=== block 1 ===
Figure 1. A small window of the routed layout (block 1).
Scale bar: 10 um. Region (158, 158) to (188, 188) um. Cells in gray, sequential cells in the stronger gray; small squares are vias.
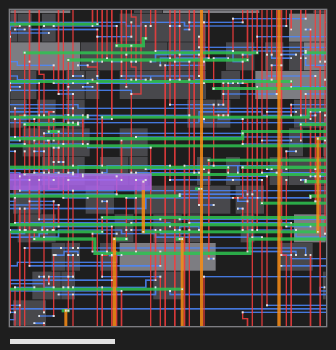
Figure 2. Clock wiring as the flow saved it (block 1).
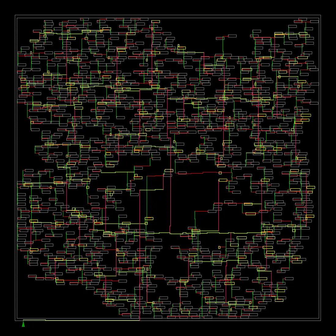
Figure 3. Met4 routing (block 1).
Supply wires on this layer in gray.
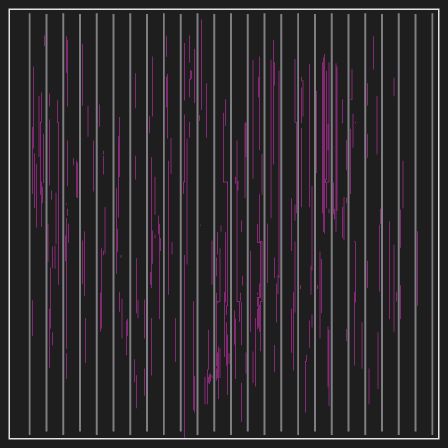
--- config.mk ---
export PLATFORM = sky130hd
export DESIGN_NAME = if_branch_predictor
export DESIGN_NICKNAME = d
export VERILOG_FILES = /design/src/rtl/if_branch_predictor.sv
export SDC_FILE = /design/constraint.sdc
export NUM_CORES = 2
export LEC_CHECK = 0
export ABC_AREA = 0
export CAP_MARGIN = 25
export CELL_PAD_IN_SITES_DETAIL_PLACEMENT = 0
export CELL_PAD_IN_SITES_GLOBAL_PLACEMENT = 1
export CORE_MARGIN = 2
export CORE_UTILIZATION = 50
export DETAILED_ROUTE_END_ITERATION = 16
export PLACE_DENSITY = 0.79
export SYNTH_ARGS = -nofsm -noshare
export SYNTH_HDL_FRONTEND = slang
export SYNTH_SLANG_ARGS = --single-unit
--- constraint.sdc ---
create_clock -name clk -period 7 [get_ports clk]
set_clock_uncertainty 0.15 [all_clocks]
set_input_delay 1.05 -clock clk [delete_from_list [all_inputs] [get_ports clk]]
set_output_delay 1.05 -clock clk [all_outputs]
set_load 0.005 [all_outputs]
--- src/rtl/if_branch_predictor.sv ---
// if_branch_predictor: fetch-stage dynamic branch predictor.
// Direct-mapped table of {valid, tag, 2-bit saturating counter, target}.
// Produces a combinational taken/target prediction for IF_PC, and a
// combinational mispredict/redirect for the branch resolved in EX.
// Resolutions are captured into a pending-update register and committed
// one cycle later. A bypass lets fetch see the post-commit entry in the
// meantime.
//
// Handshake: EX_Branch_Valid is a single-cycle qualifier with no
// backpressure. Every cycle in which it is high is exactly one resolved
// branch, and all EX_* inputs are sampled in that cycle. The predictor
// is always ready.
module if_branch_predictor #(
  parameter int IDX_BITS = 4,
  parameter int TAG_BITS = 30 - IDX_BITS,
  parameter int CNT_W    = 16
) (
  input  logic             clk,
  input  logic             rst_n,
  input  logic [31:0]      IF_PC,
  input  logic             branch_predictor_enable,
  output logic             IF_Pred_Taken,
  output logic [31:0]      IF_Pred_Target,
  input  logic             EX_Branch_Valid,
  input  logic [31:0]      EX_PC,
  input  logic             EX_Taken,
  input  logic [31:0]      EX_Target,
  input  logic             EX_Pred_Taken,
  input  logic [31:0]      EX_Pred_Target,
  output logic             EX_Mispredict,
  output logic [31:0]      EX_Redirect_PC,
  input  logic             Stat_Clear,
  output logic [CNT_W-1:0] Branch_Count,
  output logic [CNT_W-1:0] Mispredict_Count
);

  localparam int ENTRIES = 1 << IDX_BITS;

  // Table storage
  logic                valid_mem  [ENTRIES];
  logic [TAG_BITS-1:0] tag_mem    [ENTRIES];
  logic [1:0]          cnt_mem    [ENTRIES];
  logic [31:0]         target_mem [ENTRIES];

  // Pending update register
  logic                u_valid;
  logic [IDX_BITS-1:0] u_idx;
  logic [TAG_BITS-1:0] u_tag;
  logic                u_taken;
  logic [31:0]         u_target;

  // Post-commit value of entry u_idx
  logic                c_valid;
  logic [TAG_BITS-1:0] c_tag;
  logic [1:0]          c_cnt;
  logic [31:0]         c_target;
  logic                c_hit;

  // Lookup signals
  logic [IDX_BITS-1:0] if_idx;
  logic [TAG_BITS-1:0] if_tag;
  logic [31:0]         if_pc_plus4;
  logic                l_valid;
  logic [TAG_BITS-1:0] l_tag;
  logic [1:0]          l_cnt;
  logic [31:0]         l_target;
  logic                l_hit;

  // EX-side signals
  logic [IDX_BITS-1:0] ex_idx;
  logic [TAG_BITS-1:0] ex_tag;

  assign if_idx      = IF_PC[IDX_BITS+1:2];
  assign if_tag      = IF_PC[IDX_BITS+TAG_BITS+1:IDX_BITS+2];
  assign if_pc_plus4 = IF_PC + 32'd4;
  assign ex_idx      = EX_PC[IDX_BITS+1:2];
  assign ex_tag      = EX_PC[IDX_BITS+TAG_BITS+1:IDX_BITS+2];

  // Capture each resolved branch for commit in the following cycle
  always_ff @(posedge clk or negedge rst_n) begin
    if (!rst_n) begin
      u_valid  <= 1'b0;
      u_idx    <= '0;
      u_tag    <= '0;
      u_taken  <= 1'b0;
      u_target <= '0;
    end else begin
      u_valid <= EX_Branch_Valid;
      if (EX_Branch_Valid) begin
        u_idx    <= ex_idx;
        u_tag    <= ex_tag;
        u_taken  <= EX_Taken;
        u_target <= EX_Target;
      end
    end
  end

  // Read-modify-write: compute the post-commit entry for u_idx
  always_comb begin
    c_valid  = valid_mem[u_idx];
    c_tag    = tag_mem[u_idx];
    c_cnt    = cnt_mem[u_idx];
    c_target = target_mem[u_idx];
    c_hit    = valid_mem[u_idx] && (tag_mem[u_idx] == u_tag);
    if (c_hit) begin
      if (u_taken) begin
        if (cnt_mem[u_idx] != 2'b11) c_cnt = cnt_mem[u_idx] + 2'd1;
        c_target = u_target;
      end else begin
        if (cnt_mem[u_idx] != 2'b00) c_cnt = cnt_mem[u_idx] - 2'd1;
      end
    end else if (u_taken) begin
      c_valid  = 1'b1;
      c_tag    = u_tag;
      c_cnt    = 2'b10;
      c_target = u_target;
    end
  end

  // Commit the pending update into the table
  always_ff @(posedge clk or negedge rst_n) begin
    if (!rst_n) begin
      for (int i = 0; i < ENTRIES; i++) begin
        valid_mem[i]  <= 1'b0;
        tag_mem[i]    <= '0;
        cnt_mem[i]    <= 2'b01;
        target_mem[i] <= '0;
      end
    end else if (u_valid) begin
      valid_mem[u_idx]  <= c_valid;
      tag_mem[u_idx]    <= c_tag;
      cnt_mem[u_idx]    <= c_cnt;
      target_mem[u_idx] <= c_target;
    end
  end

  // Fetch lookup, bypassing the pending commit when it targets the same index
  always_comb begin
    if (u_valid && (if_idx == u_idx)) begin
      l_valid  = c_valid;
      l_tag    = c_tag;
      l_cnt    = c_cnt;
      l_target = c_target;
    end else begin
      l_valid  = valid_mem[if_idx];
      l_tag    = tag_mem[if_idx];
      l_cnt    = cnt_mem[if_idx];
      l_target = target_mem[if_idx];
    end
    l_hit          = l_valid && (l_tag == if_tag);
    IF_Pred_Taken  = branch_predictor_enable && l_hit && l_cnt[1];
    IF_Pred_Target = IF_Pred_Taken ? l_target : if_pc_plus4;
  end

  // Mispredict detection and correct next PC for the EX branch
  always_comb begin
    EX_Mispredict  = EX_Branch_Valid &&
                     ((EX_Taken != EX_Pred_Taken) ||
                      (EX_Taken && (EX_Pred_Target != EX_Target)));
    EX_Redirect_PC = EX_Taken ? EX_Target : (EX_PC + 32'd4);
  end

  // Saturating statistics counters; clear wins over increment
  always_ff @(posedge clk or negedge rst_n) begin
    if (!rst_n) begin
      Branch_Count     <= '0;
      Mispredict_Count <= '0;
    end else if (Stat_Clear) begin
      Branch_Count     <= '0;
      Mispredict_Count <= '0;
    end else begin
      if (EX_Branch_Valid && (Branch_Count != '1))
        Branch_Count <= Branch_Count + 1'b1;
      if (EX_Mispredict && (Mispredict_Count != '1))
        Mispredict_Count <= Mispredict_Count + 1'b1;
    end
  end

endmodule

==> impl_metrics.tcl <==
# implementation run metrics
set metrics [dict create \
    outcome "finished with violations" \
    failed_checks "setup timing" \
    switching_share 0.351 \
    share_comb_of_total_power 0.334 \
    floorplan.nets 5516 \
    final_layout_size_suffix_gt1_frac 0.237 \
    mux_area_frac 0.254 \
    route.met2.wl_um 94500 \
    chipWidth_um 346 \
    synth-xor-area-share 0.0216 \
    detail_route.iter0.violations 5644 \
    layout_top_cells "sky130_fd_sc_hd__dfrtp_1 (1052), sky130_fd_sc_hd__nand2_1 (1013), sky130_fd_sc_hd__o21ai_0 (918)" \
    regMostFlops "target_mem" \
    number_of_warnings_printed_during_yosys_synthesis 0 \
    io_pins 233 \
    cp-endpoint "IF_Pred_Target[12]" \
    met3_length_um 24000 \
    clkPwrFrac 0.253 \
    cts.root.buffer_cell "sky130_fd_sc_hd__clkbuf_16" \
    dpl.hpwl_um 145000 \
    clk-power_uw 6520 \
    htreeDepth 3 \
    synth_compound_gate_area_share 0.120 \
    power_per_cell_area_mw_per_mm2 374 \
    crit_chain "buf_12 -> buf_12 -> mux4_2 -> nand2_1 -> a31oi_1 -> a211o_1 -> or4_4 -> nor4b_4 -> a31oi_4 -> buf_6 -> buf_4 -> mux2i_4 -> buf_4 -> a32oi_1 -> nand4_1 -> nand4b_1 -> nor4_4 -> buf_12 -> buf_12 -> buf_12 -> mux2i_2 -> buf_2" \
    layout.area.top_class "multi-input combinational cells" \
    setup_viol 32 \
    worst-path-buf-inv 9 \
    post_synthesis_to_final_layout_area_growth_pct 17.8 \
    rows 125 \
    global_route.usage.met2 0.530 \
    maximum_single_stage_delay_on_the_critical_path_ps 570 \
    post_cts_resize_count 174 \
    critical_path.most_common_cell "sky130_fd_sc_hd__buf_12" \
    setup_slack_ps -373 \
    share_seq_of_total_power 0.413 \
    maxPowerGroup "sequential cells" \
    clockNetworkAreaShare 0.0584 \
    grt_antenna_before_repair 19 \
    worst_pin_slew_ps 1170 \
    path_max_fanout 7 \
]
Notes on Figure 1 above:
Key: M2 = red; M3 = green; M5 = purple; M1 = blue; M4 = orange
Netlist names of flops here include tag_mem (3). Most frequent: nand2_1 (11), buf_4 (9), o21ai_0 (6). 51 logic cells have their middle in the window. Sequential cells in the window: 3.

Notes on Figure 2 above:
sequential cells: 1072
clock buffer count in the final layout: 159

Notes on Figure 3 above:
The layer holds 4.2% of the routed length. The longest straight run is 167 um.


=== block 2 ===
Figure 4. A small window of the routed layout (block 2).
Scale bar: 10 um. Region (14, 41) to (44, 71) um. Cells in gray, sequential cells in the stronger gray; small squares are vias.
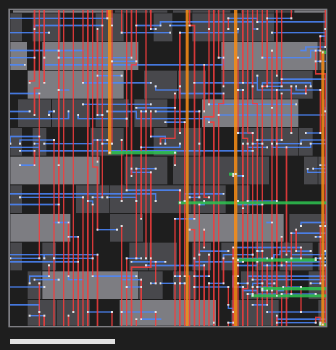
Figure 5. Signal wires on met1 (block 2).
Supply wires on this layer in gray.
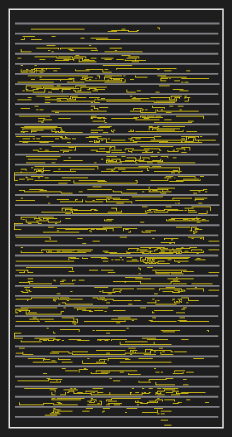
--- src/rtl/counter_pkg.sv ---
// rtl/counter_pkg.sv - shared widths and FSM state encoding for the run controller
package counter_pkg;

  localparam int CNT_W_DEF = 17;
  localparam int PER_W_DEF = 8;

  typedef enum logic [2:0] {
    ST_IDLE = 3'd0,
    ST_LOAD = 3'd1,
    ST_RUN  = 3'd2,
    ST_DONE = 3'd3,
    ST_ERR  = 3'd4
  } state_e;

endpackage

--- src/rtl/mod_counter.sv ---
// rtl/mod_counter.sv - modulo-(limit+1) up counter with clear and terminal-count flag
module mod_counter #(
  parameter int CNT_W = counter_pkg::CNT_W_DEF
) (
  input  logic             clk,
  input  logic             reset,
  input  logic             clr,
  input  logic             en,
  input  logic [CNT_W-1:0] limit,
  output logic [CNT_W-1:0] data,
  output logic             wrap
);

  logic [CNT_W-1:0] data_q;
  logic [CNT_W-1:0] data_d;

  // Comparing against limit before incrementing means limit = all-ones never overflows.
  assign wrap = en && (data_q == limit);
  assign data = data_q;

  always_comb begin
    data_d = data_q;
    if (clr) begin
      data_d = '0;
    end else if (en) begin
      data_d = wrap ? '0 : data_q + CNT_W'(1);
    end
  end

  always_ff @(posedge clk or posedge reset) begin
    if (reset) begin
      data_q <= '0;
    end else begin
      data_q <= data_d;
    end
  end

endmodule

--- src/rtl/counter_run_ctrl.sv ---
// rtl/counter_run_ctrl.sv - run controller: counts cfg_periods full periods of 0..cfg_limit
module counter_run_ctrl
  import counter_pkg::*;
#(
  parameter int CNT_W = CNT_W_DEF,
  parameter int PER_W = PER_W_DEF
) (
  input  logic             clk,
  input  logic             reset,
  input  logic             start,
  input  logic             abort,
  input  logic [CNT_W-1:0] cfg_limit,
  input  logic [PER_W-1:0] cfg_periods,
  output logic [CNT_W-1:0] data,
  output logic             wrap,
  output logic [PER_W-1:0] period_cnt,
  output logic             busy,
  output logic             done,
  output logic             err
);

  state_e           state_q, state_d;
  logic [CNT_W-1:0] limit_q, limit_d;
  logic [PER_W-1:0] periods_q, periods_d;
  logic [PER_W-1:0] period_cnt_q, period_cnt_d;
  logic             done_q, done_d;
  logic             err_q, err_d;
  logic             cnt_clr;
  logic             cnt_en;
  logic             cnt_wrap;

  assign cnt_en     = (state_q == ST_RUN);
  assign busy       = (state_q == ST_LOAD) || (state_q == ST_RUN);
  assign wrap       = cnt_wrap;
  assign period_cnt = period_cnt_q;
  assign done       = done_q;
  assign err        = err_q;

  mod_counter #(.CNT_W(CNT_W)) u_cnt (
    .clk   (clk),
    .reset (reset),
    .clr   (cnt_clr),
    .en    (cnt_en),
    .limit (limit_q),
    .data  (data),
    .wrap  (cnt_wrap)
  );

  always_comb begin
    state_d      = state_q;
    limit_d      = limit_q;
    periods_d    = periods_q;
    period_cnt_d = period_cnt_q;
    done_d       = 1'b0;
    err_d        = 1'b0;
    cnt_clr      = 1'b0;
    case (state_q)
      ST_IDLE: begin
        if (start) state_d = ST_LOAD;
      end
      ST_LOAD: begin
        limit_d      = cfg_limit;
        periods_d    = cfg_periods;
        period_cnt_d = '0;
        cnt_clr      = 1'b1;
        if (abort) begin
          state_d = ST_IDLE;
        end else if ((cfg_limit == '0) || (cfg_periods == '0)) begin
          state_d = ST_ERR;
          err_d   = 1'b1;
        end else begin
          state_d = ST_RUN;
        end
      end
      ST_RUN: begin
        // Abort takes priority even over the wrap that would finish the run.
        if (abort) begin
          state_d = ST_IDLE;
          cnt_clr = 1'b1;
        end else if (cnt_wrap) begin
          period_cnt_d = period_cnt_q + PER_W'(1);
          if (period_cnt_d == periods_q) begin
            state_d = ST_DONE;
            done_d  = 1'b1;
          end
        end
      end
      ST_DONE: state_d = ST_IDLE;
      ST_ERR:  state_d = ST_IDLE;
      default: state_d = ST_IDLE;
    endcase
  end

  always_ff @(posedge clk or posedge reset) begin
    if (reset) begin
      state_q      <= ST_IDLE;
      limit_q      <= '0;
      periods_q    <= '0;
      period_cnt_q <= '0;
      done_q       <= 1'b0;
      err_q        <= 1'b0;
    end else begin
      state_q      <= state_d;
      limit_q      <= limit_d;
      periods_q    <= periods_d;
      period_cnt_q <= period_cnt_d;
      done_q       <= done_d;
      err_q        <= err_d;
    end
  end

endmodule
--- config.mk ---
export PLATFORM = sky130hd
export DESIGN_NAME = counter_run_ctrl
export DESIGN_NICKNAME = d
export VERILOG_FILES = /design/src/rtl/counter_pkg.sv /design/src/rtl/mod_counter.sv /design/src/rtl/counter_run_ctrl.sv
export SDC_FILE = /design/constraint.sdc
export NUM_CORES = 1
export LEC_CHECK = 0
export CAP_MARGIN = 10
export CORE_ASPECT_RATIO = 2
export CORE_UTILIZATION = 50
export CTS_CLUSTER_SIZE = 40
export DETAILED_ROUTE_END_ITERATION = 10
export DONT_BUFFER_PORTS = 1
export PLACE_DENSITY_LB_ADDON = 0.1
export REMOVE_ABC_BUFFERS = 1
export SYNTH_ARGS = -nofsm -noshare
export SYNTH_HDL_FRONTEND = slang
export SYNTH_SLANG_ARGS = --single-unit
export TNS_END_PERCENT = 5
--- constraint.sdc ---
create_clock -name clk -period 2.37 [get_ports clk]
set_input_delay 0.474 -clock clk [delete_from_list [all_inputs] [get_ports clk]]
set_output_delay 0.474 -clock clk [all_outputs]
set_load 0.1 [all_outputs]
==> impl_metrics.tcl <==
# implementation run metrics
set metrics [dict create \
    outcome "finished with violations" \
    failed_checks "DRC" \
    design.die.area_mm2 0.00643 \
    global_route.peak_usage_layer "met2" \
    share_seq_of_total_power 0.466 \
    layout_top_cell "sky130_fd_sc_hd__nand2_1" \
    drt-wirelength-per-cell_um 18.8 \
    global_route.usage.met2 0.537 \
    synth.yosys.seq_area_share 0.451 \
    timing.critical_path.slowest_stage_cell "sky130_fd_sc_hd__dfrtp_1" \
    area.share.sequential 0.384 \
    number_of_warnings_printed_during_yosys_synthesis 0 \
    tns_setup_ps 0 \
    final_routed_wirelength_across_all_metal_layers_um 8190 \
    synth_compound_gate_area_share 0.110 \
    chipWidth_um 57.2 \
    syn-mean-instance-area_um2 8.86 \
    first_global_vias 2653 \
    htreeDepth 2 \
    power_per_cell_area_mw_per_mm2 715 \
    n_antenna_cell 0 \
    setup_viol 0 \
    edf_count 0 \
    drc 3 \
    gr-total-overflow 0 \
    cts.path.max_buffers 2 \
    synthAdderAreaFrac 0.00821 \
    setup_slack_ps 2.58 \
    top_logic_kind "simple AND/OR/NAND/NOR gates" \
    netlist_instances 344 \
    clockBufferCount 6 \
    maximum_vdd_drop_uv 684 \
    share_comb_of_total_power 0.241 \
    clkPwrFrac 0.293 \
    grt_first_pass_wirelength_um 13300 \
    synth.distinct_cells 48 \
    cp-endpoint "wrap" \
    synth_flops 55 \
    fin_crit_ps 2370 \
    cts.root.buffer_cell "sky130_fd_sc_hd__clkbuf_16" \
    maxPowerGroup "sequential cells" \
    power.static_leakage_uw 0.00163 \
    timing.critical_path.from_type "register" \
    placement.setup.worst_slack_ps 163 \
    syn-cell-area_mm2 0.00305 \
    post_cts_resize_count 4 \
    worst-r2r-cell-count 7 \
    cp_num_cells 5 \
    bufAreaShareNonClock 0.0956 \
    largest_net_degree_at_the_start_of_global_routing 32 \
    comb_cells 266 \
    vias 2607 \
    route.met2.wl_um 4720 \
    ant_nets 0 \
    final_layout_size_suffix_gt1_frac 0.165 \
    most_common_cell "sky130_fd_sc_hd__nand2_1" \
    routed_via_density 5.98 \
    cts_num_sinks 55 \
    regToRegEndpoint "done" \
    switching_share 0.338 \
    num_tap_cells 61 \
    common_cells "sky130_fd_sc_hd__nand2_1 (88), sky130_fd_sc_hd__dfrtp_1 (55), sky130_fd_sc_hd__xor2_1 (21), sky130_fd_sc_hd__xnor2_1 (20)" \
]
## Picture notes: Figure 4
Key: M1 = blue; M4 = orange; M3 = green; M2 = red
Netlist names of flops here include limit_q (3), u_cnt.data (3), period_cnt (2). Most frequent: dfrtp_1 (9), nand2_1 (7). 55 logic cells have their middle in the window. Sequential cells in the window: 9.

## Picture notes: Figure 5
The layer carries 2800 um of wire. The wires run mostly horizontal.


=== block 3 ===
Figure 6. Signal wires on met1 (block 3).
Supply wires on this layer in gray.
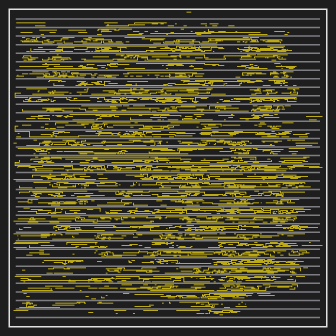
Figure 7. Met4 routing (block 3).
Supply wires on this layer in gray.
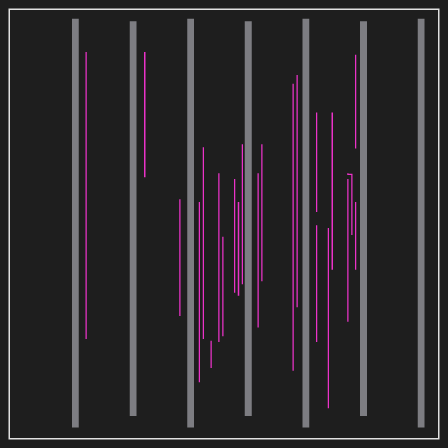
Figure 8. Clock wiring as the flow saved it (block 3).
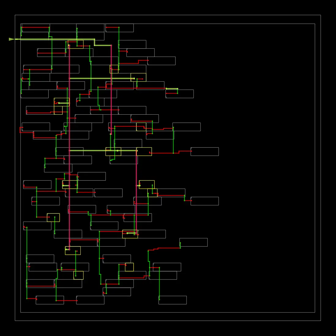
[src/rtl/processor_datapath.sv]
// Bus-centred 10-bit datapath: four general registers, ALU operand registers A/G,
// instruction register and a 2-bit step counter driven by an external controller.
module processor_datapath (
  input  logic       clk,
  input  logic       rst_n,
  input  logic [9:0] data_in,
  input  logic [9:0] IMM,
  input  logic [1:0] Rin,
  input  logic [1:0] Rout,
  input  logic       ENW,
  input  logic       ENR,
  input  logic       Ain,
  input  logic       Gin,
  input  logic       Gout,
  input  logic [3:0] ALUcont,
  input  logic       Ext,
  input  logic       IRin,
  input  logic       Clr,
  output logic [9:0] IR,
  output logic [1:0] timestep,
  output logic [9:0] bus,
  output logic       done,
  output logic       bus_conflict
);

  localparam logic [3:0] OP_ADD  = 4'b0010;
  localparam logic [3:0] OP_SUB  = 4'b0011;
  localparam logic [3:0] OP_NOT  = 4'b0100;
  localparam logic [3:0] OP_AND  = 4'b0101;
  localparam logic [3:0] OP_OR   = 4'b0110;
  localparam logic [3:0] OP_XOR  = 4'b0111;
  localparam logic [3:0] OP_NAND = 4'b1000;
  localparam logic [3:0] OP_NOR  = 4'b1001;
  localparam logic [3:0] OP_XNOR = 4'b1010;
  localparam logic [3:0] OP_SHL  = 4'b1011;

  logic [9:0] regs_r [4];
  logic [9:0] a_r;
  logic [9:0] g_r;
  logic [9:0] ir_r;
  logic [1:0] ts_r;
  logic       done_r;
  logic       conflict_r;
  logic [9:0] bus_s;
  logic       multi_drv_s;

  // Shift amounts of 10 or more push every bit out of the 10-bit word.
  function automatic logic [9:0] alu_f(input logic [3:0] op, input logic [9:0] a,
                                       input logic [9:0] g);
    logic [9:0] res;
    res = 10'd0;
    case (op)
      OP_ADD:  res = a + g;
      OP_SUB:  res = a - g;
      OP_NOT:  res = ~a;
      OP_AND:  res = a & g;
      OP_OR:   res = a | g;
      OP_XOR:  res = a ^ g;
      OP_NAND: res = ~(a & g);
      OP_NOR:  res = ~(a | g);
      OP_XNOR: res = ~(a ^ g);
      OP_SHL: begin
        if (g[3:0] >= 4'd10) begin
          res = 10'd0;
        end else begin
          res = a << g[3:0];
        end
      end
      default: res = 10'd0;
    endcase
    return res;
  endfunction

  // Bus source select; IMM and ALUcont are only looked at when actually selected.
  always_comb begin
    bus_s = 10'd0;
    if (Ext) begin
      bus_s = data_in;
    end else if (Gout) begin
      bus_s = alu_f(ALUcont, a_r, g_r);
    end else if (ENR) begin
      bus_s = regs_r[Rout];
    end else begin
      bus_s = IMM;
    end
  end

  assign multi_drv_s = (Ext & Gout) | (Ext & ENR) | (Gout & ENR);

  // Register file and operand/instruction registers all sample the same bus value.
  always_ff @(posedge clk or negedge rst_n) begin
    if (!rst_n) begin
      for (int i = 0; i < 4; i++) begin
        regs_r[i] <= 10'd0;
      end
      a_r  <= 10'd0;
      g_r  <= 10'd0;
      ir_r <= 10'd0;
    end else begin
      if (ENW)  regs_r[Rin] <= bus_s;
      if (Ain)  a_r         <= bus_s;
      if (Gin)  g_r         <= bus_s;
      if (IRin) ir_r        <= bus_s;
    end
  end

  // Step counter, end-of-instruction pulse and sticky multi-driver flag.
  always_ff @(posedge clk or negedge rst_n) begin
    if (!rst_n) begin
      ts_r       <= 2'd0;
      done_r     <= 1'b0;
      conflict_r <= 1'b0;
    end else begin
      ts_r       <= Clr ? 2'd0 : ts_r + 2'd1;
      done_r     <= Clr;
      conflict_r <= conflict_r | multi_drv_s;
    end
  end

  assign bus          = bus_s;
  assign IR           = ir_r;
  assign timestep     = ts_r;
  assign done         = done_r;
  assign bus_conflict = conflict_r;

endmodule
[config.mk]
export PLATFORM = sky130hd
export DESIGN_NAME = processor_datapath
export DESIGN_NICKNAME = d
export VERILOG_FILES = /design/src/rtl/processor_datapath.sv
export SDC_FILE = /design/constraint.sdc
export NUM_CORES = 1
export LEC_CHECK = 0
export ABC_AREA = 0
export CAP_MARGIN = 20
export CORE_MARGIN = 1.5
export CORE_UTILIZATION = 58
export DETAILED_ROUTE_END_ITERATION = 7
export PLACE_DENSITY = 0.82
export RECOVER_POWER = 100
export SETUP_SLACK_MARGIN = 0.05
export SLEW_MARGIN = 10
export SYNTH_ARGS = -nofsm -noshare
export SYNTH_HDL_FRONTEND = slang
export SYNTH_SLANG_ARGS = --single-unit
export TNS_END_PERCENT = 1
[constraint.sdc]
create_clock -name clk -period 9.5 [get_ports clk]
set_input_delay 2.85 -clock clk [delete_from_list [all_inputs] [get_ports clk]]
set_output_delay 2.85 -clock clk [all_outputs]
set_load 0.005 [all_outputs]
==> impl_metrics.tcl <==
# implementation run metrics
set metrics [dict create \
    failed_checks "capacitance limit, slew limit" \
    tns_setup_ps 0 \
    seq-power_uw 430 \
    wl_met1_um 6630 \
    cp-endpoint "bus[3]" \
    post_synthesis_to_final_layout_area_growth_pct 15.3 \
    htreeDepth 3 \
    yosys.area.top_type_share 0.334 \
    synthSimpleGateAreaFrac 0.132 \
    maximum_single_stage_delay_on_the_critical_path_ps 860 \
    outcome "finished with violations" \
    timing.max_cap.violations 1 \
    synth_compound_gate_area_share 0.210 \
    drv_slew 75 \
    critPathKind "input port to output port" \
]
## Picture notes: Figure 6
The longest straight run is 47.8 um. The layer carries 6630 um of wire.

## Picture notes: Figure 7
The layer holds 4.7% of the routed length. The layer carries 765 um of wire. The longest straight run is 67.3 um. 22 nets have wire on it. The wires run mostly vertical.
vias: 4990
final routed wirelength across all metal layers: 16200 um

## Picture notes: Figure 8
Clock Sinks: 74
CTS buffer count: 9
sequential cells: 74
reported clock group power: 234 uW


=== block 4 ===
`config.mk`:
```
export PLATFORM = sky130hd
export DESIGN_NAME = gcn_mac_sequencer
export DESIGN_NICKNAME = d
export VERILOG_FILES = /design/src/rtl/gcn_mac_sequencer.sv
export SDC_FILE = /design/constraint.sdc
export NUM_CORES = 1
export LEC_CHECK = 0
export CAP_MARGIN = 30
export CELL_PAD_IN_SITES_DETAIL_PLACEMENT = 0
export CELL_PAD_IN_SITES_GLOBAL_PLACEMENT = 2
export CORE_MARGIN = 8
export CORE_UTILIZATION = 36
export CTS_CLUSTER_SIZE = 40
export DETAILED_ROUTE_END_ITERATION = 10
export GPL_ROUTABILITY_DRIVEN = 0
export PLACE_DENSITY = 0.82
export RECOVER_POWER = 25
export SLEW_MARGIN = 0
export SYNTH_ARGS = -nofsm -noshare
export SYNTH_HDL_FRONTEND = slang
export SYNTH_SLANG_ARGS = --single-unit
```
`constraint.sdc`:
```
create_clock -name clk -period 4.9 [get_ports clk]
set_clock_uncertainty 0.1 [all_clocks]
set_input_delay 0.49 -clock clk [delete_from_list [all_inputs] [get_ports clk]]
set_output_delay 0.49 -clock clk [all_outputs]
set_load 0.01 [all_outputs]
```
`src/rtl/gcn_mac_sequencer.sv`:
```
// Control sequencer for the GCN feature x weight MAC: issues buffer reads, steers the shared
// accumulator, commits each result and drains them downstream. Optional counters: GCN_SEQ_PERF_EN.
module gcn_mac_sequencer #(
   parameter int unsigned ROWS   = 96,
   parameter int unsigned COLS   = 3,
   parameter int unsigned RD_LAT = 1,
   parameter int unsigned ROW_W  = 7,
   parameter int unsigned COL_W  = 2,
   parameter int unsigned IDX_W  = 4
) (
   input  logic             clk,
   input  logic             rst_n,
   input  logic             start,
   input  logic             abort,
   output logic             busy,
   output logic             done,
   output logic             rd_en,
   output logic [ROW_W-1:0] row_addr,
   output logic [COL_W-1:0] feat_col,
   output logic [COL_W-1:0] wgt_col,
   output logic             mac_en,
   output logic             mac_first,
   output logic             acc_wr,
   output logic [IDX_W-1:0] acc_idx,
   output logic             out_valid,
   input  logic             out_ready,
   output logic [IDX_W-1:0] out_idx
`ifdef GCN_SEQ_PERF_EN
   ,
   output logic [15:0]      perf_cycles,
   output logic [15:0]      perf_stall
`endif
);

   localparam int unsigned FL_W = 2;
   localparam int unsigned NRES = COLS * COLS;

   localparam logic [2:0] S_IDLE  = 3'd0;
   localparam logic [2:0] S_ISSUE = 3'd1;
   localparam logic [2:0] S_FLUSH = 3'd2;
   localparam logic [2:0] S_WB    = 3'd3;
   localparam logic [2:0] S_DRAIN = 3'd4;
   localparam logic [2:0] S_DONE  = 3'd5;

   logic [2:0]       state_q, state_d;
   logic [ROW_W-1:0] k_q, k_d;
   logic [COL_W-1:0] i_q, i_d;
   logic [COL_W-1:0] j_q, j_d;
   logic [IDX_W-1:0] e_q, e_d;
   logic [IDX_W-1:0] d_q, d_d;
   logic [FL_W-1:0]  fl_q, fl_d;

   logic             rd_en_q, acc_wr_q, out_valid_q, busy_q, done_q;
   logic [RD_LAT-1:0] en_pipe_q, first_pipe_q;

   logic             kill_c;
   logic             start_acc_c;

   // Abort only acts outside IDLE; start is refused when abort arrives with it.
   assign kill_c      = abort && (state_q != S_IDLE);
   assign start_acc_c = (state_q == S_IDLE) && start && !abort;

   // Next-state and counter logic
   always_comb begin
      state_d = state_q;
      k_d     = k_q;
      i_d     = i_q;
      j_d     = j_q;
      e_d     = e_q;
      d_d     = d_q;
      fl_d    = fl_q;

      case (state_q)
         S_IDLE: begin
            if (start_acc_c) begin
               state_d = S_ISSUE;
               k_d     = '0;
               i_d     = '0;
               j_d     = '0;
               e_d     = '0;
               d_d     = '0;
               fl_d    = '0;
            end
         end
         S_ISSUE: begin
            if (k_q == ROW_W'(ROWS - 1)) begin
               k_d     = '0;
               fl_d    = '0;
               state_d = S_FLUSH;
            end else begin
               k_d = k_q + ROW_W'(1);
            end
         end
         S_FLUSH: begin
            if (fl_q == FL_W'(RD_LAT - 1)) begin
               fl_d    = '0;
               state_d = S_WB;
            end else begin
               fl_d = fl_q + FL_W'(1);
            end
         end
         S_WB: begin
            // j is the inner loop; e tracks i*COLS+j without a multiplier
            if (j_q == COL_W'(COLS - 1)) begin
               j_d = '0;
               if (i_q == COL_W'(COLS - 1)) begin
                  i_d     = '0;
                  e_d     = '0;
                  state_d = S_DRAIN;
               end else begin
                  i_d     = i_q + COL_W'(1);
                  e_d     = e_q + IDX_W'(1);
                  state_d = S_ISSUE;
               end
            end else begin
               j_d     = j_q + COL_W'(1);
               e_d     = e_q + IDX_W'(1);
               state_d = S_ISSUE;
            end
         end
         S_DRAIN: begin
            if (out_ready) begin
               if (d_q == IDX_W'(NRES - 1)) begin
                  d_d     = '0;
                  state_d = S_DONE;
               end else begin
                  d_d = d_q + IDX_W'(1);
               end
            end
         end
         S_DONE: begin
            state_d = S_IDLE;
         end
         default: begin
            state_d = S_IDLE;
         end
      endcase

      if (kill_c) begin
         state_d = S_IDLE;
         k_d     = '0;
         i_d     = '0;
         j_d     = '0;
         e_d     = '0;
         d_d     = '0;
         fl_d    = '0;
      end
   end

   // State, counters and registered strobes decoded from the next state
   always_ff @(posedge clk or negedge rst_n) begin
      if (!rst_n) begin
         state_q     <= S_IDLE;
         k_q         <= '0;
         i_q         <= '0;
         j_q         <= '0;
         e_q         <= '0;
         d_q         <= '0;
         fl_q        <= '0;
         rd_en_q     <= 1'b0;
         acc_wr_q    <= 1'b0;
         out_valid_q <= 1'b0;
         busy_q      <= 1'b0;
         done_q      <= 1'b0;
      end else begin
         state_q     <= state_d;
         k_q         <= k_d;
         i_q         <= i_d;
         j_q         <= j_d;
         e_q         <= e_d;
         d_q         <= d_d;
         fl_q        <= fl_d;
         rd_en_q     <= (state_d == S_ISSUE);
         acc_wr_q    <= (state_d == S_WB);
         out_valid_q <= (state_d == S_DRAIN);
         busy_q      <= (state_d != S_IDLE);
         done_q      <= (state_d == S_DONE);
      end
   end

   // Read-latency delay line: the k==0 flag rides with rd_en to mark the accumulator load
   always_ff @(posedge clk or negedge rst_n) begin
      if (!rst_n) begin
         en_pipe_q    <= '0;
         first_pipe_q <= '0;
      end else if (kill_c) begin
         en_pipe_q    <= '0;
         first_pipe_q <= '0;
      end else begin
         en_pipe_q    <= RD_LAT'({en_pipe_q, rd_en_q});
         first_pipe_q <= RD_LAT'({first_pipe_q, rd_en_q && (k_q == '0)});
      end
   end

   assign busy      = busy_q;
   assign done      = done_q;
   assign rd_en     = rd_en_q;
   assign row_addr  = k_q;
   assign feat_col  = i_q;
   assign wgt_col   = j_q;
   assign mac_en    = en_pipe_q[RD_LAT-1];
   assign mac_first = first_pipe_q[RD_LAT-1];
   assign acc_wr    = acc_wr_q;
   assign acc_idx   = e_q;
   assign out_valid = out_valid_q;
   assign out_idx   = d_q;

`ifdef GCN_SEQ_PERF_EN
   logic [15:0] perf_cycles_q, perf_stall_q;

   // Saturating counters; restart on start acceptance, survive abort
   always_ff @(posedge clk or negedge rst_n) begin
      if (!rst_n) begin
         perf_cycles_q <= '0;
         perf_stall_q  <= '0;
      end else if (start_acc_c) begin
         perf_cycles_q <= '0;
         perf_stall_q  <= '0;
      end else begin
         if ((state_q != S_IDLE) && (perf_cycles_q != 16'hFFFF)) begin
            perf_cycles_q <= perf_cycles_q + 16'd1;
         end
         if ((state_q == S_DRAIN) && !out_ready && (perf_stall_q != 16'hFFFF)) begin
            perf_stall_q <= perf_stall_q + 16'd1;
         end
      end
   end

   assign perf_cycles = perf_cycles_q;
   assign perf_stall  = perf_stall_q;
`endif

endmodule

```
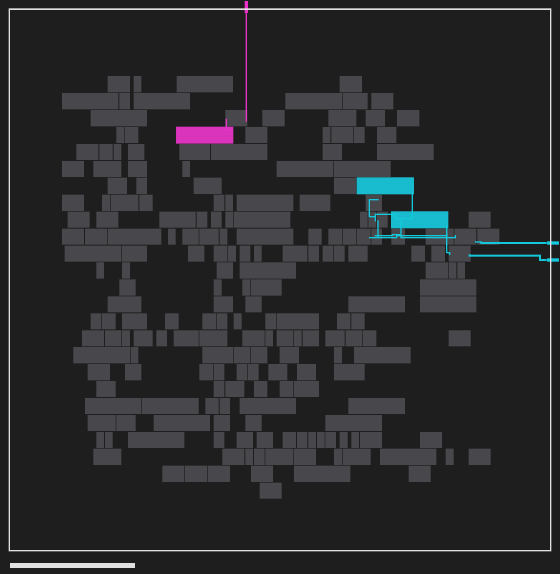
Figure 9: block 4, I/O nets highlighted.
Scale bar: 20 um.
Key: acc_wr = magenta [bits 1, direction output, edge top, end cells 1, wire 20.2 um]; wgt_col = cyan [bits 2, direction output, edge right, end cells 2, wire 79.1 um]

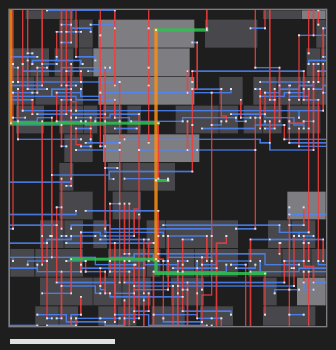
Figure 10: block 4, a small window of the routed layout.
Scale bar: 10 um. Region (28, 28) to (58, 58) um. Cells in gray, sequential cells in the stronger gray; small squares are vias.
Key: M3 = green; M2 = red; M4 = orange; M1 = blue
Netlist names of flops here include state_q (3), rd_en (1). 63 logic cells have their middle in the window. Sequential cells in the window: 4.

==> impl_metrics.tcl <==
# implementation run metrics
set metrics [dict create \
    rsz_0062_raised_after_global_routing "false" \
    largest_net_degree_at_the_start_of_global_routing 32 \
    floorplan.core_area_mm2 0.00479 \
    switching_share 0.327 \
    top_logic_kind "simple AND/OR/NAND/NOR gates" \
    gr-total-overflow 0 \
    grt_first_pass_wirelength_um 7120 \
    cts.repair_timing.setup_buffer_count 0 \
    placement.cell_area_mm2 0.00215 \
    edf_count 0 \
    fin_total_pwr_uw 720 \
    drv_slew 32 \
    drc 0 \
    common_cells "sky130_fd_sc_hd__dfrtp_1 (31), sky130_fd_sc_hd__inv_1 (14), sky130_fd_sc_hd__nand2_1 (12), sky130_fd_sc_hd__o21ai_0 (8), sky130_fd_sc_hd__ha_1 (7)" \
    cp_num_cells 5 \
    dr.pass1.iters 4 \
    internal-power_uw 484 \
    layout.cell_area.non_filler_mm2 0.00222 \
    max_slew_margin -0.100 \
    detail_route.iter0.violations 40 \
    critical_path.top_delay_family "simple AND/OR/NAND/NOR gates" \
    global_route.usage.met2 0.192 \
    final.fill_count 454 \
    power_per_cell_area_mw_per_mm2 324 \
    share_comb_of_total_power 0.296 \
    number_of_warnings_printed_during_yosys_synthesis 0 \
    io_pins 31 \
    maxPowerGroup "sequential cells" \
    timing.max_cap.violations 1 \
    finalHoldViolations 0 \
    outcome "finished with violations" \
    failed_checks "capacitance limit, slew limit" \
    worst_pin_slew_ps 1650 \
    synthAdderAreaFrac 0.0549 \
    worst-r2r-cell-count 4 \
    largest_reg_flops 7 \
    synth_compound_gate_area_share 0.202 \
    first_global_vias 1507 \
    nNetsFinal 219 \
    yosys.area.top_type_share 0.431 \
    rows 25 \
    use_met3 0.0406 \
    worst-path-buf-inv 1 \
    layout_top_cells "sky130_fd_sc_hd__dfrtp_1 (31), sky130_fd_sc_hd__clkdlybuf4s50_1 (29), sky130_fd_sc_hd__inv_1 (14)" \
    met3_length_um 226 \
    layout_top_cell "sky130_fd_sc_hd__dfrtp_1" \
]
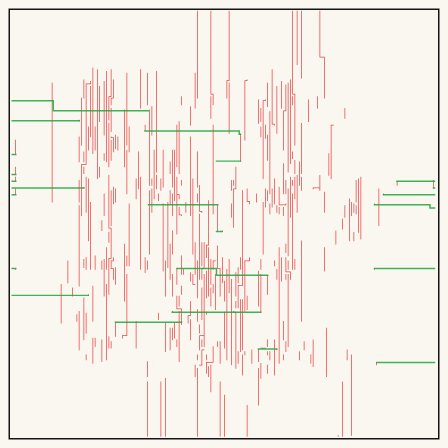
Figure 11: block 4, routed metal, one color a layer.
Two of the layers only.
Key: M3 = green [wire length 226 um]; M2 = red [wire length 2000 um]


=== block 5 ===
Figure 12. Clock wiring as the flow saved it (block 5).
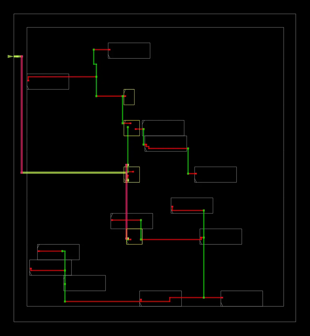
Figure 13. A small window of the routed layout (block 5).
Scale bar: 10 um. Region (10, 12) to (40, 42) um. Cells in gray, sequential cells in the stronger gray; small squares are vias.
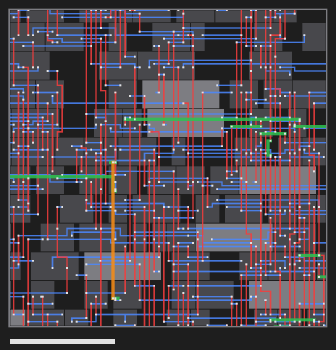
--- config.mk ---
export PLATFORM = sky130hd
export DESIGN_NAME = cc_muxn1_arb
export DESIGN_NICKNAME = d
export VERILOG_FILES = /design/src/rtl/cc_muxn1_arb.sv
export SDC_FILE = /design/constraint.sdc
export NUM_CORES = 1
export LEC_CHECK = 0
export CAP_MARGIN = 10
export CORE_ASPECT_RATIO = 1.1
export CORE_MARGIN = 2
export CORE_UTILIZATION = 40
export CTS_CLUSTER_DIAMETER = 60
export CTS_CLUSTER_SIZE = 8
export DETAILED_ROUTE_END_ITERATION = 6
export MAX_ROUTING_LAYER = met4
export PLACE_DENSITY_LB_ADDON = 0.15
export SLEW_MARGIN = 30
export SYNTH_ARGS = -nofsm -noshare
export SYNTH_HDL_FRONTEND = slang
export SYNTH_SLANG_ARGS = --single-unit
export TNS_END_PERCENT = 10
--- constraint.sdc ---
create_clock -name CC_MUXN1_CLOCK_50 -period 7.4 [get_ports CC_MUXN1_CLOCK_50]
set_clock_uncertainty 0.1 [all_clocks]
set_input_delay 2.22 -clock CC_MUXN1_CLOCK_50 [delete_from_list [all_inputs] [get_ports CC_MUXN1_CLOCK_50]]
set_output_delay 2.22 -clock CC_MUXN1_CLOCK_50 [all_outputs]
set_load 0.02 [all_outputs]
--- src/rtl/cc_muxn1_arb.sv ---
// N:1 valid/ready multiplexer with round-robin arbitration and one registered output stage.
// Define CC_MUXN1_FIXEDPRIO_EN for fixed lowest-index priority instead of round robin.
module cc_muxn1_arb #(
    parameter int MUXN1_DATAWIDTH = 8,
    parameter int MUXN1_NUMCH     = 4,
    parameter int MUXN1_CHWIDTH   = 2
) (
    input  logic                                   CC_MUXN1_CLOCK_50,
    input  logic                                   CC_MUXN1_RESET_InHigh,
    input  logic [MUXN1_NUMCH*MUXN1_DATAWIDTH-1:0] CC_MUXN1_data_InBUS,
    input  logic [MUXN1_NUMCH-1:0]                 CC_MUXN1_valid_InBUS,
    output logic [MUXN1_NUMCH-1:0]                 CC_MUXN1_ready_OutBUS,
    output logic [MUXN1_DATAWIDTH-1:0]             CC_MUXN1_data_OutBUS,
    output logic [MUXN1_CHWIDTH-1:0]               CC_MUXN1_chan_OutBUS,
    output logic                                   CC_MUXN1_valid_Out,
    input  logic                                   CC_MUXN1_ready_In
);

    typedef enum logic {
        EMPTY = 1'b0,
        FULL  = 1'b1
    } state_t;

    state_t                     state;
    logic [MUXN1_CHWIDTH-1:0]   ptr;
    logic                       load_en;
    logic                       grant_any;
    logic [MUXN1_CHWIDTH-1:0]   grant_idx;

    // Rotating search starting at ptr; the first valid channel found wins.
    // NOTE: every always_comb output gets a default before the loop, otherwise paths
    // that skip an assignment would infer a latch.
    always_comb begin
        int idx;
        idx                   = 0;
        load_en               = (state == EMPTY) || CC_MUXN1_ready_In;
        grant_any             = 1'b0;
        grant_idx             = '0;
        CC_MUXN1_ready_OutBUS = '0;
        for (int i = 0; i < MUXN1_NUMCH; i++) begin
            idx = int'(ptr) + i;
            if (idx >= MUXN1_NUMCH) begin
                idx = idx - MUXN1_NUMCH;
            end
            if (load_en && !grant_any && CC_MUXN1_valid_InBUS[idx]) begin
                grant_any = 1'b1;
                grant_idx = MUXN1_CHWIDTH'(idx);
            end
        end
        if (grant_any) begin
            CC_MUXN1_ready_OutBUS[grant_idx] = 1'b1;
        end
    end

`ifndef CC_MUXN1_FIXEDPRIO_EN
    logic [MUXN1_CHWIDTH-1:0] next_ptr;
    assign next_ptr = (grant_idx == MUXN1_CHWIDTH'(MUXN1_NUMCH - 1)) ? '0 : grant_idx + 1'b1;
`endif

    // NOTE: state registers use non-blocking assignments so every flop samples the
    // pre-edge values regardless of statement order.
    always_ff @(posedge CC_MUXN1_CLOCK_50) begin
        if (CC_MUXN1_RESET_InHigh) begin
            state                <= EMPTY;
            CC_MUXN1_data_OutBUS <= '0;
            CC_MUXN1_chan_OutBUS <= '0;
            ptr                  <= '0;
        end else if (load_en) begin
            if (grant_any) begin
                state                <= FULL;
                CC_MUXN1_data_OutBUS <= CC_MUXN1_data_InBUS[grant_idx*MUXN1_DATAWIDTH +: MUXN1_DATAWIDTH];
                CC_MUXN1_chan_OutBUS <= grant_idx;
`ifndef CC_MUXN1_FIXEDPRIO_EN
                ptr                  <= next_ptr;
`endif
            end else begin
                // Drain: word leaves, data/chan/ptr hold their last values.
                state <= EMPTY;
            end
        end
    end

    assign CC_MUXN1_valid_Out = (state == FULL);

endmodule
==> impl_metrics.tcl <==
# implementation run metrics
set metrics [dict create \
    placement.cell_area_mm2 0.00149 \
    yosys.area.top_type_share 0.286 \
    synth.yosys.seq_area_share 0.286 \
    met3_length_um 182 \
    floorplan.core_area_mm2 0.00221 \
    bufAreaShareNonClock 0.370 \
    finalHoldViolations 0 \
    vias 1058 \
    period_used_share 0.947 \
    drc 0 \
    combGateArea_um2 611 \
    use_met3 0.0389 \
    nonClockBufferCount 57 \
    gr-total-overflow 0 \
    crit_path_end_kind "output port" \
    layout_top_cells "sky130_fd_sc_hd__clkdlybuf4s50_1 (53), sky130_fd_sc_hd__dfxtp_1 (13), sky130_fd_sc_hd__nor2_1 (10)" \
    drt-wirelength-per-cell_um 15.4 \
    worst-r2r-cell-count 7 \
    synthAdderAreaFrac 0.0549 \
    global_route.usage.met2 0.426 \
    worst_skew_pair.late_latency_ps 280 \
    layout.area.top_class "multi-input combinational cells" \
    timing.critical_path.slowest_stage_cell "sky130_fd_sc_hd__clkdlybuf4s50_1" \
    post_cts_resize_count 0 \
    tritoncts "yes" \
    netlist_instances 111 \
    hold_buffers 0 \
    largest_net_degree_at_the_start_of_global_routing 14 \
    total_switching_power_uw 94.2 \
    syn-cell-area_um2 911 \
    fp_util 0.413 \
    grt_first_pass_wirelength_um 4830 \
    global_route.peak_usage_layer "met2" \
    maxPowerGroup "combinational cells" \
    tool_warnings 29 \
    rsz_0062_raised_after_global_routing "false" \
    synth-xor-area-share 0 \
    drv_slew 0 \
    nNetsFinal 210 \
    reg2reg_slack_ps 5160 \
    final_layout_size_suffix_gt1_frac 0.108 \
    floorplan.die.height_um 54.1 \
    timing.critical_path.arrival_ps 4690 \
    critical_path.most_common_cell "sky130_fd_sc_hd__clkdlybuf4s50_1" \
    area.share.combinational 0.403 \
    tns_setup_ps 0 \
    setup_viol 0 \
    clockBufferCount 3 \
    internal-power_uw 164 \
    outcome "finished clean" \
    route.top_layer_used "met4" \
    setup_slack_ps 392 \
    syn-mean-instance-area_um2 8.21 \
    cp-endpoint "CC_MUXN1_ready_OutBUS[2]" \
    seq-power_uw 85.8 \
    layout.cell_area.non_filler_mm2 0.00152 \
    n_all_inverters 4 \
    cts.path.max_buffers 2 \
    critical_path.top_delay_family "buffers and inverters" \
    cts.root.buffer_cell "sky130_fd_sc_hd__clkbuf_4" \
    r2r-start "ptr[0]" \
    final.fill_count 210 \
    max_slew_margin 0.595 \
    power_per_cell_area_mw_per_mm2 170 \
    edf_count 0 \
    synth.distinct_cells 31 \
    clockNetworkAreaShare 0.0182 \
    final_routed_wirelength_across_all_metal_layers_um 3010 \
    gr-usage-met1 0.293 \
]
About Figure 12:
sequential cells: 13
Clock Sinks: 13
reported clock group power: 46.4 uW

About Figure 13:
Key: M3 = green; M1 = blue; M2 = red; M4 = orange
81 logic cells have their middle in the window. Sequential cells in the window: 6. Netlist names of flops here include CC_MUXN1_data_OutBUS (5), CC_MUXN1_chan_OutBUS (1). Most frequent: clkdlybuf4s50_1 (8), dfxtp_1 (6), a211oi_1 (6).


=== block 6 ===
Figure 14. Routed metal, one color a layer (block 6).
Two of the layers only.
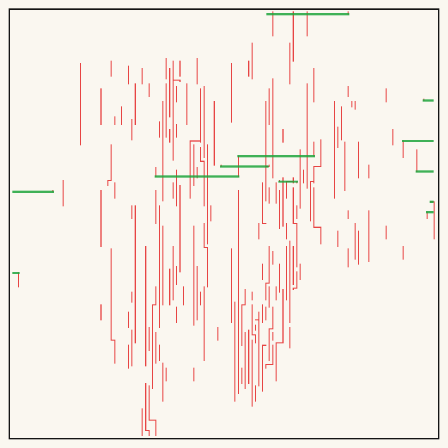
**config.mk**
```make
export PLATFORM = sky130hd
export DESIGN_NAME = bus_arbiter
export DESIGN_NICKNAME = d
export VERILOG_FILES = /design/src/rtl/bus_arb_pkg.sv /design/src/rtl/bus_arbiter_rr_pick.sv /design/src/rtl/bus_arbiter.sv
export SDC_FILE = /design/constraint.sdc
export NUM_CORES = 1
export LEC_CHECK = 0
export ABC_AREA = 1
export CAP_MARGIN = 10
export CORE_UTILIZATION = 30
export CTS_CLUSTER_SIZE = 20
export DETAILED_ROUTE_END_ITERATION = 16
export PLACE_DENSITY = 0.52
export SLEW_MARGIN = 20
export SYNTH_ARGS = -nofsm -noshare
export SYNTH_HDL_FRONTEND = slang
export SYNTH_SLANG_ARGS = --single-unit
```
**constraint.sdc**
```tcl
create_clock -name clk -period 1.95 [get_ports clk]
set_input_delay 0.39 -clock clk [delete_from_list [all_inputs] [get_ports clk]]
set_output_delay 0.39 -clock clk [all_outputs]
set_load 0.02 [all_outputs]
```
**src/rtl/bus_arb_pkg.sv**
```systemverilog
// Shared constants, state encoding and helpers for the bus arbiter slice.
package bus_arb_pkg;

    localparam int unsigned NUM_REQ = 4;
    localparam int unsigned ID_W    = 2;

    typedef enum logic {
        IDLE,
        GRANT
    } arb_state_t;

    // Reset value of the last-owner register: makes requester 0 the first favourite.
    localparam logic [ID_W-1:0] LAST_RESET = ID_W'(3);

    function automatic logic [NUM_REQ-1:0] id_to_onehot(input logic [ID_W-1:0] id);
        return NUM_REQ'(1) << id;
    endfunction

endpackage

```
**src/rtl/bus_arbiter_rr_pick.sv**
```systemverilog
// Combinational round-robin search: first set request after the last owner,
// wrapping around so the last owner itself is checked last.
module rr_pick
    import bus_arb_pkg::*;
(
    input  logic [NUM_REQ-1:0] req,
    input  logic [ID_W-1:0]    last,
    output logic               found,
    output logic [ID_W-1:0]    winner
);

    logic [ID_W-1:0] idx;

    // Search last+1 .. last+NUM_REQ (mod NUM_REQ), taking the first hit.
    always_comb begin
        found  = 1'b0;
        winner = '0;
        idx    = '0;
        for (int unsigned i = 1; i <= NUM_REQ; i++) begin
            idx = last + ID_W'(i);
            if (!found && req[idx]) begin
                found  = 1'b1;
                winner = idx;
            end
        end
    end

endmodule

```
**src/rtl/bus_arbiter.sv**
```systemverilog
// Round-robin owner of the 4:1 data-bus mux: one-hot grant, registered mux
// select, one-cycle turnaround gap and timeout preemption under contention.
module bus_arbiter
    import bus_arb_pkg::*;
#(
    parameter int unsigned HOLD_MAX = 8
) (
    input  logic               clk,
    input  logic               reset,
    input  logic [NUM_REQ-1:0] req,
    output logic [NUM_REQ-1:0] gnt,
    output logic               s1,
    output logic               s0,
    output logic               valid,
    output logic               preempt
);

    localparam int unsigned      CNT_W   = (HOLD_MAX > 1) ? $clog2(HOLD_MAX) : 1;
    localparam logic [CNT_W-1:0] CNT_MAX = CNT_W'(HOLD_MAX - 1);

    arb_state_t         state, state_nxt;
    logic [ID_W-1:0]    last, last_nxt;
    logic [CNT_W-1:0]   hold_cnt, cnt_nxt;
    logic [NUM_REQ-1:0] gnt_q, gnt_nxt;
    logic [ID_W-1:0]    sel_q, sel_nxt;
    logic               valid_q, valid_nxt;
    logic               preempt_q, preempt_nxt;

    logic               found;
    logic [ID_W-1:0]    winner;
    logic               others_waiting;

    rr_pick u_rr_pick (
        .req    (req),
        .last   (last),
        .found  (found),
        .winner (winner)
    );

    assign others_waiting = |(req & ~id_to_onehot(last));

    // Next-state and next-output logic; all outputs are registered below.
    always_comb begin
        state_nxt   = state;
        last_nxt    = last;
        cnt_nxt     = hold_cnt;
        gnt_nxt     = gnt_q;
        sel_nxt     = sel_q;
        valid_nxt   = valid_q;
        preempt_nxt = 1'b0;
        unique case (state)
            IDLE: begin
                gnt_nxt   = '0;
                valid_nxt = 1'b0;
                if (found) begin
                    state_nxt = GRANT;
                    gnt_nxt   = id_to_onehot(winner);
                    sel_nxt   = winner;
                    last_nxt  = winner;
                    cnt_nxt   = '0;
                    valid_nxt = 1'b1;
                end
            end
            GRANT: begin
                if (!req[last]) begin
                    state_nxt = IDLE;
                    gnt_nxt   = '0;
                    valid_nxt = 1'b0;
                end else if (hold_cnt == CNT_MAX && others_waiting) begin
                    state_nxt   = IDLE;
                    gnt_nxt     = '0;
                    valid_nxt   = 1'b0;
                    preempt_nxt = 1'b1;
                end else if (hold_cnt != CNT_MAX) begin
                    cnt_nxt = hold_cnt + CNT_W'(1);
                end
            end
            default: begin
                state_nxt = IDLE;
            end
        endcase
    end

    // State and output registers with synchronous reset.
    always_ff @(posedge clk) begin
        if (reset) begin
            state     <= IDLE;
            last      <= LAST_RESET;
            hold_cnt  <= '0;
            gnt_q     <= '0;
            sel_q     <= '0;
            valid_q   <= 1'b0;
            preempt_q <= 1'b0;
        end else begin
            state     <= state_nxt;
            last      <= last_nxt;
            hold_cnt  <= cnt_nxt;
            gnt_q     <= gnt_nxt;
            sel_q     <= sel_nxt;
            valid_q   <= valid_nxt;
            preempt_q <= preempt_nxt;
        end
    end

    assign gnt      = gnt_q;
    assign {s1, s0} = sel_q;
    assign valid    = valid_q;
    assign preempt  = preempt_q;

endmodule

```
==> impl_metrics.tcl <==
# implementation run metrics
set metrics [dict create \
    rows 19 \
    wl_met1_um 922 \
    nonClockBufferCount 16 \
    count_of_placed_standard_cells_in_the_final_layout_fillers_left_out 171 \
    comb_cells 92 \
    power_combinational_uw 1280 \
    worst_pin_slew_ps 323 \
    drt-wirelength-per-cell_um 10.7 \
    floorplan.core_area_mm2 0.00283 \
    clockBufferCount 3 \
    bufAreaShareNonClock 0.137 \
    edf_count 0 \
    maxPowerGroup "combinational cells" \
    clkPwrFrac 0.084 \
    maximum_vdd_drop_uv 834 \
    synth_flops 14 \
    timing.critical_path.arrival_ps 1860 \
    seq_cell_count 14 \
    placement.setup.worst_slack_ps -12.6 \
    grt_usage 0.125 \
    nNetsFinal 154 \
    critPathKind "register to register" \
    io_pins 14 \
    rsz_0062_raised_after_global_routing "false" \
    cp_num_cells 11 \
    routed_via_density 4.81 \
    timing.hold.ws_ps 464 \
    finalWeightedCongestion 0.827 \
    layout_top_cells "sky130_fd_sc_hd__nand2_1 (26), sky130_fd_sc_hd__dfxtp_1 (14), sky130_fd_sc_hd__nor2_1 (13), sky130_fd_sc_hd__clkdlybuf4s50_1 (13), sky130_fd_sc_hd__inv_1 (12)" \
    timing.critical_path.from_type "register" \
    ff_latch_area_um2 280 \
    final_routed_wirelength_across_all_metal_layers_um 1840 \
    final_layout_size_suffix_gt1_frac 0.229 \
    n_all_inverters 15 \
    synthAdderAreaFrac 0.0817 \
    outcome "finished clean" \
    tns_setup_ps 0 \
    seq-power_uw 430 \
    asyncSetResetFlopFracSynth 0 \
    dr.pass1.iters 6 \
    syn-cell-area_um2 918 \
    synthSimpleGateAreaFrac 0.398 \
]
Notes on Figure 14 above:
Key: M3 = green [wire length 54.5 um]; M2 = red [wire length 840 um]


=== block 7 ===
===== src/rtl/fetch_ctrl.sv =====
// Instruction fetch/sequencing controller: owns pc, ir and the N/Z/C/V flags,
// fetches over a req/ack port and issues one datapath-enable cycle per instruction.
module fetch_ctrl #(
    parameter int                   REG_WIDTH = 16,
    parameter logic [REG_WIDTH-1:0] RESET_PC  = '0
) (
    input  logic                 clk,
    input  logic                 rst,
    output logic [REG_WIDTH-1:0] imem_addr,
    output logic                 imem_req,
    input  logic                 imem_ack,
    input  logic [REG_WIDTH-1:0] imem_rdata,
    input  logic                 dmem_wait,
    output logic [REG_WIDTH-1:0] ins,
    output logic [REG_WIDTH-1:0] pcin,
    output logic                 dpen,
    input  logic                 flagn,
    input  logic                 flagz,
    input  logic                 flagc,
    input  logic                 flagv,
    output logic                 flagcin,
    output logic                 halted
);

    typedef enum logic [1:0] {
        S_FETCH = 2'd0,
        S_EXEC  = 2'd1,
        S_HALT  = 2'd2
    } state_t;

    state_t               state_q, state_d;
    logic [REG_WIDTH-1:0] pc_q, pc_d;
    logic [REG_WIDTH-1:0] ir_q, ir_d;
    logic                 n_q, n_d, z_q, z_d, c_q, c_d, v_q, v_d;

    logic [REG_WIDTH-1:0] pc_inc;
    logic [REG_WIDTH-1:0] jmp_target;
    logic [3:0]           opcode;
    logic [2:0]           cond;
    logic                 inv;
    logic                 base;
    logic                 taken;

    // Opcode lives in the top nibble of the instruction word.
    assign opcode     = ir_q[REG_WIDTH-1 -: 4];
    assign cond       = ir_q[11:9];
    assign inv        = ir_q[8];
    assign pc_inc     = pc_q + REG_WIDTH'(1);
    assign jmp_target = pc_q + {{(REG_WIDTH-8){ir_q[7]}}, ir_q[7:0]};

    always_comb begin
        base = 1'b1;
        case (cond)
            3'b000: base = 1'b1;
            3'b001: base = z_q;
            3'b010: base = c_q;
            3'b011: base = n_q;
            3'b100: base = (n_q == v_q);
            3'b101: base = !z_q && (n_q == v_q);
            3'b110: base = c_q && !z_q;
            default: base = 1'b1;
        endcase
        taken = base ^ inv;
    end

    always_comb begin
        state_d  = state_q;
        pc_d     = pc_q;
        ir_d     = ir_q;
        n_d      = n_q;
        z_d      = z_q;
        c_d      = c_q;
        v_d      = v_q;
        imem_req = 1'b0;
        dpen     = 1'b0;
        halted   = 1'b0;
        case (state_q)
            S_FETCH: begin
                imem_req = 1'b1;
                if (imem_ack) begin
                    ir_d    = imem_rdata;
                    state_d = S_EXEC;
                end
            end
            S_EXEC: begin
                // A pending data-memory access freezes everything, including dpen.
                if (!dmem_wait) begin
                    dpen    = 1'b1;
                    state_d = S_FETCH;
                    case (opcode)
                        4'hC: pc_d = taken ? jmp_target : pc_inc;
                        4'hD: pc_d = jmp_target;
                        4'hE: pc_d = pc_inc;
                        4'hF: state_d = S_HALT;
                        default: begin
                            pc_d = pc_inc;
                            n_d  = flagn;
                            z_d  = flagz;
                            c_d  = flagc;
                            v_d  = flagv;
                        end
                    endcase
                end
            end
            S_HALT: begin
                halted = 1'b1;
            end
            default: state_d = S_FETCH;
        endcase
    end

    always_ff @(posedge clk or posedge rst) begin
        if (rst) begin
            state_q <= S_FETCH;
            pc_q    <= RESET_PC;
            ir_q    <= '0;
            n_q     <= 1'b0;
            z_q     <= 1'b0;
            c_q     <= 1'b0;
            v_q     <= 1'b0;
        end else begin
            state_q <= state_d;
            pc_q    <= pc_d;
            ir_q    <= ir_d;
            n_q     <= n_d;
            z_q     <= z_d;
            c_q     <= c_d;
            v_q     <= v_d;
        end
    end

    assign imem_addr = pc_q;
    assign ins       = ir_q;
    assign pcin      = pc_inc;
    assign flagcin   = c_q;

endmodule


===== config.mk =====
export PLATFORM = sky130hd
export DESIGN_NAME = fetch_ctrl
export DESIGN_NICKNAME = d
export VERILOG_FILES = /design/src/rtl/fetch_ctrl.sv
export SDC_FILE = /design/constraint.sdc
export NUM_CORES = 1
export LEC_CHECK = 0
export ABC_AREA = 1
export CAP_MARGIN = 5
export CORE_UTILIZATION = 51
export CTS_CLUSTER_SIZE = 8
export DETAILED_ROUTE_END_ITERATION = 8
export MAX_ROUTING_LAYER = met4
export PLACE_DENSITY = 0.82
export SLEW_MARGIN = 20
export SYNTH_ARGS = -nofsm -noshare
export SYNTH_HDL_FRONTEND = slang
export SYNTH_SLANG_ARGS = --single-unit

===== constraint.sdc =====
create_clock -name clk -period 2.6 [get_ports clk]
set_input_delay 0.78 -clock clk [delete_from_list [all_inputs] [get_ports clk]]
set_output_delay 0.78 -clock clk [all_outputs]
set_load 0.02 [all_outputs]

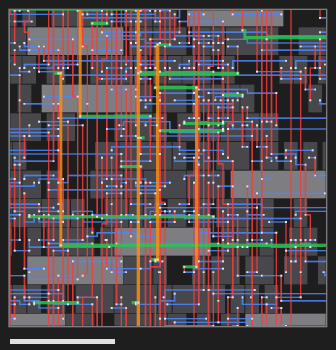
Figure 15: block 7, a small window of the routed layout.
Scale bar: 10 um. Region (26, 26) to (56, 56) um. Cells in gray, sequential cells in the stronger gray; small squares are vias.
Key: M2 = red; M1 = blue; M3 = green; M4 = orange
Netlist names of flops here include imem_addr (6). Sequential cells in the window: 6. 101 logic cells have their middle in the window. Most frequent: nand2_1 (23), nor2_1 (12), inv_1 (12).

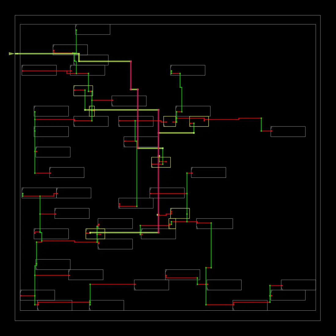
Figure 16: block 7, clock wiring as the flow saved it.
CTS buffer count: 5
Clock Sinks: 38
Post-Route Skew: 6.43 ps
sequential cells: 38
reported clock group power: 423 uW

==> impl_metrics.tcl <==
# implementation run metrics
set metrics [dict create \
    outcome "finished clean" \
    path_max_fanout 6 \
    worst-r2r-cell-count 12 \
    tool_warnings 26 \
    timing.critical_path.required_ps 1820 \
    synthAdderAreaFrac 0.0687 \
    chipWidth_um 81.3 \
    maxPowerGroup "sequential cells" \
    comb_cells 346 \
    synthSimpleGateAreaFrac 0.386 \
    asyncSetResetFlopFracSynth 1.00 \
    n_antenna_cell 0 \
    seq-power_uw 590 \
    global_route.peak_usage_layer "met2" \
    number_of_warnings_printed_during_yosys_synthesis 0 \
    layout_top_cells "sky130_fd_sc_hd__nand2_1 (129), sky130_fd_sc_hd__clkdlybuf4s50_1 (60), sky130_fd_sc_hd__inv_1 (57)" \
    period_used_share 0.969 \
    netlist_instances 460 \
    drc 0 \
    cts.repair_timing.setup_buffer_count 0 \
    top_logic_kind "simple AND/OR/NAND/NOR gates" \
    drv_slew 0 \
    floorplan.nets 501 \
    placement.setup.worst_slack_ps -144 \
    first_global_vias 3291 \
    timing.hold.worst.class "register to register" \
    gr-total-overflow 0 \
    clkPwrFrac 0.399 \
    post_synthesis_to_final_layout_area_growth_pct 31.5 \
    setup_slack_ps 80.9 \
    most_common_cell "sky130_fd_sc_hd__nand2_1" \
    layout.cell_area.non_filler_mm2 0.00422 \
    power_per_cell_area_mw_per_mm2 252 \
    maxClockFrequency_mhz 397 \
    hold_buffers 0 \
    nNetsFinal 597 \
    rows 28 \
    common_cells "sky130_fd_sc_hd__nand2_1 (130), sky130_fd_sc_hd__inv_1 (57), sky130_fd_sc_hd__nor2_1 (54), sky130_fd_sc_hd__nand3_1 (43), sky130_fd_sc_hd__dfrtp_1 (38)" \
    final.fill_count 519 \
    maximum_vdd_drop_uv 273 \
    critical_path.top_delay_family "buffers and inverters" \
    edf_count 0 \
    final_layout_size_suffix_gt1_frac 0.167 \
    grt_usage 0.308 \
    cp-endpoint "pcin[7]" \
    cp_num_cells 6 \
    grt_first_pass_wirelength_um 14800 \
    regToRegEndpoint "imem_addr[14]" \
    timing.hold.ws_ps 544 \
    routed_via_density 5.32 \
    synth-xor-area-share 0.0535 \
    vias 3365 \
    dr.pass1.iters 6 \
    cts.path.max_buffers 2 \
    drt-wirelength-per-cell_um 14.6 \
    mux_area_frac 0.0457 \
    worst_skew_pair.late_latency_ps 300 \
    combGateArea_mm2 0.00198 \
    design.die.area_mm2 0.00661 \
    dpl.hpwl_um 7110 \
]

=== block 8 ===
Figure 17. Met4 routing (block 8).
Supply wires on this layer in gray.
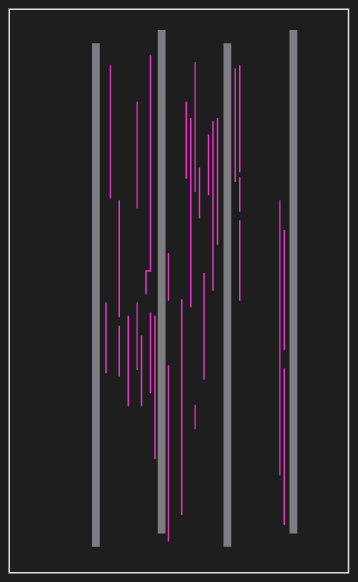
Figure 18. A small window of the routed layout (block 8).
Scale bar: 10 um. Region (20, 43) to (50, 73) um. Cells in gray, sequential cells in the stronger gray; small squares are vias.
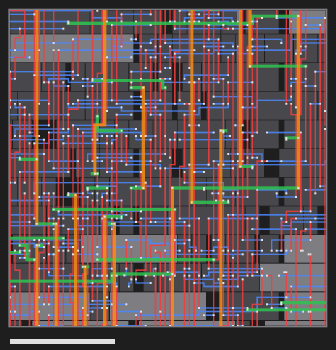
[src/rtl/cam_capture_ctrl.sv]
`timescale 1ns/1ps
// cam_capture_ctrl: OV7670 frame-capture controller in the pixel-clock domain.
// It pairs RGB565 bytes into RGB332 pixels and writes them to a linear
// frame buffer that is clipped to an H_PIXELS x V_LINES window. It also
// sequences single-shot or continuous captures.
module cam_capture_ctrl #(
  parameter int H_PIXELS = 160,
  parameter int V_LINES  = 120,
  parameter int AW       = 15
) (
  input  logic          pclk,
  input  logic          in_reset,
  input  logic          vsync,
  input  logic          href,
  input  logic [7:0]    px_data,
  input  logic          capture_req,
  input  logic          continuous,
  output logic [AW-1:0] mem_addr,
  output logic [7:0]    mem_data,
  output logic          mem_wr,
  output logic          busy,
  output logic          frame_done,
  output logic [7:0]    line_cnt
);

  localparam int              CW     = $clog2(H_PIXELS + 1);
  localparam logic [CW-1:0]   H_MAX  = CW'(H_PIXELS);
  localparam logic [7:0]      V_MAX  = 8'(V_LINES);
  localparam logic [AW-1:0]   H_STEP = AW'(H_PIXELS);

  typedef enum logic [1:0] {
    S_IDLE    = 2'd0,
    S_ARM     = 2'd1,
    S_CAPTURE = 2'd2,
    S_DONE    = 2'd3
  } state_t;

  state_t        state_q, state_d;
  logic          vs_q, hr_q;
  logic          phase_q, phase_d;
  logic [5:0]    byte0_q, byte0_d;
  logic [CW-1:0] col_q, col_d;
  logic [7:0]    line_q, line_d;
  logic [AW-1:0] base_q, base_d;
  logic [AW-1:0] mem_addr_q, mem_addr_d;
  logic [7:0]    mem_data_q, mem_data_d;
  logic          mem_wr_q, mem_wr_d;

  logic          vs_rise, vs_fall, hr_fall;

  // RGB332 from the kept bits of the first byte (R[4:2], G[5:3]) and the
  // two blue MSBs carried in the second byte.
  function automatic logic [7:0] rgb565_to_332(input logic [5:0] hi_bits,
                                               input logic [1:0] blue_msb);
    return {hi_bits, blue_msb};
  endfunction

  assign vs_rise = vsync & ~vs_q;
  assign vs_fall = ~vsync & vs_q;
  assign hr_fall = hr_q & ~href;

  assign mem_addr   = mem_addr_q;
  assign mem_data   = mem_data_q;
  assign mem_wr     = mem_wr_q;
  assign busy       = (state_q == S_ARM) || (state_q == S_CAPTURE);
  assign frame_done = (state_q == S_DONE);
  assign line_cnt   = line_q;

  // Next-state, byte pairing, window clipping and line bookkeeping.
  always_comb begin
    state_d    = state_q;
    phase_d    = phase_q;
    byte0_d    = byte0_q;
    col_d      = col_q;
    line_d     = line_q;
    base_d     = base_q;
    mem_addr_d = mem_addr_q;
    mem_data_d = mem_data_q;
    mem_wr_d   = 1'b0;

    // A line boundary always restarts byte pairing, so a trailing odd
    // byte is discarded.
    if (!href) begin
      phase_d = 1'b0;
    end

    case (state_q)
      S_IDLE: begin
        if (capture_req) begin
          state_d = S_ARM;
        end
      end
      S_ARM: begin
        if (!capture_req) begin
          state_d = S_IDLE;
        end else if (vs_fall) begin
          col_d   = '0;
          line_d  = '0;
          base_d  = '0;
          phase_d = 1'b0;
          state_d = S_CAPTURE;
        end
      end
      S_CAPTURE: begin
        if (href) begin
          phase_d = ~phase_q;
          if (!phase_q) begin
            byte0_d = {px_data[7:5], px_data[2:0]};
          end else if ((col_q < H_MAX) && (line_q < V_MAX)) begin
            mem_wr_d   = 1'b1;
            mem_addr_d = base_q + AW'(col_q);
            mem_data_d = rgb565_to_332(byte0_q, px_data[4:3]);
            col_d      = col_q + 1'b1;
          end
        end else if (hr_fall && (col_q != '0)) begin
          line_d = line_q + 8'd1;
          base_d = base_q + H_STEP;
          col_d  = '0;
        end
        // capture_req is ignored here; a started frame always completes.
        if (vs_rise || (line_q == V_MAX)) begin
          state_d = S_DONE;
        end
      end
      S_DONE: begin
        // A vsync fall seen in this cycle is deliberately not acted on.
        state_d = (continuous && capture_req) ? S_ARM : S_IDLE;
      end
      default: begin
        state_d = S_IDLE;
      end
    endcase
  end

  // Control and output registers, cleared asynchronously.
  always_ff @(posedge pclk or negedge in_reset) begin
    if (!in_reset) begin
      state_q    <= S_IDLE;
      vs_q       <= 1'b0;
      hr_q       <= 1'b0;
      phase_q    <= 1'b0;
      col_q      <= '0;
      line_q     <= '0;
      base_q     <= '0;
      mem_addr_q <= '0;
      mem_data_q <= '0;
      mem_wr_q   <= 1'b0;
    end else begin
      state_q    <= state_d;
      vs_q       <= vsync;
      hr_q       <= href;
      phase_q    <= phase_d;
      col_q      <= col_d;
      line_q     <= line_d;
      base_q     <= base_d;
      mem_addr_q <= mem_addr_d;
      mem_data_q <= mem_data_d;
      mem_wr_q   <= mem_wr_d;
    end
  end

  // First-byte holding register; its content is only consumed after a
  // phase-0 load, so it needs no reset.
  always_ff @(posedge pclk) begin
    byte0_q <= byte0_d;
  end

endmodule
[config.mk]
export PLATFORM = sky130hd
export DESIGN_NAME = cam_capture_ctrl
export DESIGN_NICKNAME = d
export VERILOG_FILES = /design/src/rtl/cam_capture_ctrl.sv
export SDC_FILE = /design/constraint.sdc
export NUM_CORES = 1
export LEC_CHECK = 0
export ABC_AREA = 1
export CORE_ASPECT_RATIO = 1.75
export CORE_MARGIN = 4
export CORE_UTILIZATION = 49
export CTS_CLUSTER_DIAMETER = 200
export DETAILED_ROUTE_END_ITERATION = 6
export PLACE_DENSITY = 0.81
export SLEW_MARGIN = 10
export SYNTH_ARGS = -nofsm -noshare
export SYNTH_HDL_FRONTEND = slang
export SYNTH_SLANG_ARGS = --single-unit
[constraint.sdc]
create_clock -name pclk -period 1.65 [get_ports pclk]
set_clock_uncertainty 0.15 [all_clocks]
set_input_delay 0.495 -clock pclk [delete_from_list [all_inputs] [get_ports pclk]]
set_output_delay 0.495 -clock pclk [all_outputs]
set_load 0.05 [all_outputs]
==> impl_metrics.tcl <==
# implementation run metrics
set metrics [dict create \
    netlist_instances 416 \
    global_route.peak_usage_layer "met2" \
    syn-cell-area_mm2 0.00326 \
    finalHoldViolations 10 \
    layout_top_cells "sky130_fd_sc_hd__nand2_1 (89), sky130_fd_sc_hd__dfrtp_1 (46), sky130_fd_sc_hd__nand2_2 (43), sky130_fd_sc_hd__buf_4 (43), sky130_fd_sc_hd__buf_12 (39)" \
    failed_checks "hold timing, setup timing" \
    critical_path.top_delay_family "simple AND/OR/NAND/NOR gates" \
    share_seq_of_total_power 0.287 \
    switching_share 0.384 \
    setup_viol 58 \
    tritoncts "yes" \
    syn-mean-instance-area_um2 7.84 \
    fin_crit_ps 1960 \
    num_tap_cells 82 \
    timing.critical_path.from_type "register" \
    layout.cell_area.non_filler_mm2 0.00565 \
    outcome "finished with violations" \
    setup_slack_ps -307 \
    maxClockFrequency_mhz 511 \
    synth.yosys.seq_area_share 0.477 \
    timing.critical_path.required_ps 1720 \
    timing.hold.ws_ps -6.64 \
    synthAdderAreaFrac 0.0499 \
]
Notes on Figure 17 above:
The layer carries 700 um of wire. The longest straight run is 56.4 um. 28 nets have wire on it. The layer holds 5.9% of the routed length. The wires run mostly vertical.

Notes on Figure 18 above:
Key: M4 = orange; M3 = green; M2 = red; M1 = blue
Most frequent: nand2_1 (20), buf_4 (9). Sequential cells in the window: 5. 96 logic cells have their middle in the window. Netlist names of flops here include col_q (2).


=== block 9 ===
Figure 19. Routed metal, one color a layer (block 9).
Two of the layers only.
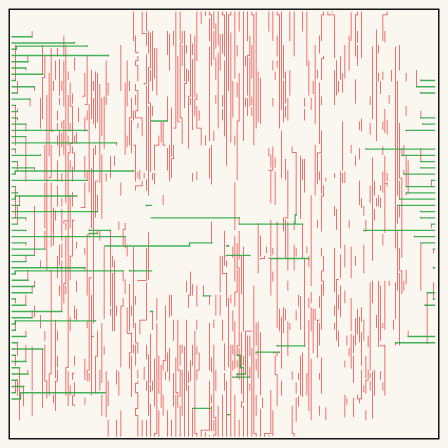
Figure 20. Clock wiring as the flow saved it (block 9).
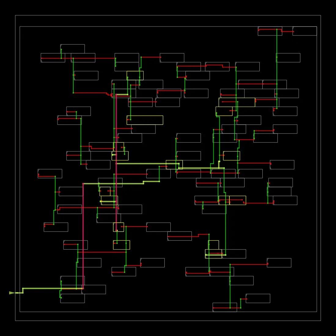
==> src/rtl/mem_port_arbiter_pkg.sv <==
// mem_port_arbiter_pkg: shared FSM state and memory-owner codes for the memory port arbiter
package mem_port_arbiter_pkg;
   typedef enum logic [1:0] {
      IDLE   = 2'b00,
      ACCESS = 2'b01,
      RESP   = 2'b10
   } state_e;
   localparam logic [1:0] OWN_NONE = 2'b00;
   localparam logic [1:0] OWN_CPU  = 2'b01;
   localparam logic [1:0] OWN_LDR  = 2'b10;
endpackage

==> src/rtl/mem_port_arbiter_arb_select.sv <==
// mem_port_arbiter_arb_select: CPU-priority winner pick with a loader anti-starvation streak counter
//   clk, reset     : clock, synchronous active-high reset
//   cpu_req        : CPU is requesting
//   ldr_req        : loader is requesting
//   exclude_owner  : master barred from this pick (the completing owner during hand-over)
//   grant_strobe   : the pick is taken this cycle; the streak counter advances
//   winner         : OWN_NONE / OWN_CPU / OWN_LDR
module mem_port_arbiter_arb_select
   import mem_port_arbiter_pkg::*;
#(
   parameter int MAX_CPU_STREAK = 4
) (
   input  logic       clk,
   input  logic       reset,
   input  logic       cpu_req,
   input  logic       ldr_req,
   input  logic [1:0] exclude_owner,
   input  logic       grant_strobe,
   output logic [1:0] winner
);
   localparam int SW = $clog2(MAX_CPU_STREAK + 1);
   logic [SW-1:0] streak_q, streak_d;
   logic          cpu_ok, ldr_ok, at_max, ldr_win;
   assign cpu_ok  = cpu_req && exclude_owner != OWN_CPU;
   assign ldr_ok  = ldr_req && exclude_owner != OWN_LDR;
   assign at_max  = streak_q == SW'(MAX_CPU_STREAK);
   assign ldr_win = ldr_ok && (!cpu_ok || at_max);
   assign winner  = ldr_win ? OWN_LDR : cpu_ok ? OWN_CPU : OWN_NONE;
   // Only CPU grants taken while the loader waits build the streak; it saturates at the limit.
   always_comb begin
      streak_d = streak_q;
      if (grant_strobe && winner != OWN_NONE)
         streak_d = ldr_win ? '0 : !ldr_req ? '0 : at_max ? streak_q : streak_q + SW'(1);
   end
   always_ff @(posedge clk) begin
      if (reset) streak_q <= '0;
      else       streak_q <= streak_d;
   end
endmodule

==> src/rtl/mem_port_arbiter.sv <==
// mem_port_arbiter: shares one memory port between the CPU and a loader/debug master
//   clk, reset                          : clock, synchronous active-high reset
//   cpu_req/we/adr/wdata -> rdata/ack   : CPU request and response; cpu_stall = cpu_req & ~cpu_ack
//   ldr_req/we/adr/wdata -> rdata/ack   : loader request and response
//   mem_en/we/adr/wdata, mem_rdata      : memory port, held for MEM_LAT cycles per access
//   owner                               : 00 none, 01 CPU, 10 loader (registered)
module mem_port_arbiter
   import mem_port_arbiter_pkg::*;
#(
   parameter int ADDR_W         = 16,
   parameter int DATA_W         = 16,
   parameter int MEM_LAT        = 1,
   parameter int MAX_CPU_STREAK = 4
) (
   input  logic              clk,
   input  logic              reset,
   input  logic              cpu_req,
   input  logic              cpu_we,
   input  logic [ADDR_W-1:0] cpu_adr,
   input  logic [DATA_W-1:0] cpu_wdata,
   output logic [DATA_W-1:0] cpu_rdata,
   output logic              cpu_ack,
   output logic              cpu_stall,
   input  logic              ldr_req,
   input  logic              ldr_we,
   input  logic [ADDR_W-1:0] ldr_adr,
   input  logic [DATA_W-1:0] ldr_wdata,
   output logic [DATA_W-1:0] ldr_rdata,
   output logic              ldr_ack,
   output logic              mem_en,
   output logic              mem_we,
   output logic [ADDR_W-1:0] mem_adr,
   output logic [DATA_W-1:0] mem_wdata,
   input  logic [DATA_W-1:0] mem_rdata,
   output logic [1:0]        owner
);
   localparam int CW = $clog2(MEM_LAT + 1);
   state_e            state_q;
   logic [1:0]        owner_q, winner;
   logic [CW-1:0]     wait_q;
   logic              en_q, we_q, cpu_ack_q, ldr_ack_q, grant;
   logic [ADDR_W-1:0] adr_q;
   logic [DATA_W-1:0] wdata_q, cpu_rdata_q, ldr_rdata_q;
   // During hand-over the completing owner still holds req high, so it is barred from the pick.
   assign grant = state_q != ACCESS && winner != OWN_NONE;
   mem_port_arbiter_arb_select #(.MAX_CPU_STREAK(MAX_CPU_STREAK)) u_sel (
      .clk          (clk),
      .reset        (reset),
      .cpu_req      (cpu_req),
      .ldr_req      (ldr_req),
      .exclude_owner(state_q == RESP ? owner_q : OWN_NONE),
      .grant_strobe (grant),
      .winner       (winner)
   );
   always_ff @(posedge clk) begin
      if (reset) begin
         state_q     <= IDLE;
         owner_q     <= OWN_NONE;
         wait_q      <= '0;
         en_q        <= 1'b0;
         we_q        <= 1'b0;
         adr_q       <= '0;
         wdata_q     <= '0;
         cpu_ack_q   <= 1'b0;
         ldr_ack_q   <= 1'b0;
         cpu_rdata_q <= '0;
         ldr_rdata_q <= '0;
      end else begin
         cpu_ack_q <= 1'b0;
         ldr_ack_q <= 1'b0;
         if (state_q == ACCESS) begin
            wait_q <= wait_q - CW'(1);
            // Last access cycle: sample read data straight into the owner's result register.
            if (wait_q == CW'(1)) begin
               state_q   <= RESP;
               en_q      <= 1'b0;
               we_q      <= 1'b0;
               cpu_ack_q <= owner_q == OWN_CPU;
               ldr_ack_q <= owner_q == OWN_LDR;
               if (owner_q == OWN_CPU) cpu_rdata_q <= mem_rdata;
               if (owner_q == OWN_LDR) ldr_rdata_q <= mem_rdata;
            end
         end else if (grant) begin
            state_q <= ACCESS;
            owner_q <= winner;
            wait_q  <= CW'(MEM_LAT);
            en_q    <= 1'b1;
            we_q    <= winner == OWN_LDR ? ldr_we : cpu_we;
            adr_q   <= winner == OWN_LDR ? ldr_adr : cpu_adr;
            wdata_q <= winner == OWN_LDR ? ldr_wdata : cpu_wdata;
         end else begin
            state_q <= IDLE;
            owner_q <= OWN_NONE;
         end
      end
   end
   assign cpu_stall = cpu_req && !cpu_ack_q;
   assign cpu_ack   = cpu_ack_q;
   assign ldr_ack   = ldr_ack_q;
   assign cpu_rdata = cpu_rdata_q;
   assign ldr_rdata = ldr_rdata_q;
   assign mem_en    = en_q;
   assign mem_we    = we_q;
   assign mem_adr   = adr_q;
   assign mem_wdata = wdata_q;
   assign owner     = owner_q;
endmodule

==> config.mk <==
export PLATFORM = sky130hd
export DESIGN_NAME = mem_port_arbiter
export DESIGN_NICKNAME = d
export VERILOG_FILES = /design/src/rtl/mem_port_arbiter_pkg.sv /design/src/rtl/mem_port_arbiter_arb_select.sv /design/src/rtl/mem_port_arbiter.sv
export SDC_FILE = /design/constraint.sdc
export NUM_CORES = 1
export LEC_CHECK = 0
export CAP_MARGIN = 20
export CORE_UTILIZATION = 42
export CTS_CLUSTER_SIZE = 28
export DETAILED_ROUTE_END_ITERATION = 10
export PLACE_DENSITY_LB_ADDON = 0.2
export SKIP_CTS_REPAIR_TIMING = 1
export SYNTH_ARGS = -nofsm -noshare
export SYNTH_HDL_FRONTEND = slang
export SYNTH_HIERARCHICAL = 1
export SYNTH_SLANG_ARGS = --single-unit
==> constraint.sdc <==
create_clock -name clk -period 3.28 [get_ports clk]
set_clock_uncertainty 0.1 [all_clocks]
set_input_delay 0.82 -clock clk [delete_from_list [all_inputs] [get_ports clk]]
set_output_delay 0.82 -clock clk [all_outputs]
set_load 0.05 [all_outputs]
==> impl_metrics.tcl <==
# implementation run metrics
set metrics [dict create \
    common_cells "sky130_fd_sc_hd__nand2_1 (115), sky130_fd_sc_hd__dfxtp_1 (76), sky130_fd_sc_hd__mux2i_1 (37), sky130_fd_sc_hd__a21oi_1 (33), sky130_fd_sc_hd__a311oi_2 (29)" \
    setup_viol 0 \
    cts.path.max_buffers 2 \
    top_logic_kind "AND-OR/OR-AND gates" \
    clockNetworkAreaShare 0.0429 \
    tritoncts "yes" \
    layout_top_cell "sky130_fd_sc_hd__clkdlybuf4s50_1" \
    timing.critical_path.arrival_ps 1830 \
    synth.area.top_cells "sky130_fd_sc_hd__dfxtp_1 (44%), sky130_fd_sc_hd__a311oi_2 (12%), sky130_fd_sc_hd__nand2_1 (12%)" \
    io_pins 157 \
    design.die.area_mm2 0.00869 \
    global_route.peak_usage_layer "met2" \
    number_of_input_and_output_port_buffers_inserted 156 \
    cts.root.buffer_cell "sky130_fd_sc_hd__clkbuf_8" \
    power.static_leakage_uw 0.00203 \
    clkPwrFrac 0.327 \
    internal-power_uw 1690 \
    detail_route.iter0.violations 105 \
    route.top_layer_used "met4" \
    synth_chip_area_mm2 0.00349 \
    dpl.hpwl_um 6450 \
    vias 3224 \
    worst_pin_slew_ps 782 \
    count_of_placed_standard_cells_in_the_final_layout_fillers_left_out 632 \
    layout.area.top_class "multi-input combinational cells" \
    synthSimpleGateAreaFrac 0.192 \
    area.share.combinational 0.333 \
    critPathKind "input port to output port" \
    timing.max_cap.violations 0 \
    worst_hold_path_ep "ldr_rdata[14]" \
    routed_via_density 5.10 \
    most_common_cell "sky130_fd_sc_hd__nand2_1" \
    gr-total-overflow 0 \
    fp_util 0.443 \
    cts_num_sinks 76 \
    crit_chain "clkdlybuf4s50_1 -> buf_4 -> nor2b_1 -> buf_12" \
    outcome "finished clean" \
    timing.hold.ws_ps 358 \
    final_routed_wirelength_across_all_metal_layers_um 9190 \
    met3_length_um 656 \
    largest_net_degree_at_the_start_of_global_routing 51 \
    nonClockBufferCount 166 \
    syn-cell-area_mm2 0.00349 \
    drv_slew 0 \
    placement.cell_area_mm2 0.00508 \
    setup_slack_ps 532 \
    yosys_most_used_dff "sky130_fd_sc_hd__dfxtp_1" \
    hold_depth 2 \
]
Notes on Figure 19 above:
Key: M2 = red [wire length 4560 um]; M3 = green [wire length 656 um]

Notes on Figure 20 above:
clock buffer count in the final layout: 9
CTS buffer count: 9
reported clock group power: 815 uW


=== block 10 ===
--- src/rtl/ring_coder_n.sv ---
// ring_coder_n: WIDTH-bit shift counter usable as a phase/slot sequencer.
//   MODE = 0 : one-hot ring, WIDTH states, CODE = index of the set bit.
//   MODE = 1 : Johnson (twisted ring), 2*WIDTH states, CODE = position in sequence.
// Illegal states are flagged on VALID and cleared to Q = 1 by the next enabled edge.
//
// Ports:
//   CLK      in   clock, rising edge
//   RST_N    in   asynchronous active-low reset (Q = 1, WRAP = 0)
//   EN       in   step enable
//   DIR      in   0 = up (bit i -> bit i+1), 1 = down
//   MODE     in   0 = ring, 1 = Johnson
//   LOAD     in   synchronous parallel load, overrides EN
//   LOAD_VAL in   value written to Q on LOAD (taken as-is, even if illegal)
//   Q        out  state register
//   CODE     out  binary position of Q (0 when illegal), combinational
//   VALID    out  Q is legal for the current MODE, combinational
//   WRAP     out  registered one-cycle pulse after a terminal-count wrap
module ring_coder_n #(
  parameter int unsigned WIDTH = 4,
  parameter int unsigned CW    = $clog2(2 * WIDTH)
) (
  input  logic             CLK,
  input  logic             RST_N,
  input  logic             EN,
  input  logic             DIR,
  input  logic             MODE,
  input  logic             LOAD,
  input  logic [WIDTH-1:0] LOAD_VAL,
  output logic [WIDTH-1:0] Q,
  output logic [CW-1:0]    CODE,
  output logic             VALID,
  output logic             WRAP
);

  logic [WIDTH-1:0] q_q, q_d;
  logic             wrap_q, wrap_d;

  logic [CW-1:0]    pop;
  logic [WIDTH-1:0] low_mask;   // pop ones anchored at bit 0
  logic [WIDTH-1:0] high_mask;  // pop ones anchored at bit WIDTH-1
  logic [CW-1:0]    code_ring;
  logic [CW-1:0]    code_john;
  logic [CW-1:0]    code_raw;
  logic [CW-1:0]    last_code;
  logic             valid;

  // Population count and the two legal Johnson shapes for that count.
  always_comb begin
    pop = '0;
    for (int i = 0; i < int'(WIDTH); i++) begin
      pop = pop + CW'(q_q[i]);
    end
    for (int i = 0; i < int'(WIDTH); i++) begin
      low_mask[i]  = (i < int'(pop));
      high_mask[i] = (i >= int'(WIDTH) - int'(pop));
    end
  end

  always_comb begin
    code_ring = '0;
    for (int i = 0; i < int'(WIDTH); i++) begin
      if (q_q[i]) code_ring = CW'(i);
    end
    // Ones growing from bit 0 count up from 0; ones draining toward the top
    // are the second half of the sequence. 2*WIDTH may truncate to 0 at the
    // top of the range, which is still correct modulo 2^CW.
    if (q_q[0]) begin
      code_john = pop;
    end else if (q_q == '0) begin
      code_john = '0;
    end else begin
      code_john = CW'(2 * WIDTH) - pop;
    end
  end

  always_comb begin
    if (MODE) begin
      valid     = (q_q == low_mask) || (q_q == high_mask);
      code_raw  = code_john;
      last_code = CW'(2 * WIDTH - 1);
    end else begin
      valid     = (pop == CW'(1));
      code_raw  = code_ring;
      last_code = CW'(WIDTH - 1);
    end
  end

  // Next state: load, then recovery, then step, then hold.
  always_comb begin
    q_d    = q_q;
    wrap_d = 1'b0;
    if (LOAD) begin
      q_d = LOAD_VAL;
    end else if (EN && !valid) begin
      q_d = WIDTH'(1);
    end else if (EN) begin
      case ({MODE, DIR})
        2'b00:   q_d = {q_q[WIDTH-2:0], q_q[WIDTH-1]};
        2'b01:   q_d = {q_q[0], q_q[WIDTH-1:1]};
        2'b10:   q_d = {q_q[WIDTH-2:0], ~q_q[WIDTH-1]};
        default: q_d = {~q_q[0], q_q[WIDTH-1:1]};
      endcase
      // From a legal state the terminal code always steps to the opposite end.
      wrap_d = DIR ? (code_raw == '0) : (code_raw == last_code);
    end
  end

  always_ff @(posedge CLK or negedge RST_N) begin
    if (!RST_N) begin
      q_q    <= WIDTH'(1);
      wrap_q <= 1'b0;
    end else begin
      q_q    <= q_d;
      wrap_q <= wrap_d;
    end
  end

  assign Q     = q_q;
  assign VALID = valid;
  assign CODE  = valid ? code_raw : '0;
  assign WRAP  = wrap_q;

endmodule

--- config.mk ---
export PLATFORM = sky130hd
export DESIGN_NAME = ring_coder_n
export DESIGN_NICKNAME = d
export VERILOG_FILES = /design/src/rtl/ring_coder_n.sv
export SDC_FILE = /design/constraint.sdc
export NUM_CORES = 1
export LEC_CHECK = 0
export ABC_AREA = 1
export CAP_MARGIN = 20
export CELL_PAD_IN_SITES_DETAIL_PLACEMENT = 0
export CELL_PAD_IN_SITES_GLOBAL_PLACEMENT = 1
export CORE_AREA = 2 2 52 54
export CTS_CLUSTER_DIAMETER = 80
export CTS_CLUSTER_SIZE = 14
export DETAILED_ROUTE_END_ITERATION = 12
export DIE_AREA = 0 0 54 56
export HOLD_SLACK_MARGIN = 0.03
export PLACE_DENSITY_LB_ADDON = 0.3
export SLEW_MARGIN = 10
export SYNTH_ARGS = -nofsm -noshare
export SYNTH_HDL_FRONTEND = slang
export SYNTH_SLANG_ARGS = --single-unit
--- constraint.sdc ---
create_clock -name CLK -period 3.6 [get_ports CLK]
set_clock_uncertainty 0.2 [all_clocks]
set_input_delay 0.54 -clock CLK [delete_from_list [all_inputs] [get_ports CLK]]
set_output_delay 0.54 -clock CLK [all_outputs]
set_load 0.01 [all_outputs]
==> impl_metrics.tcl <==
# implementation run metrics
set metrics [dict create \
    nonClockBufferCount 35 \
    synth.distinct_cells 25 \
    drc 0 \
    cp-endpoint "CODE[0]" \
    timing.hold.ws_ps 301 \
    yosys.area.top_type_share 0.182 \
    floorplan.die.height_um 56 \
    layout.cell_area.non_filler_mm2 0.00116 \
    power_combinational_uw 421 \
    internal-power_uw 307 \
    largest_net_degree_at_the_start_of_global_routing 10 \
    timing.hold.worst.class "input port to async pin" \
    synthAdderAreaFrac 0.151 \
    timing.critical_path.slowest_stage_cell "sky130_fd_sc_hd__dfstp_2" \
    cts_buffers 3 \
    outcome "finished clean" \
    netlist_instances 120 \
    hold_buffers 0 \
    crit_start "Q[0]" \
    worst-r2r-cell-count 18 \
    timing.critical_path.required_ps 2860 \
    switching_share 0.448 \
    fin_total_pwr_uw 557 \
    max_slew_margin 0.780 \
    synth_chip_area_um2 763 \
    clk-power_uw 67.7 \
]
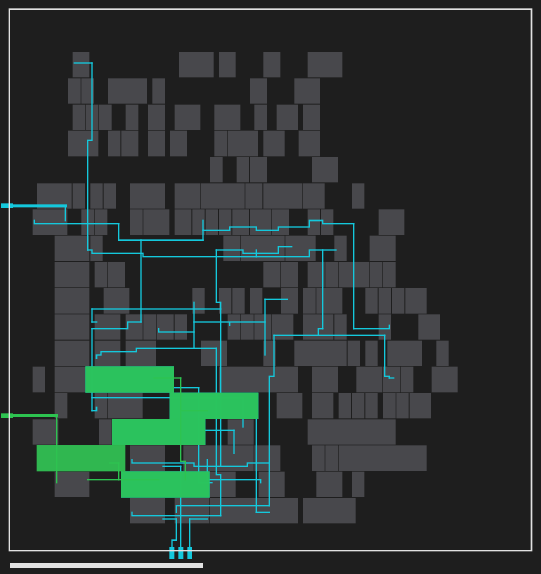
Figure 21: block 10, I/O nets highlighted.
Scale bar: 20 um.
Key: RST_N = green [bits 1, direction input, edge left, end cells 5, wire 37.8 um]; Q = cyan [bits 4, direction output, edge 3 bottom, 1 left, end cells 4, wire 394 um]
number of input and output port buffers inserted: 18
IO Count: 19


=== block 11 ===
Figure 22. I/O nets highlighted (block 11).
Scale bar: 20 um.
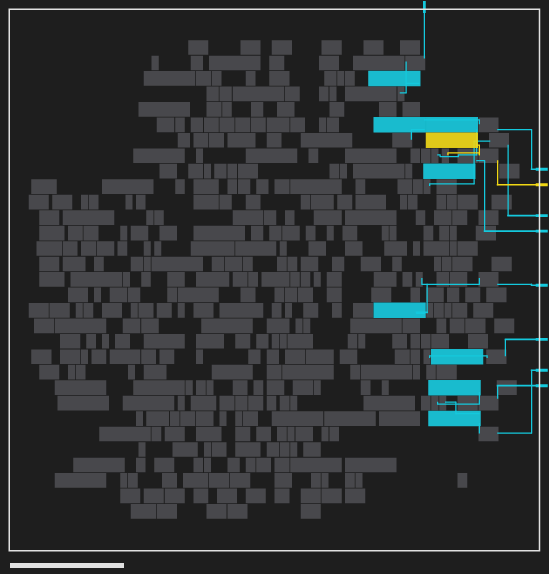
Figure 23. Clock wiring as the flow saved it (block 11).
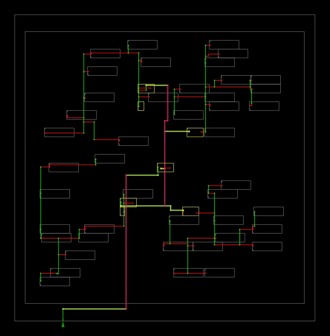
Figure 24. Signal wires on met1 (block 11).
Supply wires on this layer in gray.
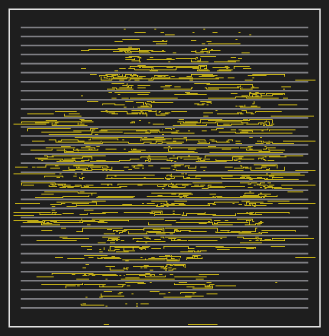
**src/rtl/div_pkg.sv**
```systemverilog
// Shared types and sign helpers for the signed/unsigned divider control stage.
// Helpers work on a wide word; callers sign-extend into it and size-cast the result back.
package div_pkg;

    typedef enum logic [1:0] {IDLE, WAIT, DONE} div_state_t;

    localparam int DIV_LAT_MAX = 15;
    localparam int CALC_W      = 64;

    function automatic logic [CALC_W-1:0] abs_val(input logic [CALC_W-1:0] value,
                                                  input logic              is_signed);
        return (is_signed && value[CALC_W-1]) ? -value : value;
    endfunction

    function automatic logic [CALC_W-1:0] neg_if(input logic [CALC_W-1:0] value,
                                                 input logic              cond);
        return cond ? -value : value;
    endfunction

endpackage

```
**src/rtl/div_sign_ctrl.sv**
```systemverilog
// Control wrapper around an external combinational unsigned divider: takes signed or
// unsigned operands, feeds magnitudes to the divider, sign-corrects and buffers the result.
module div_sign_ctrl
    import div_pkg::*;
#(
    parameter int WIDTH   = 8,
    parameter int DIV_LAT = 1
) (
    input  logic             clk,
    input  logic             reset_n,
    input  logic             in_valid,
    output logic             in_ready,
    input  logic [WIDTH-1:0] in_dvd,
    input  logic [WIDTH-1:0] in_dvs,
    input  logic             in_signed,
    output logic [WIDTH-1:0] div_dvd,
    output logic [WIDTH-1:0] div_dvs,
    input  logic [WIDTH-1:0] div_qot,
    input  logic [WIDTH-1:0] div_rmd,
    output logic             out_valid,
    input  logic             out_ready,
    output logic [WIDTH-1:0] out_qot,
    output logic [WIDTH-1:0] out_rmd,
    output logic             out_dbz,
    output logic             out_ovf
);

    localparam int               CNT_W    = $clog2(DIV_LAT_MAX + 1);
    localparam logic [CNT_W-1:0] CNT_LOAD = CNT_W'(DIV_LAT - 1);
    localparam logic [WIDTH-1:0] MIN_NEG  = {1'b1, {(WIDTH-1){1'b0}}};

    div_state_t       state_q, state_d;
    logic [CNT_W-1:0] cnt_q, cnt_d;
    logic             live_q;
    logic             sd_q, sd_d, ss_q, ss_d;
    logic [WIDTH-1:0] dvd_q, dvd_d, dvs_q, dvs_d;
    logic [WIDTH-1:0] qot_q, qot_d, rmd_q, rmd_d;
    logic             valid_q, valid_d, dbz_q, dbz_d, ovf_q, ovf_d;
    logic             accept, sd_in, ss_in;
    logic [WIDTH-1:0] dvd_mag, dvs_mag;

    // live_q keeps in_ready low until the first clock edge after reset release
    assign in_ready = live_q && (state_q == IDLE);
    assign accept   = in_valid && in_ready;
    assign sd_in    = in_signed & in_dvd[WIDTH-1];
    assign ss_in    = in_signed & in_dvs[WIDTH-1];
    assign dvd_mag  = WIDTH'(abs_val({{(CALC_W-WIDTH){sd_in}}, in_dvd}, in_signed));
    assign dvs_mag  = WIDTH'(abs_val({{(CALC_W-WIDTH){ss_in}}, in_dvs}, in_signed));

    always_comb begin
        state_d = state_q;
        cnt_d   = cnt_q;
        sd_d    = sd_q;
        ss_d    = ss_q;
        dvd_d   = dvd_q;
        dvs_d   = dvs_q;
        qot_d   = qot_q;
        rmd_d   = rmd_q;
        valid_d = valid_q;
        dbz_d   = dbz_q;
        ovf_d   = ovf_q;
        case (state_q)
            IDLE: begin
                if (accept) begin
                    if (in_dvs == '0) begin
                        qot_d   = '1;
                        rmd_d   = in_dvd;
                        dbz_d   = 1'b1;
                        ovf_d   = 1'b0;
                        valid_d = 1'b1;
                        state_d = DONE;
                    end else if (in_signed && in_dvd == MIN_NEG && in_dvs == '1) begin
                        qot_d   = MIN_NEG;
                        rmd_d   = '0;
                        dbz_d   = 1'b0;
                        ovf_d   = 1'b1;
                        valid_d = 1'b1;
                        state_d = DONE;
                    end else begin
                        dvd_d   = dvd_mag;
                        dvs_d   = dvs_mag;
                        sd_d    = sd_in;
                        ss_d    = ss_in;
                        cnt_d   = CNT_LOAD;
                        state_d = WAIT;
                    end
                end
            end
            WAIT: begin
                if (cnt_q == '0) begin
                    // Quotient sign follows both operands; remainder follows the dividend
                    qot_d   = WIDTH'(neg_if({{(CALC_W-WIDTH){1'b0}}, div_qot}, sd_q ^ ss_q));
                    rmd_d   = WIDTH'(neg_if({{(CALC_W-WIDTH){1'b0}}, div_rmd}, sd_q));
                    dbz_d   = 1'b0;
                    ovf_d   = 1'b0;
                    valid_d = 1'b1;
                    state_d = DONE;
                end else begin
                    cnt_d = cnt_q - 1'b1;
                end
            end
            DONE: begin
                if (out_ready) begin
                    valid_d = 1'b0;
                    state_d = IDLE;
                end
            end
            default: state_d = IDLE;
        endcase
    end

    always_ff @(posedge clk or negedge reset_n) begin
        if (!reset_n) begin
            state_q <= IDLE;
            cnt_q   <= '0;
            live_q  <= 1'b0;
            sd_q    <= 1'b0;
            ss_q    <= 1'b0;
            dvd_q   <= '0;
            dvs_q   <= '0;
            qot_q   <= '0;
            rmd_q   <= '0;
            valid_q <= 1'b0;
            dbz_q   <= 1'b0;
            ovf_q   <= 1'b0;
        end else begin
            state_q <= state_d;
            cnt_q   <= cnt_d;
            live_q  <= 1'b1;
            sd_q    <= sd_d;
            ss_q    <= ss_d;
            dvd_q   <= dvd_d;
            dvs_q   <= dvs_d;
            qot_q   <= qot_d;
            rmd_q   <= rmd_d;
            valid_q <= valid_d;
            dbz_q   <= dbz_d;
            ovf_q   <= ovf_d;
        end
    end

    assign div_dvd   = dvd_q;
    assign div_dvs   = dvs_q;
    assign out_qot   = qot_q;
    assign out_rmd   = rmd_q;
    assign out_valid = valid_q;
    assign out_dbz   = dbz_q;
    assign out_ovf   = ovf_q;

endmodule

```
**config.mk**
```make
export PLATFORM = sky130hd
export DESIGN_NAME = div_sign_ctrl
export DESIGN_NICKNAME = d
export VERILOG_FILES = /design/src/rtl/div_pkg.sv /design/src/rtl/div_sign_ctrl.sv
export SDC_FILE = /design/constraint.sdc
export NUM_CORES = 1
export LEC_CHECK = 0
export CORE_AREA = 3 3 90 92
export DETAILED_ROUTE_END_ITERATION = 10
export DIE_AREA = 0 0 93 95
export SLEW_MARGIN = 20
export SYNTH_ARGS = -nofsm -noshare
export SYNTH_HDL_FRONTEND = slang
export SYNTH_SLANG_ARGS = --single-unit
```
**constraint.sdc**
```tcl
create_clock -name clk -period 2.4 [get_ports clk]
set_clock_uncertainty 0.2 [all_clocks]
set_input_delay 0.48 -clock clk [delete_from_list [all_inputs] [get_ports clk]]
set_output_delay 0.48 -clock clk [all_outputs]
set_load 0.02 [all_outputs]
```
==> impl_metrics.tcl <==
# implementation run metrics
set metrics [dict create \
    worst-path-buf-inv 1 \
    failed_checks "hold timing" \
    layout_utilization 0.541 \
    fp_util 0.348 \
    route.top_layer_used "met4" \
    cts.repair_timing.setup_buffer_count 0 \
    dr.pass1.iters 4 \
    total_switching_power_uw 1690 \
    share_seq_of_total_power 0.308 \
    placement.cell_area_mm2 0.00376 \
    period_used_share 0.978 \
    timing.max_cap.violations 0 \
    seq-power_uw 1280 \
    comb_cells 215 \
    finalWeightedCongestion 0.859 \
    maximum_vdd_drop_uv 465 \
    internal-power_uw 2480 \
    timing.critical_path.required_ps 1720 \
    crit_path_end_kind "output port" \
    yosys.area.top_type_share 0.433 \
    crit_start "state_q[1]" \
    final_layout_size_suffix_gt1_frac 0.184 \
    finalHoldViolations 24 \
    synth-xor-area-share 0.0759 \
    edf_count 0 \
    cp_num_cells 3 \
    layout_top_cell "sky130_fd_sc_hd__clkdlybuf4s50_1" \
    met3_length_um 344 \
    syn-cell-area_mm2 0.00254 \
    ant_nets 0 \
    outcome "finished with violations" \
    drt-wirelength-per-cell_um 14.1 \
    gr-usage-met1 0.227 \
    reg2reg_slack_ps 90 \
    gr-total-overflow 0 \
    hold_buffers 0 \
    number_of_warnings_printed_during_yosys_synthesis 0 \
    layout.area.top_class "multi-input combinational cells" \
    timing.hold.ws_ps -14.2 \
    clkPwrFrac 0.105 \
    post_cts_resize_count 0 \
]
## Picture notes: Figure 22
Key: out_qot = cyan [bits 8, direction output, edge 7 right, 1 top, end cells 8, wire 208 um]; out_ovf = yellow [bits 1, direction output, edge right, end cells 1, wire 19.3 um]
number of input and output port buffers inserted: 72
IO Count: 73

## Picture notes: Figure 23
reported clock group power: 438 uW
clock buffer count in the final layout: 6

## Picture notes: Figure 24
The layer holds 48% of the routed length. The longest straight run is 40.0 um. The wires run mostly horizontal.


=== block 12 ===
Figure 25. Met4 routing (block 12).
Supply wires on this layer in gray.
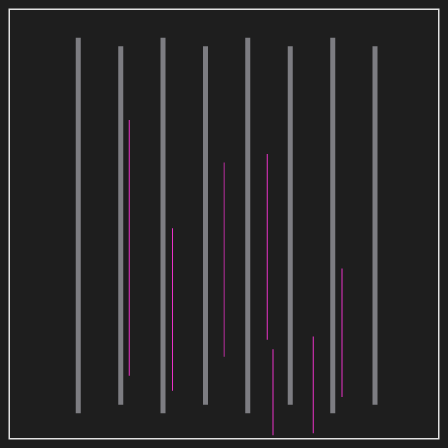
## src/rtl/mem_port_arbiter.sv

```systemverilog
// Shares one single-port, variable-latency memory between instruction fetch and load/store,
// one transaction at a time, with registered read data and one-cycle completion pulses.
module mem_port_arbiter #(
    parameter int STARVE_MAX = 4,
    parameter int ADDR_W     = 32,
    parameter int CNT_W      = $clog2(STARVE_MAX + 1)
) (
    input  logic              clk,
    input  logic              rst,
    input  logic              if_req,
    input  logic [ADDR_W-1:0] if_addr,
    output logic [31:0]       if_rdata,
    output logic              if_valid,
    output logic              if_stall,
    input  logic              d_req,
    input  logic              d_we,
    input  logic [ADDR_W-1:0] d_addr,
    input  logic [31:0]       d_wdata,
    input  logic [2:0]        d_func3,
    output logic [31:0]       d_rdata,
    output logic              d_valid,
    output logic              d_stall,
    output logic              mem_req,
    output logic              mem_we,
    output logic [ADDR_W-1:0] mem_addr,
    output logic [31:0]       mem_wdata,
    output logic [2:0]        mem_func3,
    input  logic [31:0]       mem_rdata,
    input  logic              mem_ready,
    output logic [1:0]        dbg_state,
    output logic [CNT_W-1:0]  dbg_starve_cnt
);

    typedef enum logic [1:0] {
        IDLE   = 2'd0,
        BUSY_I = 2'd1,
        BUSY_D = 2'd2
    } state_e;

    state_e             state_q, state_d;
    logic [CNT_W-1:0]   cnt_q, cnt_d;
    logic               mem_req_q, mem_req_d;
    logic               mem_we_q, mem_we_d;
    logic [ADDR_W-1:0]  mem_addr_q, mem_addr_d;
    logic [31:0]        mem_wdata_q, mem_wdata_d;
    logic [2:0]         mem_func3_q, mem_func3_d;
    logic [31:0]        if_rdata_q, if_rdata_d;
    logic [31:0]        d_rdata_q, d_rdata_d;
    logic               if_valid_q, if_valid_d;
    logic               d_valid_q, d_valid_d;

    // Handshake: a requester holds req until its valid pulse; the memory holds mem_req and all
    // mem_* stable until it answers with mem_ready. A req seen alongside its own valid is stale.
    logic if_want, d_want, starved, grant_d, grant_i;
    assign if_want = if_req & ~if_valid_q;
    assign d_want  = d_req & ~d_valid_q;
    assign starved = (cnt_q == CNT_W'(STARVE_MAX));
    assign grant_d = d_want & ~(if_want & starved);
    assign grant_i = if_want & ~grant_d;

    always_comb begin
        state_d     = state_q;
        cnt_d       = cnt_q;
        mem_req_d   = mem_req_q;
        mem_we_d    = mem_we_q;
        mem_addr_d  = mem_addr_q;
        mem_wdata_d = mem_wdata_q;
        mem_func3_d = mem_func3_q;
        if_rdata_d  = if_rdata_q;
        d_rdata_d   = d_rdata_q;
        if_valid_d  = 1'b0;
        d_valid_d   = 1'b0;
        case (state_q)
            IDLE: begin
                if (grant_d) begin
                    state_d     = BUSY_D;
                    mem_req_d   = 1'b1;
                    mem_we_d    = d_we;
                    mem_addr_d  = d_addr;
                    mem_wdata_d = d_wdata;
                    mem_func3_d = d_func3;
                    if (if_req && !starved) begin
                        cnt_d = cnt_q + CNT_W'(1);
                    end
                end else if (grant_i) begin
                    state_d     = BUSY_I;
                    mem_req_d   = 1'b1;
                    mem_we_d    = 1'b0;
                    mem_addr_d  = if_addr;
                    mem_wdata_d = 32'd0;
                    mem_func3_d = 3'b010;
                    cnt_d       = '0;
                end
            end
            BUSY_I: begin
                if (mem_ready) begin
                    state_d    = IDLE;
                    mem_req_d  = 1'b0;
                    if_valid_d = 1'b1;
                    if_rdata_d = mem_rdata;
                end
            end
            BUSY_D: begin
                if (mem_ready) begin
                    state_d   = IDLE;
                    mem_req_d = 1'b0;
                    d_valid_d = 1'b1;
                    if (!mem_we_q) begin
                        d_rdata_d = mem_rdata;
                    end
                end
            end
            default: state_d = IDLE;
        endcase
    end

    always_ff @(posedge clk or negedge rst) begin
        if (!rst) begin
            state_q <= IDLE;
        end else begin
            state_q <= state_d;
        end
    end

    always_ff @(posedge clk or negedge rst) begin
        if (!rst) begin
            cnt_q       <= '0;
            mem_req_q   <= 1'b0;
            mem_we_q    <= 1'b0;
            mem_addr_q  <= '0;
            mem_wdata_q <= 32'd0;
            mem_func3_q <= 3'd0;
            if_rdata_q  <= 32'd0;
            d_rdata_q   <= 32'd0;
            if_valid_q  <= 1'b0;
            d_valid_q   <= 1'b0;
        end else begin
            cnt_q       <= cnt_d;
            mem_req_q   <= mem_req_d;
            mem_we_q    <= mem_we_d;
            mem_addr_q  <= mem_addr_d;
            mem_wdata_q <= mem_wdata_d;
            mem_func3_q <= mem_func3_d;
            if_rdata_q  <= if_rdata_d;
            d_rdata_q   <= d_rdata_d;
            if_valid_q  <= if_valid_d;
            d_valid_q   <= d_valid_d;
        end
    end

    assign mem_req        = mem_req_q;
    assign mem_we         = mem_we_q;
    assign mem_addr       = mem_addr_q;
    assign mem_wdata      = mem_wdata_q;
    assign mem_func3      = mem_func3_q;
    assign if_rdata       = if_rdata_q;
    assign d_rdata        = d_rdata_q;
    assign if_valid       = if_valid_q;
    assign d_valid        = d_valid_q;
    assign if_stall       = if_req & ~if_valid_q;
    assign d_stall        = d_req & ~d_valid_q;
    assign dbg_state      = state_q;
    assign dbg_starve_cnt = cnt_q;

endmodule

```

## config.mk

```make
export PLATFORM = sky130hd
export DESIGN_NAME = mem_port_arbiter
export DESIGN_NICKNAME = d
export VERILOG_FILES = /design/src/rtl/mem_port_arbiter.sv
export SDC_FILE = /design/constraint.sdc
export NUM_CORES = 1
export LEC_CHECK = 0
export ABC_AREA = 1
export CAP_MARGIN = 20
export CORE_MARGIN = 8
export CORE_UTILIZATION = 40
export DETAILED_ROUTE_END_ITERATION = 12
export GPL_TIMING_DRIVEN = 0
export PLACE_DENSITY = 0.79
export SYNTH_ARGS = -nofsm -noshare
export SYNTH_HDL_FRONTEND = slang
export SYNTH_SLANG_ARGS = --single-unit
export TNS_END_PERCENT = 20
```

## constraint.sdc

```tcl
create_clock -name clk -period 1.83 [get_ports clk]
set_input_delay 0.2745 -clock clk [delete_from_list [all_inputs] [get_ports clk]]
set_output_delay 0.2745 -clock clk [all_outputs]
set_load 0.02 [all_outputs]
```

==> impl_metrics.tcl <==
# implementation run metrics
set metrics [dict create \
    outcome "finished clean" \
    bufAreaShareNonClock 0.324 \
    grt_usage 0.210 \
    combGateArea_mm2 0.00192 \
    gr-usage-met1 0.242 \
    share_comb_of_total_power 0.487 \
    synth-xor-area-share 0.00150 \
    floorplan.nets 787 \
    cp-endpoint "if_valid" \
    maximum_vdd_drop_uv 937 \
    crit_start "if_valid" \
    met3_length_um 2530 \
    finalHoldViolations 0 \
    placement.setup.worst_slack_ps -339 \
    fin_crit_ps 1760 \
    crit_chain "clkdlybuf4s50_1" \
    cts.repair_timing.setup_buffer_count 0 \
    post_synthesis_to_final_layout_area_growth_pct 62.1 \
    top_area_cell "sky130_fd_sc_hd__dfrtp_1" \
    rows 44 \
    tns_setup_ps 0 \
    layout_top_cells "sky130_fd_sc_hd__clkdlybuf4s50_1 (273), sky130_fd_sc_hd__nand2_1 (229), sky130_fd_sc_hd__dfrtp_1 (140)" \
    crit_path_end_kind "output port" \
    worst-r2r-cell-count 8 \
    comb_cells 415 \
    min_from "d_wdata[3]" \
    route.met2.wl_um 9190 \
    reg2reg_slack_ps 140 \
    drv_slew 0 \
    route.top_layer_used "met4" \
    syn-cell-area_mm2 0.00585 \
    first_global_vias 5788 \
    nonClockBufferCount 320 \
    power.static_leakage_uw 0.00454 \
    top_logic_kind "simple AND/OR/NAND/NOR gates" \
    internal-power_uw 10200 \
    most_common_cell "sky130_fd_sc_hd__nand2_1" \
    wl_met1_um 7950 \
    number_of_input_and_output_port_buffers_inserted 278 \
    layout.cell_area.non_filler_mm2 0.00949 \
    tritoncts "yes" \
    largest_net_degree_at_the_start_of_global_routing 80 \
    area.share.combinational 0.203 \
    cts_num_sinks 140 \
    hold_depth 3 \
    placed_cells 1107 \
    global_route.peak_usage_layer "met2" \
    asyncSetResetFlopFracSynth 1.00 \
    count_of_placed_standard_cells_in_the_final_layout_fillers_left_out 1139 \
    yosys.area.top_type_share 0.598 \
    cts.path.max_buffers 2 \
    layout.area.top_class "sequential cells" \
    floorplan.core_area_mm2 0.0144 \
    regToRegEndpoint "mem_addr[25]" \
    worst_pin_slew_ps 580 \
    synth.yosys.seq_area_share 0.598 \
    chipWidth_um 137 \
    setup_viol 0 \
    clock-skew-final_ps 8.84 \
    synth.distinct_cells 25 \
    area.share.sequential 0.369 \
    timing.max_cap.violations 0 \
    layout_utilization 0.658 \
    gr-total-overflow 0 \
    timing.hold.ws_ps 395 \
    timing.hold.worst.class "input port to register" \
    n_antenna_cell 0 \
    drc 0 \
    max_slew_margin 0.614 \
    dr.pass1.iters 5 \
]
Notes on Figure 25 above:
6 nets have wire on it. The longest straight run is 81.6 um. The layer holds 1.8% of the routed length. The layer carries 353 um of wire. The wires run mostly vertical.
vias: 5520
final routed wirelength across all metal layers: 20000 um


=== block 13 ===
Figure 26. Met4 routing (block 13).
Supply wires on this layer in gray.
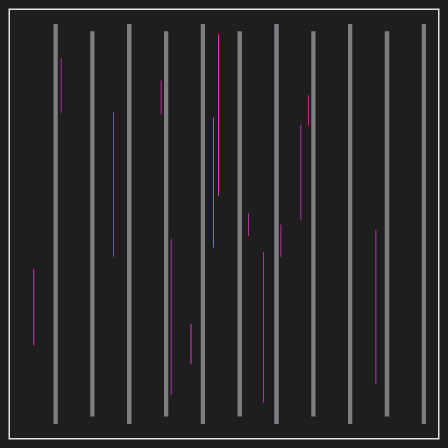
**src/rtl/dac_sample_scheduler.sv**
```systemverilog
// rtl/dac_sample_scheduler.sv - paces buffered stereo pairs into the DAC at a fixed tick rate; optional UNDERRUN_CNT_EN adds underrun_count
module dac_sample_scheduler #(
  parameter int DATA_W      = 16,
  parameter int DEPTH       = 8,
  parameter int PRIME_LEVEL = 4,
  parameter int DIV         = 256
) (
  input  logic                       clk_12,
  input  logic                       reset_n,
  input  logic                       in_valid,
  output logic                       in_ready,
  input  logic [DATA_W-1:0]          in_left,
  input  logic [DATA_W-1:0]          in_right,
  input  logic                       flush,
  output logic [DATA_W-1:0]          dac_left,
  output logic [DATA_W-1:0]          dac_right,
  output logic                       dac_load,
  output logic                       running,
  output logic [$clog2(DEPTH):0]     fill_level,
  output logic                       underrun
`ifdef UNDERRUN_CNT_EN
  ,
  output logic [15:0]                underrun_count
`endif
);

  localparam int AW  = $clog2(DEPTH);
  localparam int CW  = AW + 1;
  localparam int DVW = $clog2(DIV);

  typedef enum logic {ST_PRIME, ST_RUN} state_t;

  state_t                  state;
  logic [DVW-1:0]          div_cnt;
  logic                    tick;
  logic [AW-1:0]           wr_ptr;
  logic [AW-1:0]           rd_ptr;
  logic [2*DATA_W-1:0]     mem [DEPTH];
  logic                    push;
  logic                    pop;
  logic                    fifo_empty;

  assign tick       = (div_cnt == DVW'(DIV - 1));
  assign fifo_empty = (fill_level == '0);
  // Full means not ready even if a pop lands in the same cycle.
  assign in_ready   = (fill_level < CW'(DEPTH));
  // A push in the flush cycle is dropped.
  assign push       = in_valid && in_ready && !flush;
  // Pops only happen on a RUN tick; flush takes priority over the pop.
  assign pop        = tick && (state == ST_RUN) && !fifo_empty && !flush;

  // Free-running sample-rate divider, cleared only by reset.
  always_ff @(posedge clk_12 or negedge reset_n) begin
    if (!reset_n) begin
      div_cnt <= '0;
    end else if (tick) begin
      div_cnt <= '0;
    end else begin
      div_cnt <= div_cnt + DVW'(1);
    end
  end

  // Sample storage; contents are meaningless once pointers are cleared.
  always_ff @(posedge clk_12) begin
    if (push) begin
      mem[wr_ptr] <= {in_left, in_right};
    end
  end

  // FIFO pointers and occupancy.
  always_ff @(posedge clk_12 or negedge reset_n) begin
    if (!reset_n) begin
      wr_ptr     <= '0;
      rd_ptr     <= '0;
      fill_level <= '0;
    end else if (flush) begin
      wr_ptr     <= '0;
      rd_ptr     <= '0;
      fill_level <= '0;
    end else begin
      if (push) begin
        wr_ptr <= wr_ptr + AW'(1);
      end
      if (pop) begin
        rd_ptr <= rd_ptr + AW'(1);
      end
      if (push && !pop) begin
        fill_level <= fill_level + CW'(1);
      end else if (pop && !push) begin
        fill_level <= fill_level - CW'(1);
      end
    end
  end

  // Playback FSM with registered DAC outputs; every tick produces one load.
  always_ff @(posedge clk_12 or negedge reset_n) begin
    if (!reset_n) begin
      state     <= ST_PRIME;
      running   <= 1'b0;
      dac_left  <= '0;
      dac_right <= '0;
      dac_load  <= 1'b0;
      underrun  <= 1'b0;
    end else begin
      dac_load <= tick;
      underrun <= 1'b0;
      if (flush) begin
        state     <= ST_PRIME;
        running   <= 1'b0;
        dac_left  <= '0;
        dac_right <= '0;
      end else if (tick) begin
        case (state)
          ST_PRIME: begin
            dac_left  <= '0;
            dac_right <= '0;
            if (fill_level >= CW'(PRIME_LEVEL)) begin
              state   <= ST_RUN;
              running <= 1'b1;
            end
          end
          ST_RUN: begin
            if (!fifo_empty) begin
              dac_left  <= mem[rd_ptr][2*DATA_W-1:DATA_W];
              dac_right <= mem[rd_ptr][DATA_W-1:0];
            end else begin
              dac_left  <= '0;
              dac_right <= '0;
              underrun  <= 1'b1;
              state     <= ST_PRIME;
              running   <= 1'b0;
            end
          end
          default: begin
            state   <= ST_PRIME;
            running <= 1'b0;
          end
        endcase
      end
    end
  end

`ifdef UNDERRUN_CNT_EN
  // Saturating count of underrun pulses; survives flush.
  always_ff @(posedge clk_12 or negedge reset_n) begin
    if (!reset_n) begin
      underrun_count <= '0;
    end else if (underrun && (underrun_count != 16'hFFFF)) begin
      underrun_count <= underrun_count + 16'd1;
    end
  end
`endif

endmodule

```
**config.mk**
```make
export PLATFORM = sky130hd
export DESIGN_NAME = dac_sample_scheduler
export DESIGN_NICKNAME = d
export VERILOG_FILES = /design/src/rtl/dac_sample_scheduler.sv
export SDC_FILE = /design/constraint.sdc
export NUM_CORES = 1
export LEC_CHECK = 0
export ABC_AREA = 1
export CORE_MARGIN = 3
export CORE_UTILIZATION = 53
export DETAILED_ROUTE_END_ITERATION = 10
export DONT_BUFFER_PORTS = 1
export HOLD_SLACK_MARGIN = 0.05
export PLACE_DENSITY = 0.7
export SYNTH_ARGS = -nofsm -noshare
export SYNTH_HDL_FRONTEND = slang
export SYNTH_SLANG_ARGS = --single-unit
```
**constraint.sdc**
```tcl
create_clock -name clk_12 -period 3.3 [get_ports clk_12]
set_clock_uncertainty 0.05 [all_clocks]
set_input_delay 0.495 -clock clk_12 [delete_from_list [all_inputs] [get_ports clk_12]]
set_output_delay 0.495 -clock clk_12 [all_outputs]
set_load 0.005 [all_outputs]
```
==> impl_metrics.tcl <==
# implementation run metrics
set metrics [dict create \
    tool_warnings 26 \
    synth-xor-area-share 0.00287 \
    common_cells "sky130_fd_sc_hd__edfxtp_1 (256), sky130_fd_sc_hd__nor2_1 (210), sky130_fd_sc_hd__o21ai_0 (128), sky130_fd_sc_hd__nand2_1 (87), sky130_fd_sc_hd__o211ai_1 (64)" \
    timing.hold.ws_ps 101 \
    synth.yosys.seq_area_share 0.741 \
    placement.cell_area_mm2 0.0125 \
    synth_chip_area_mm2 0.0122 \
    bufAreaShareNonClock 0.0387 \
    outcome "finished clean" \
    share_seq_of_total_power 0.537 \
    number_of_input_and_output_port_buffers_inserted 0 \
    cp-endpoint "fill_level[3]" \
    final.fill_count 1643 \
    route.top_layer_used "met4" \
    ff_latch_area_mm2 0.00905 \
    use_met3 0.0366 \
    layout_top_cell "sky130_fd_sc_hd__edfxtp_1" \
    mux_area_frac 0 \
    layout.cell_area.non_filler_mm2 0.0138 \
    setup_viol 0 \
    total_switching_power_uw 1770 \
    num_tap_cells 280 \
    fp_util 0.549 \
    switching_share 0.218 \
    clockNetworkAreaShare 0.0690 \
    maxPowerGroup "sequential cells" \
    reg2reg_slack_ps 1060 \
    critPathKind "register to register" \
    power_combinational_uw 460 \
    layout_top_cells "sky130_fd_sc_hd__edfxtp_1 (256), sky130_fd_sc_hd__nor2_1 (202), sky130_fd_sc_hd__o21ai_0 (128)" \
    final_layout_size_suffix_gt1_frac 0.0867 \
    synth_flops 310 \
    crit_chain "ha_1 -> nand2_1 -> nor2_2 -> nand2_4 -> clkinv_4 -> nand2_2 -> nand2_4 -> ha_1 -> nand2_1 -> nor2_1 -> a211oi_1 -> nand3b_1 -> nand3_1 -> nand2_1" \
    fin_crit_ps 2240 \
    floorplan.die.height_um 158 \
    synth.distinct_cells 35 \
    timing.hold.worst.class "input port to register" \
    area.share.sequential 0.653 \
    htreeDepth 1 \
    hold_depth 3 \
    gr-total-overflow 0 \
    comb_cells 575 \
    dr.pass1.iters 5 \
    count_of_placed_standard_cells_in_the_final_layout_fillers_left_out 1297 \
    number_of_warnings_printed_during_yosys_synthesis 0 \
    netlist_instances 963 \
    cts.root.buffer_cell "sky130_fd_sc_hd__clkbuf_16" \
    placement.setup.worst_slack_ps 1080 \
    largest_net_degree_at_the_start_of_global_routing 88 \
    grt_usage 0.210 \
    chipWidth_um 158 \
    cts_buffers 30 \
    finalHoldViolations 0 \
    grt_antenna_before_repair 2 \
    worst-r2r-cell-count 14 \
    max_slew_margin 0.563 \
    tritoncts "yes" \
    layout.area.top_class "sequential cells" \
    asyncSetResetFlopFracSynth 0.174 \
    cts.path.max_buffers 3 \
    global_route.usage.met2 0.345 \
    seq_cell_count 310 \
    drv_slew 0 \
    seq-power_uw 4360 \
    post_cts_resize_count 0 \
    timing.critical_path.arrival_ps 2690 \
    yosys.area.top_type_share 0.630 \
]
Notes on Figure 26 above:
6 nets have wire on it. The layer carries 468 um of wire. The wires run mostly vertical. The layer holds 1.8% of the routed length. The longest straight run is 59.2 um.



## Gallery

Routed metal, one color a layer.
Two of the layers only.
shot_01.png
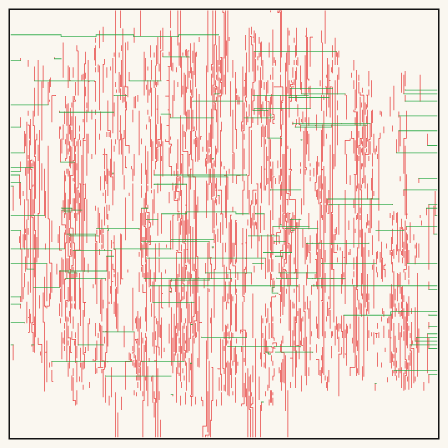
shot_02.png
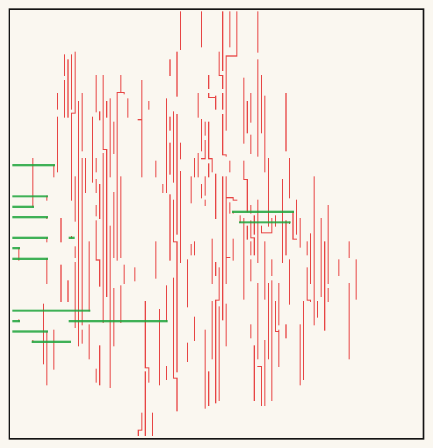
shot_03.png
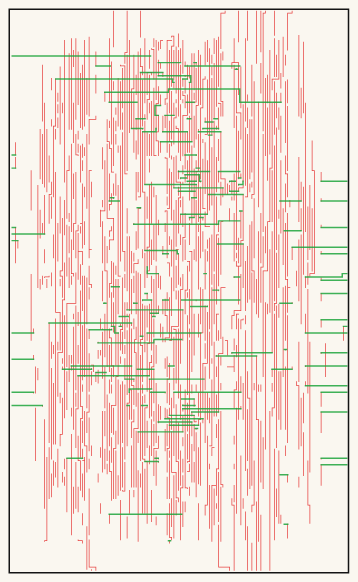
shot_04.png
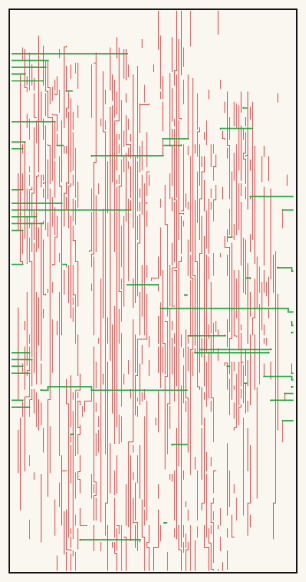
shot_05.png
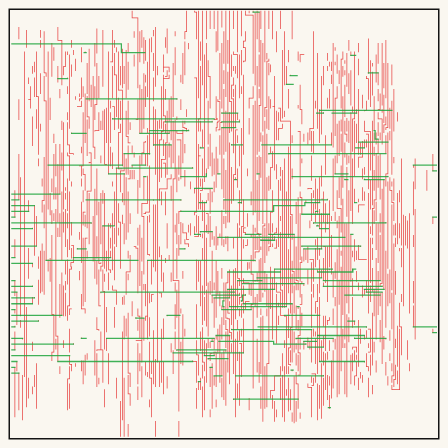
shot_06.png
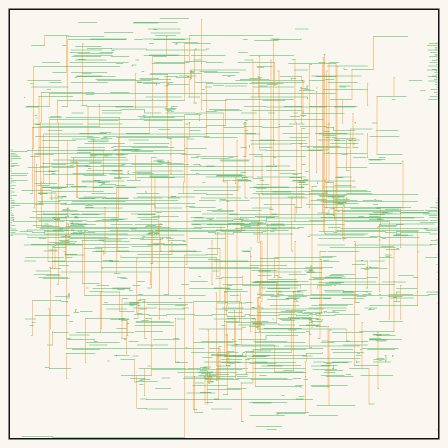
| picture | from |
|---|---|
| shot_04.png | block 2 |
| shot_05.png | block 3 |
| shot_02.png | block 10 |
| shot_06.png | block 1 |
| shot_01.png | block 13 |
| shot_03.png | block 8 |
- most wire: shot_06.png


==> screenshots <==
Routed metal, one color a layer.
Two of the layers only.
(a)
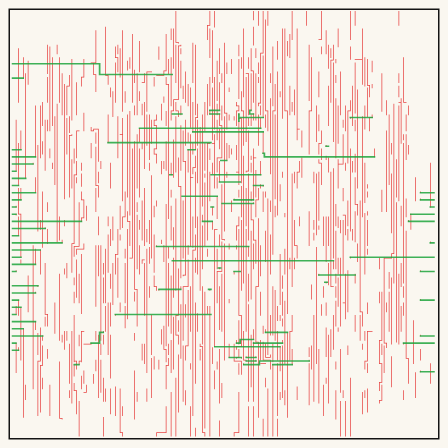
(b)
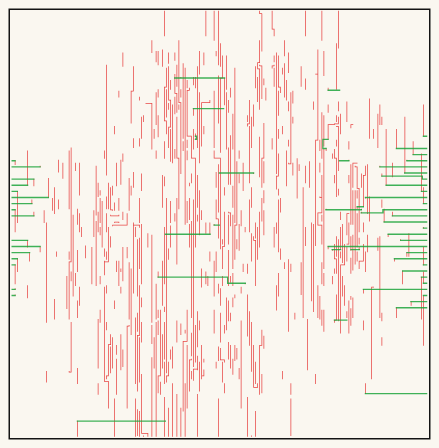
(c)
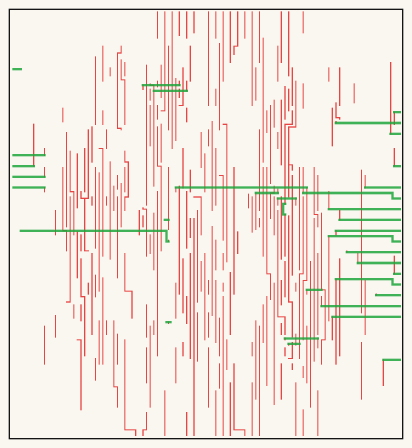
(d)
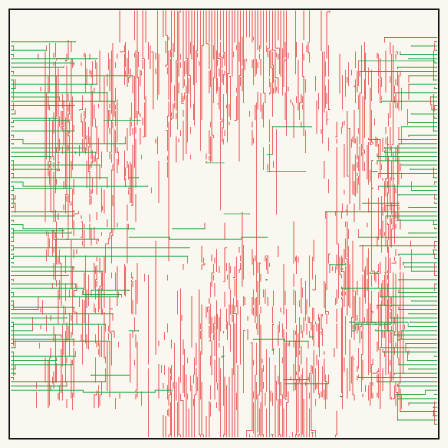
- block 12 = (d)
- block 7 = (a)
- block 11 = (b)
- block 5 = (c)
- most wire: (d)
- least wire: (c)

Key to (d):
Key: M2 = red [wire length 9190 um]; M3 = green [wire length 2530 um]

Power is estimated from default activity; no workload was simulated.
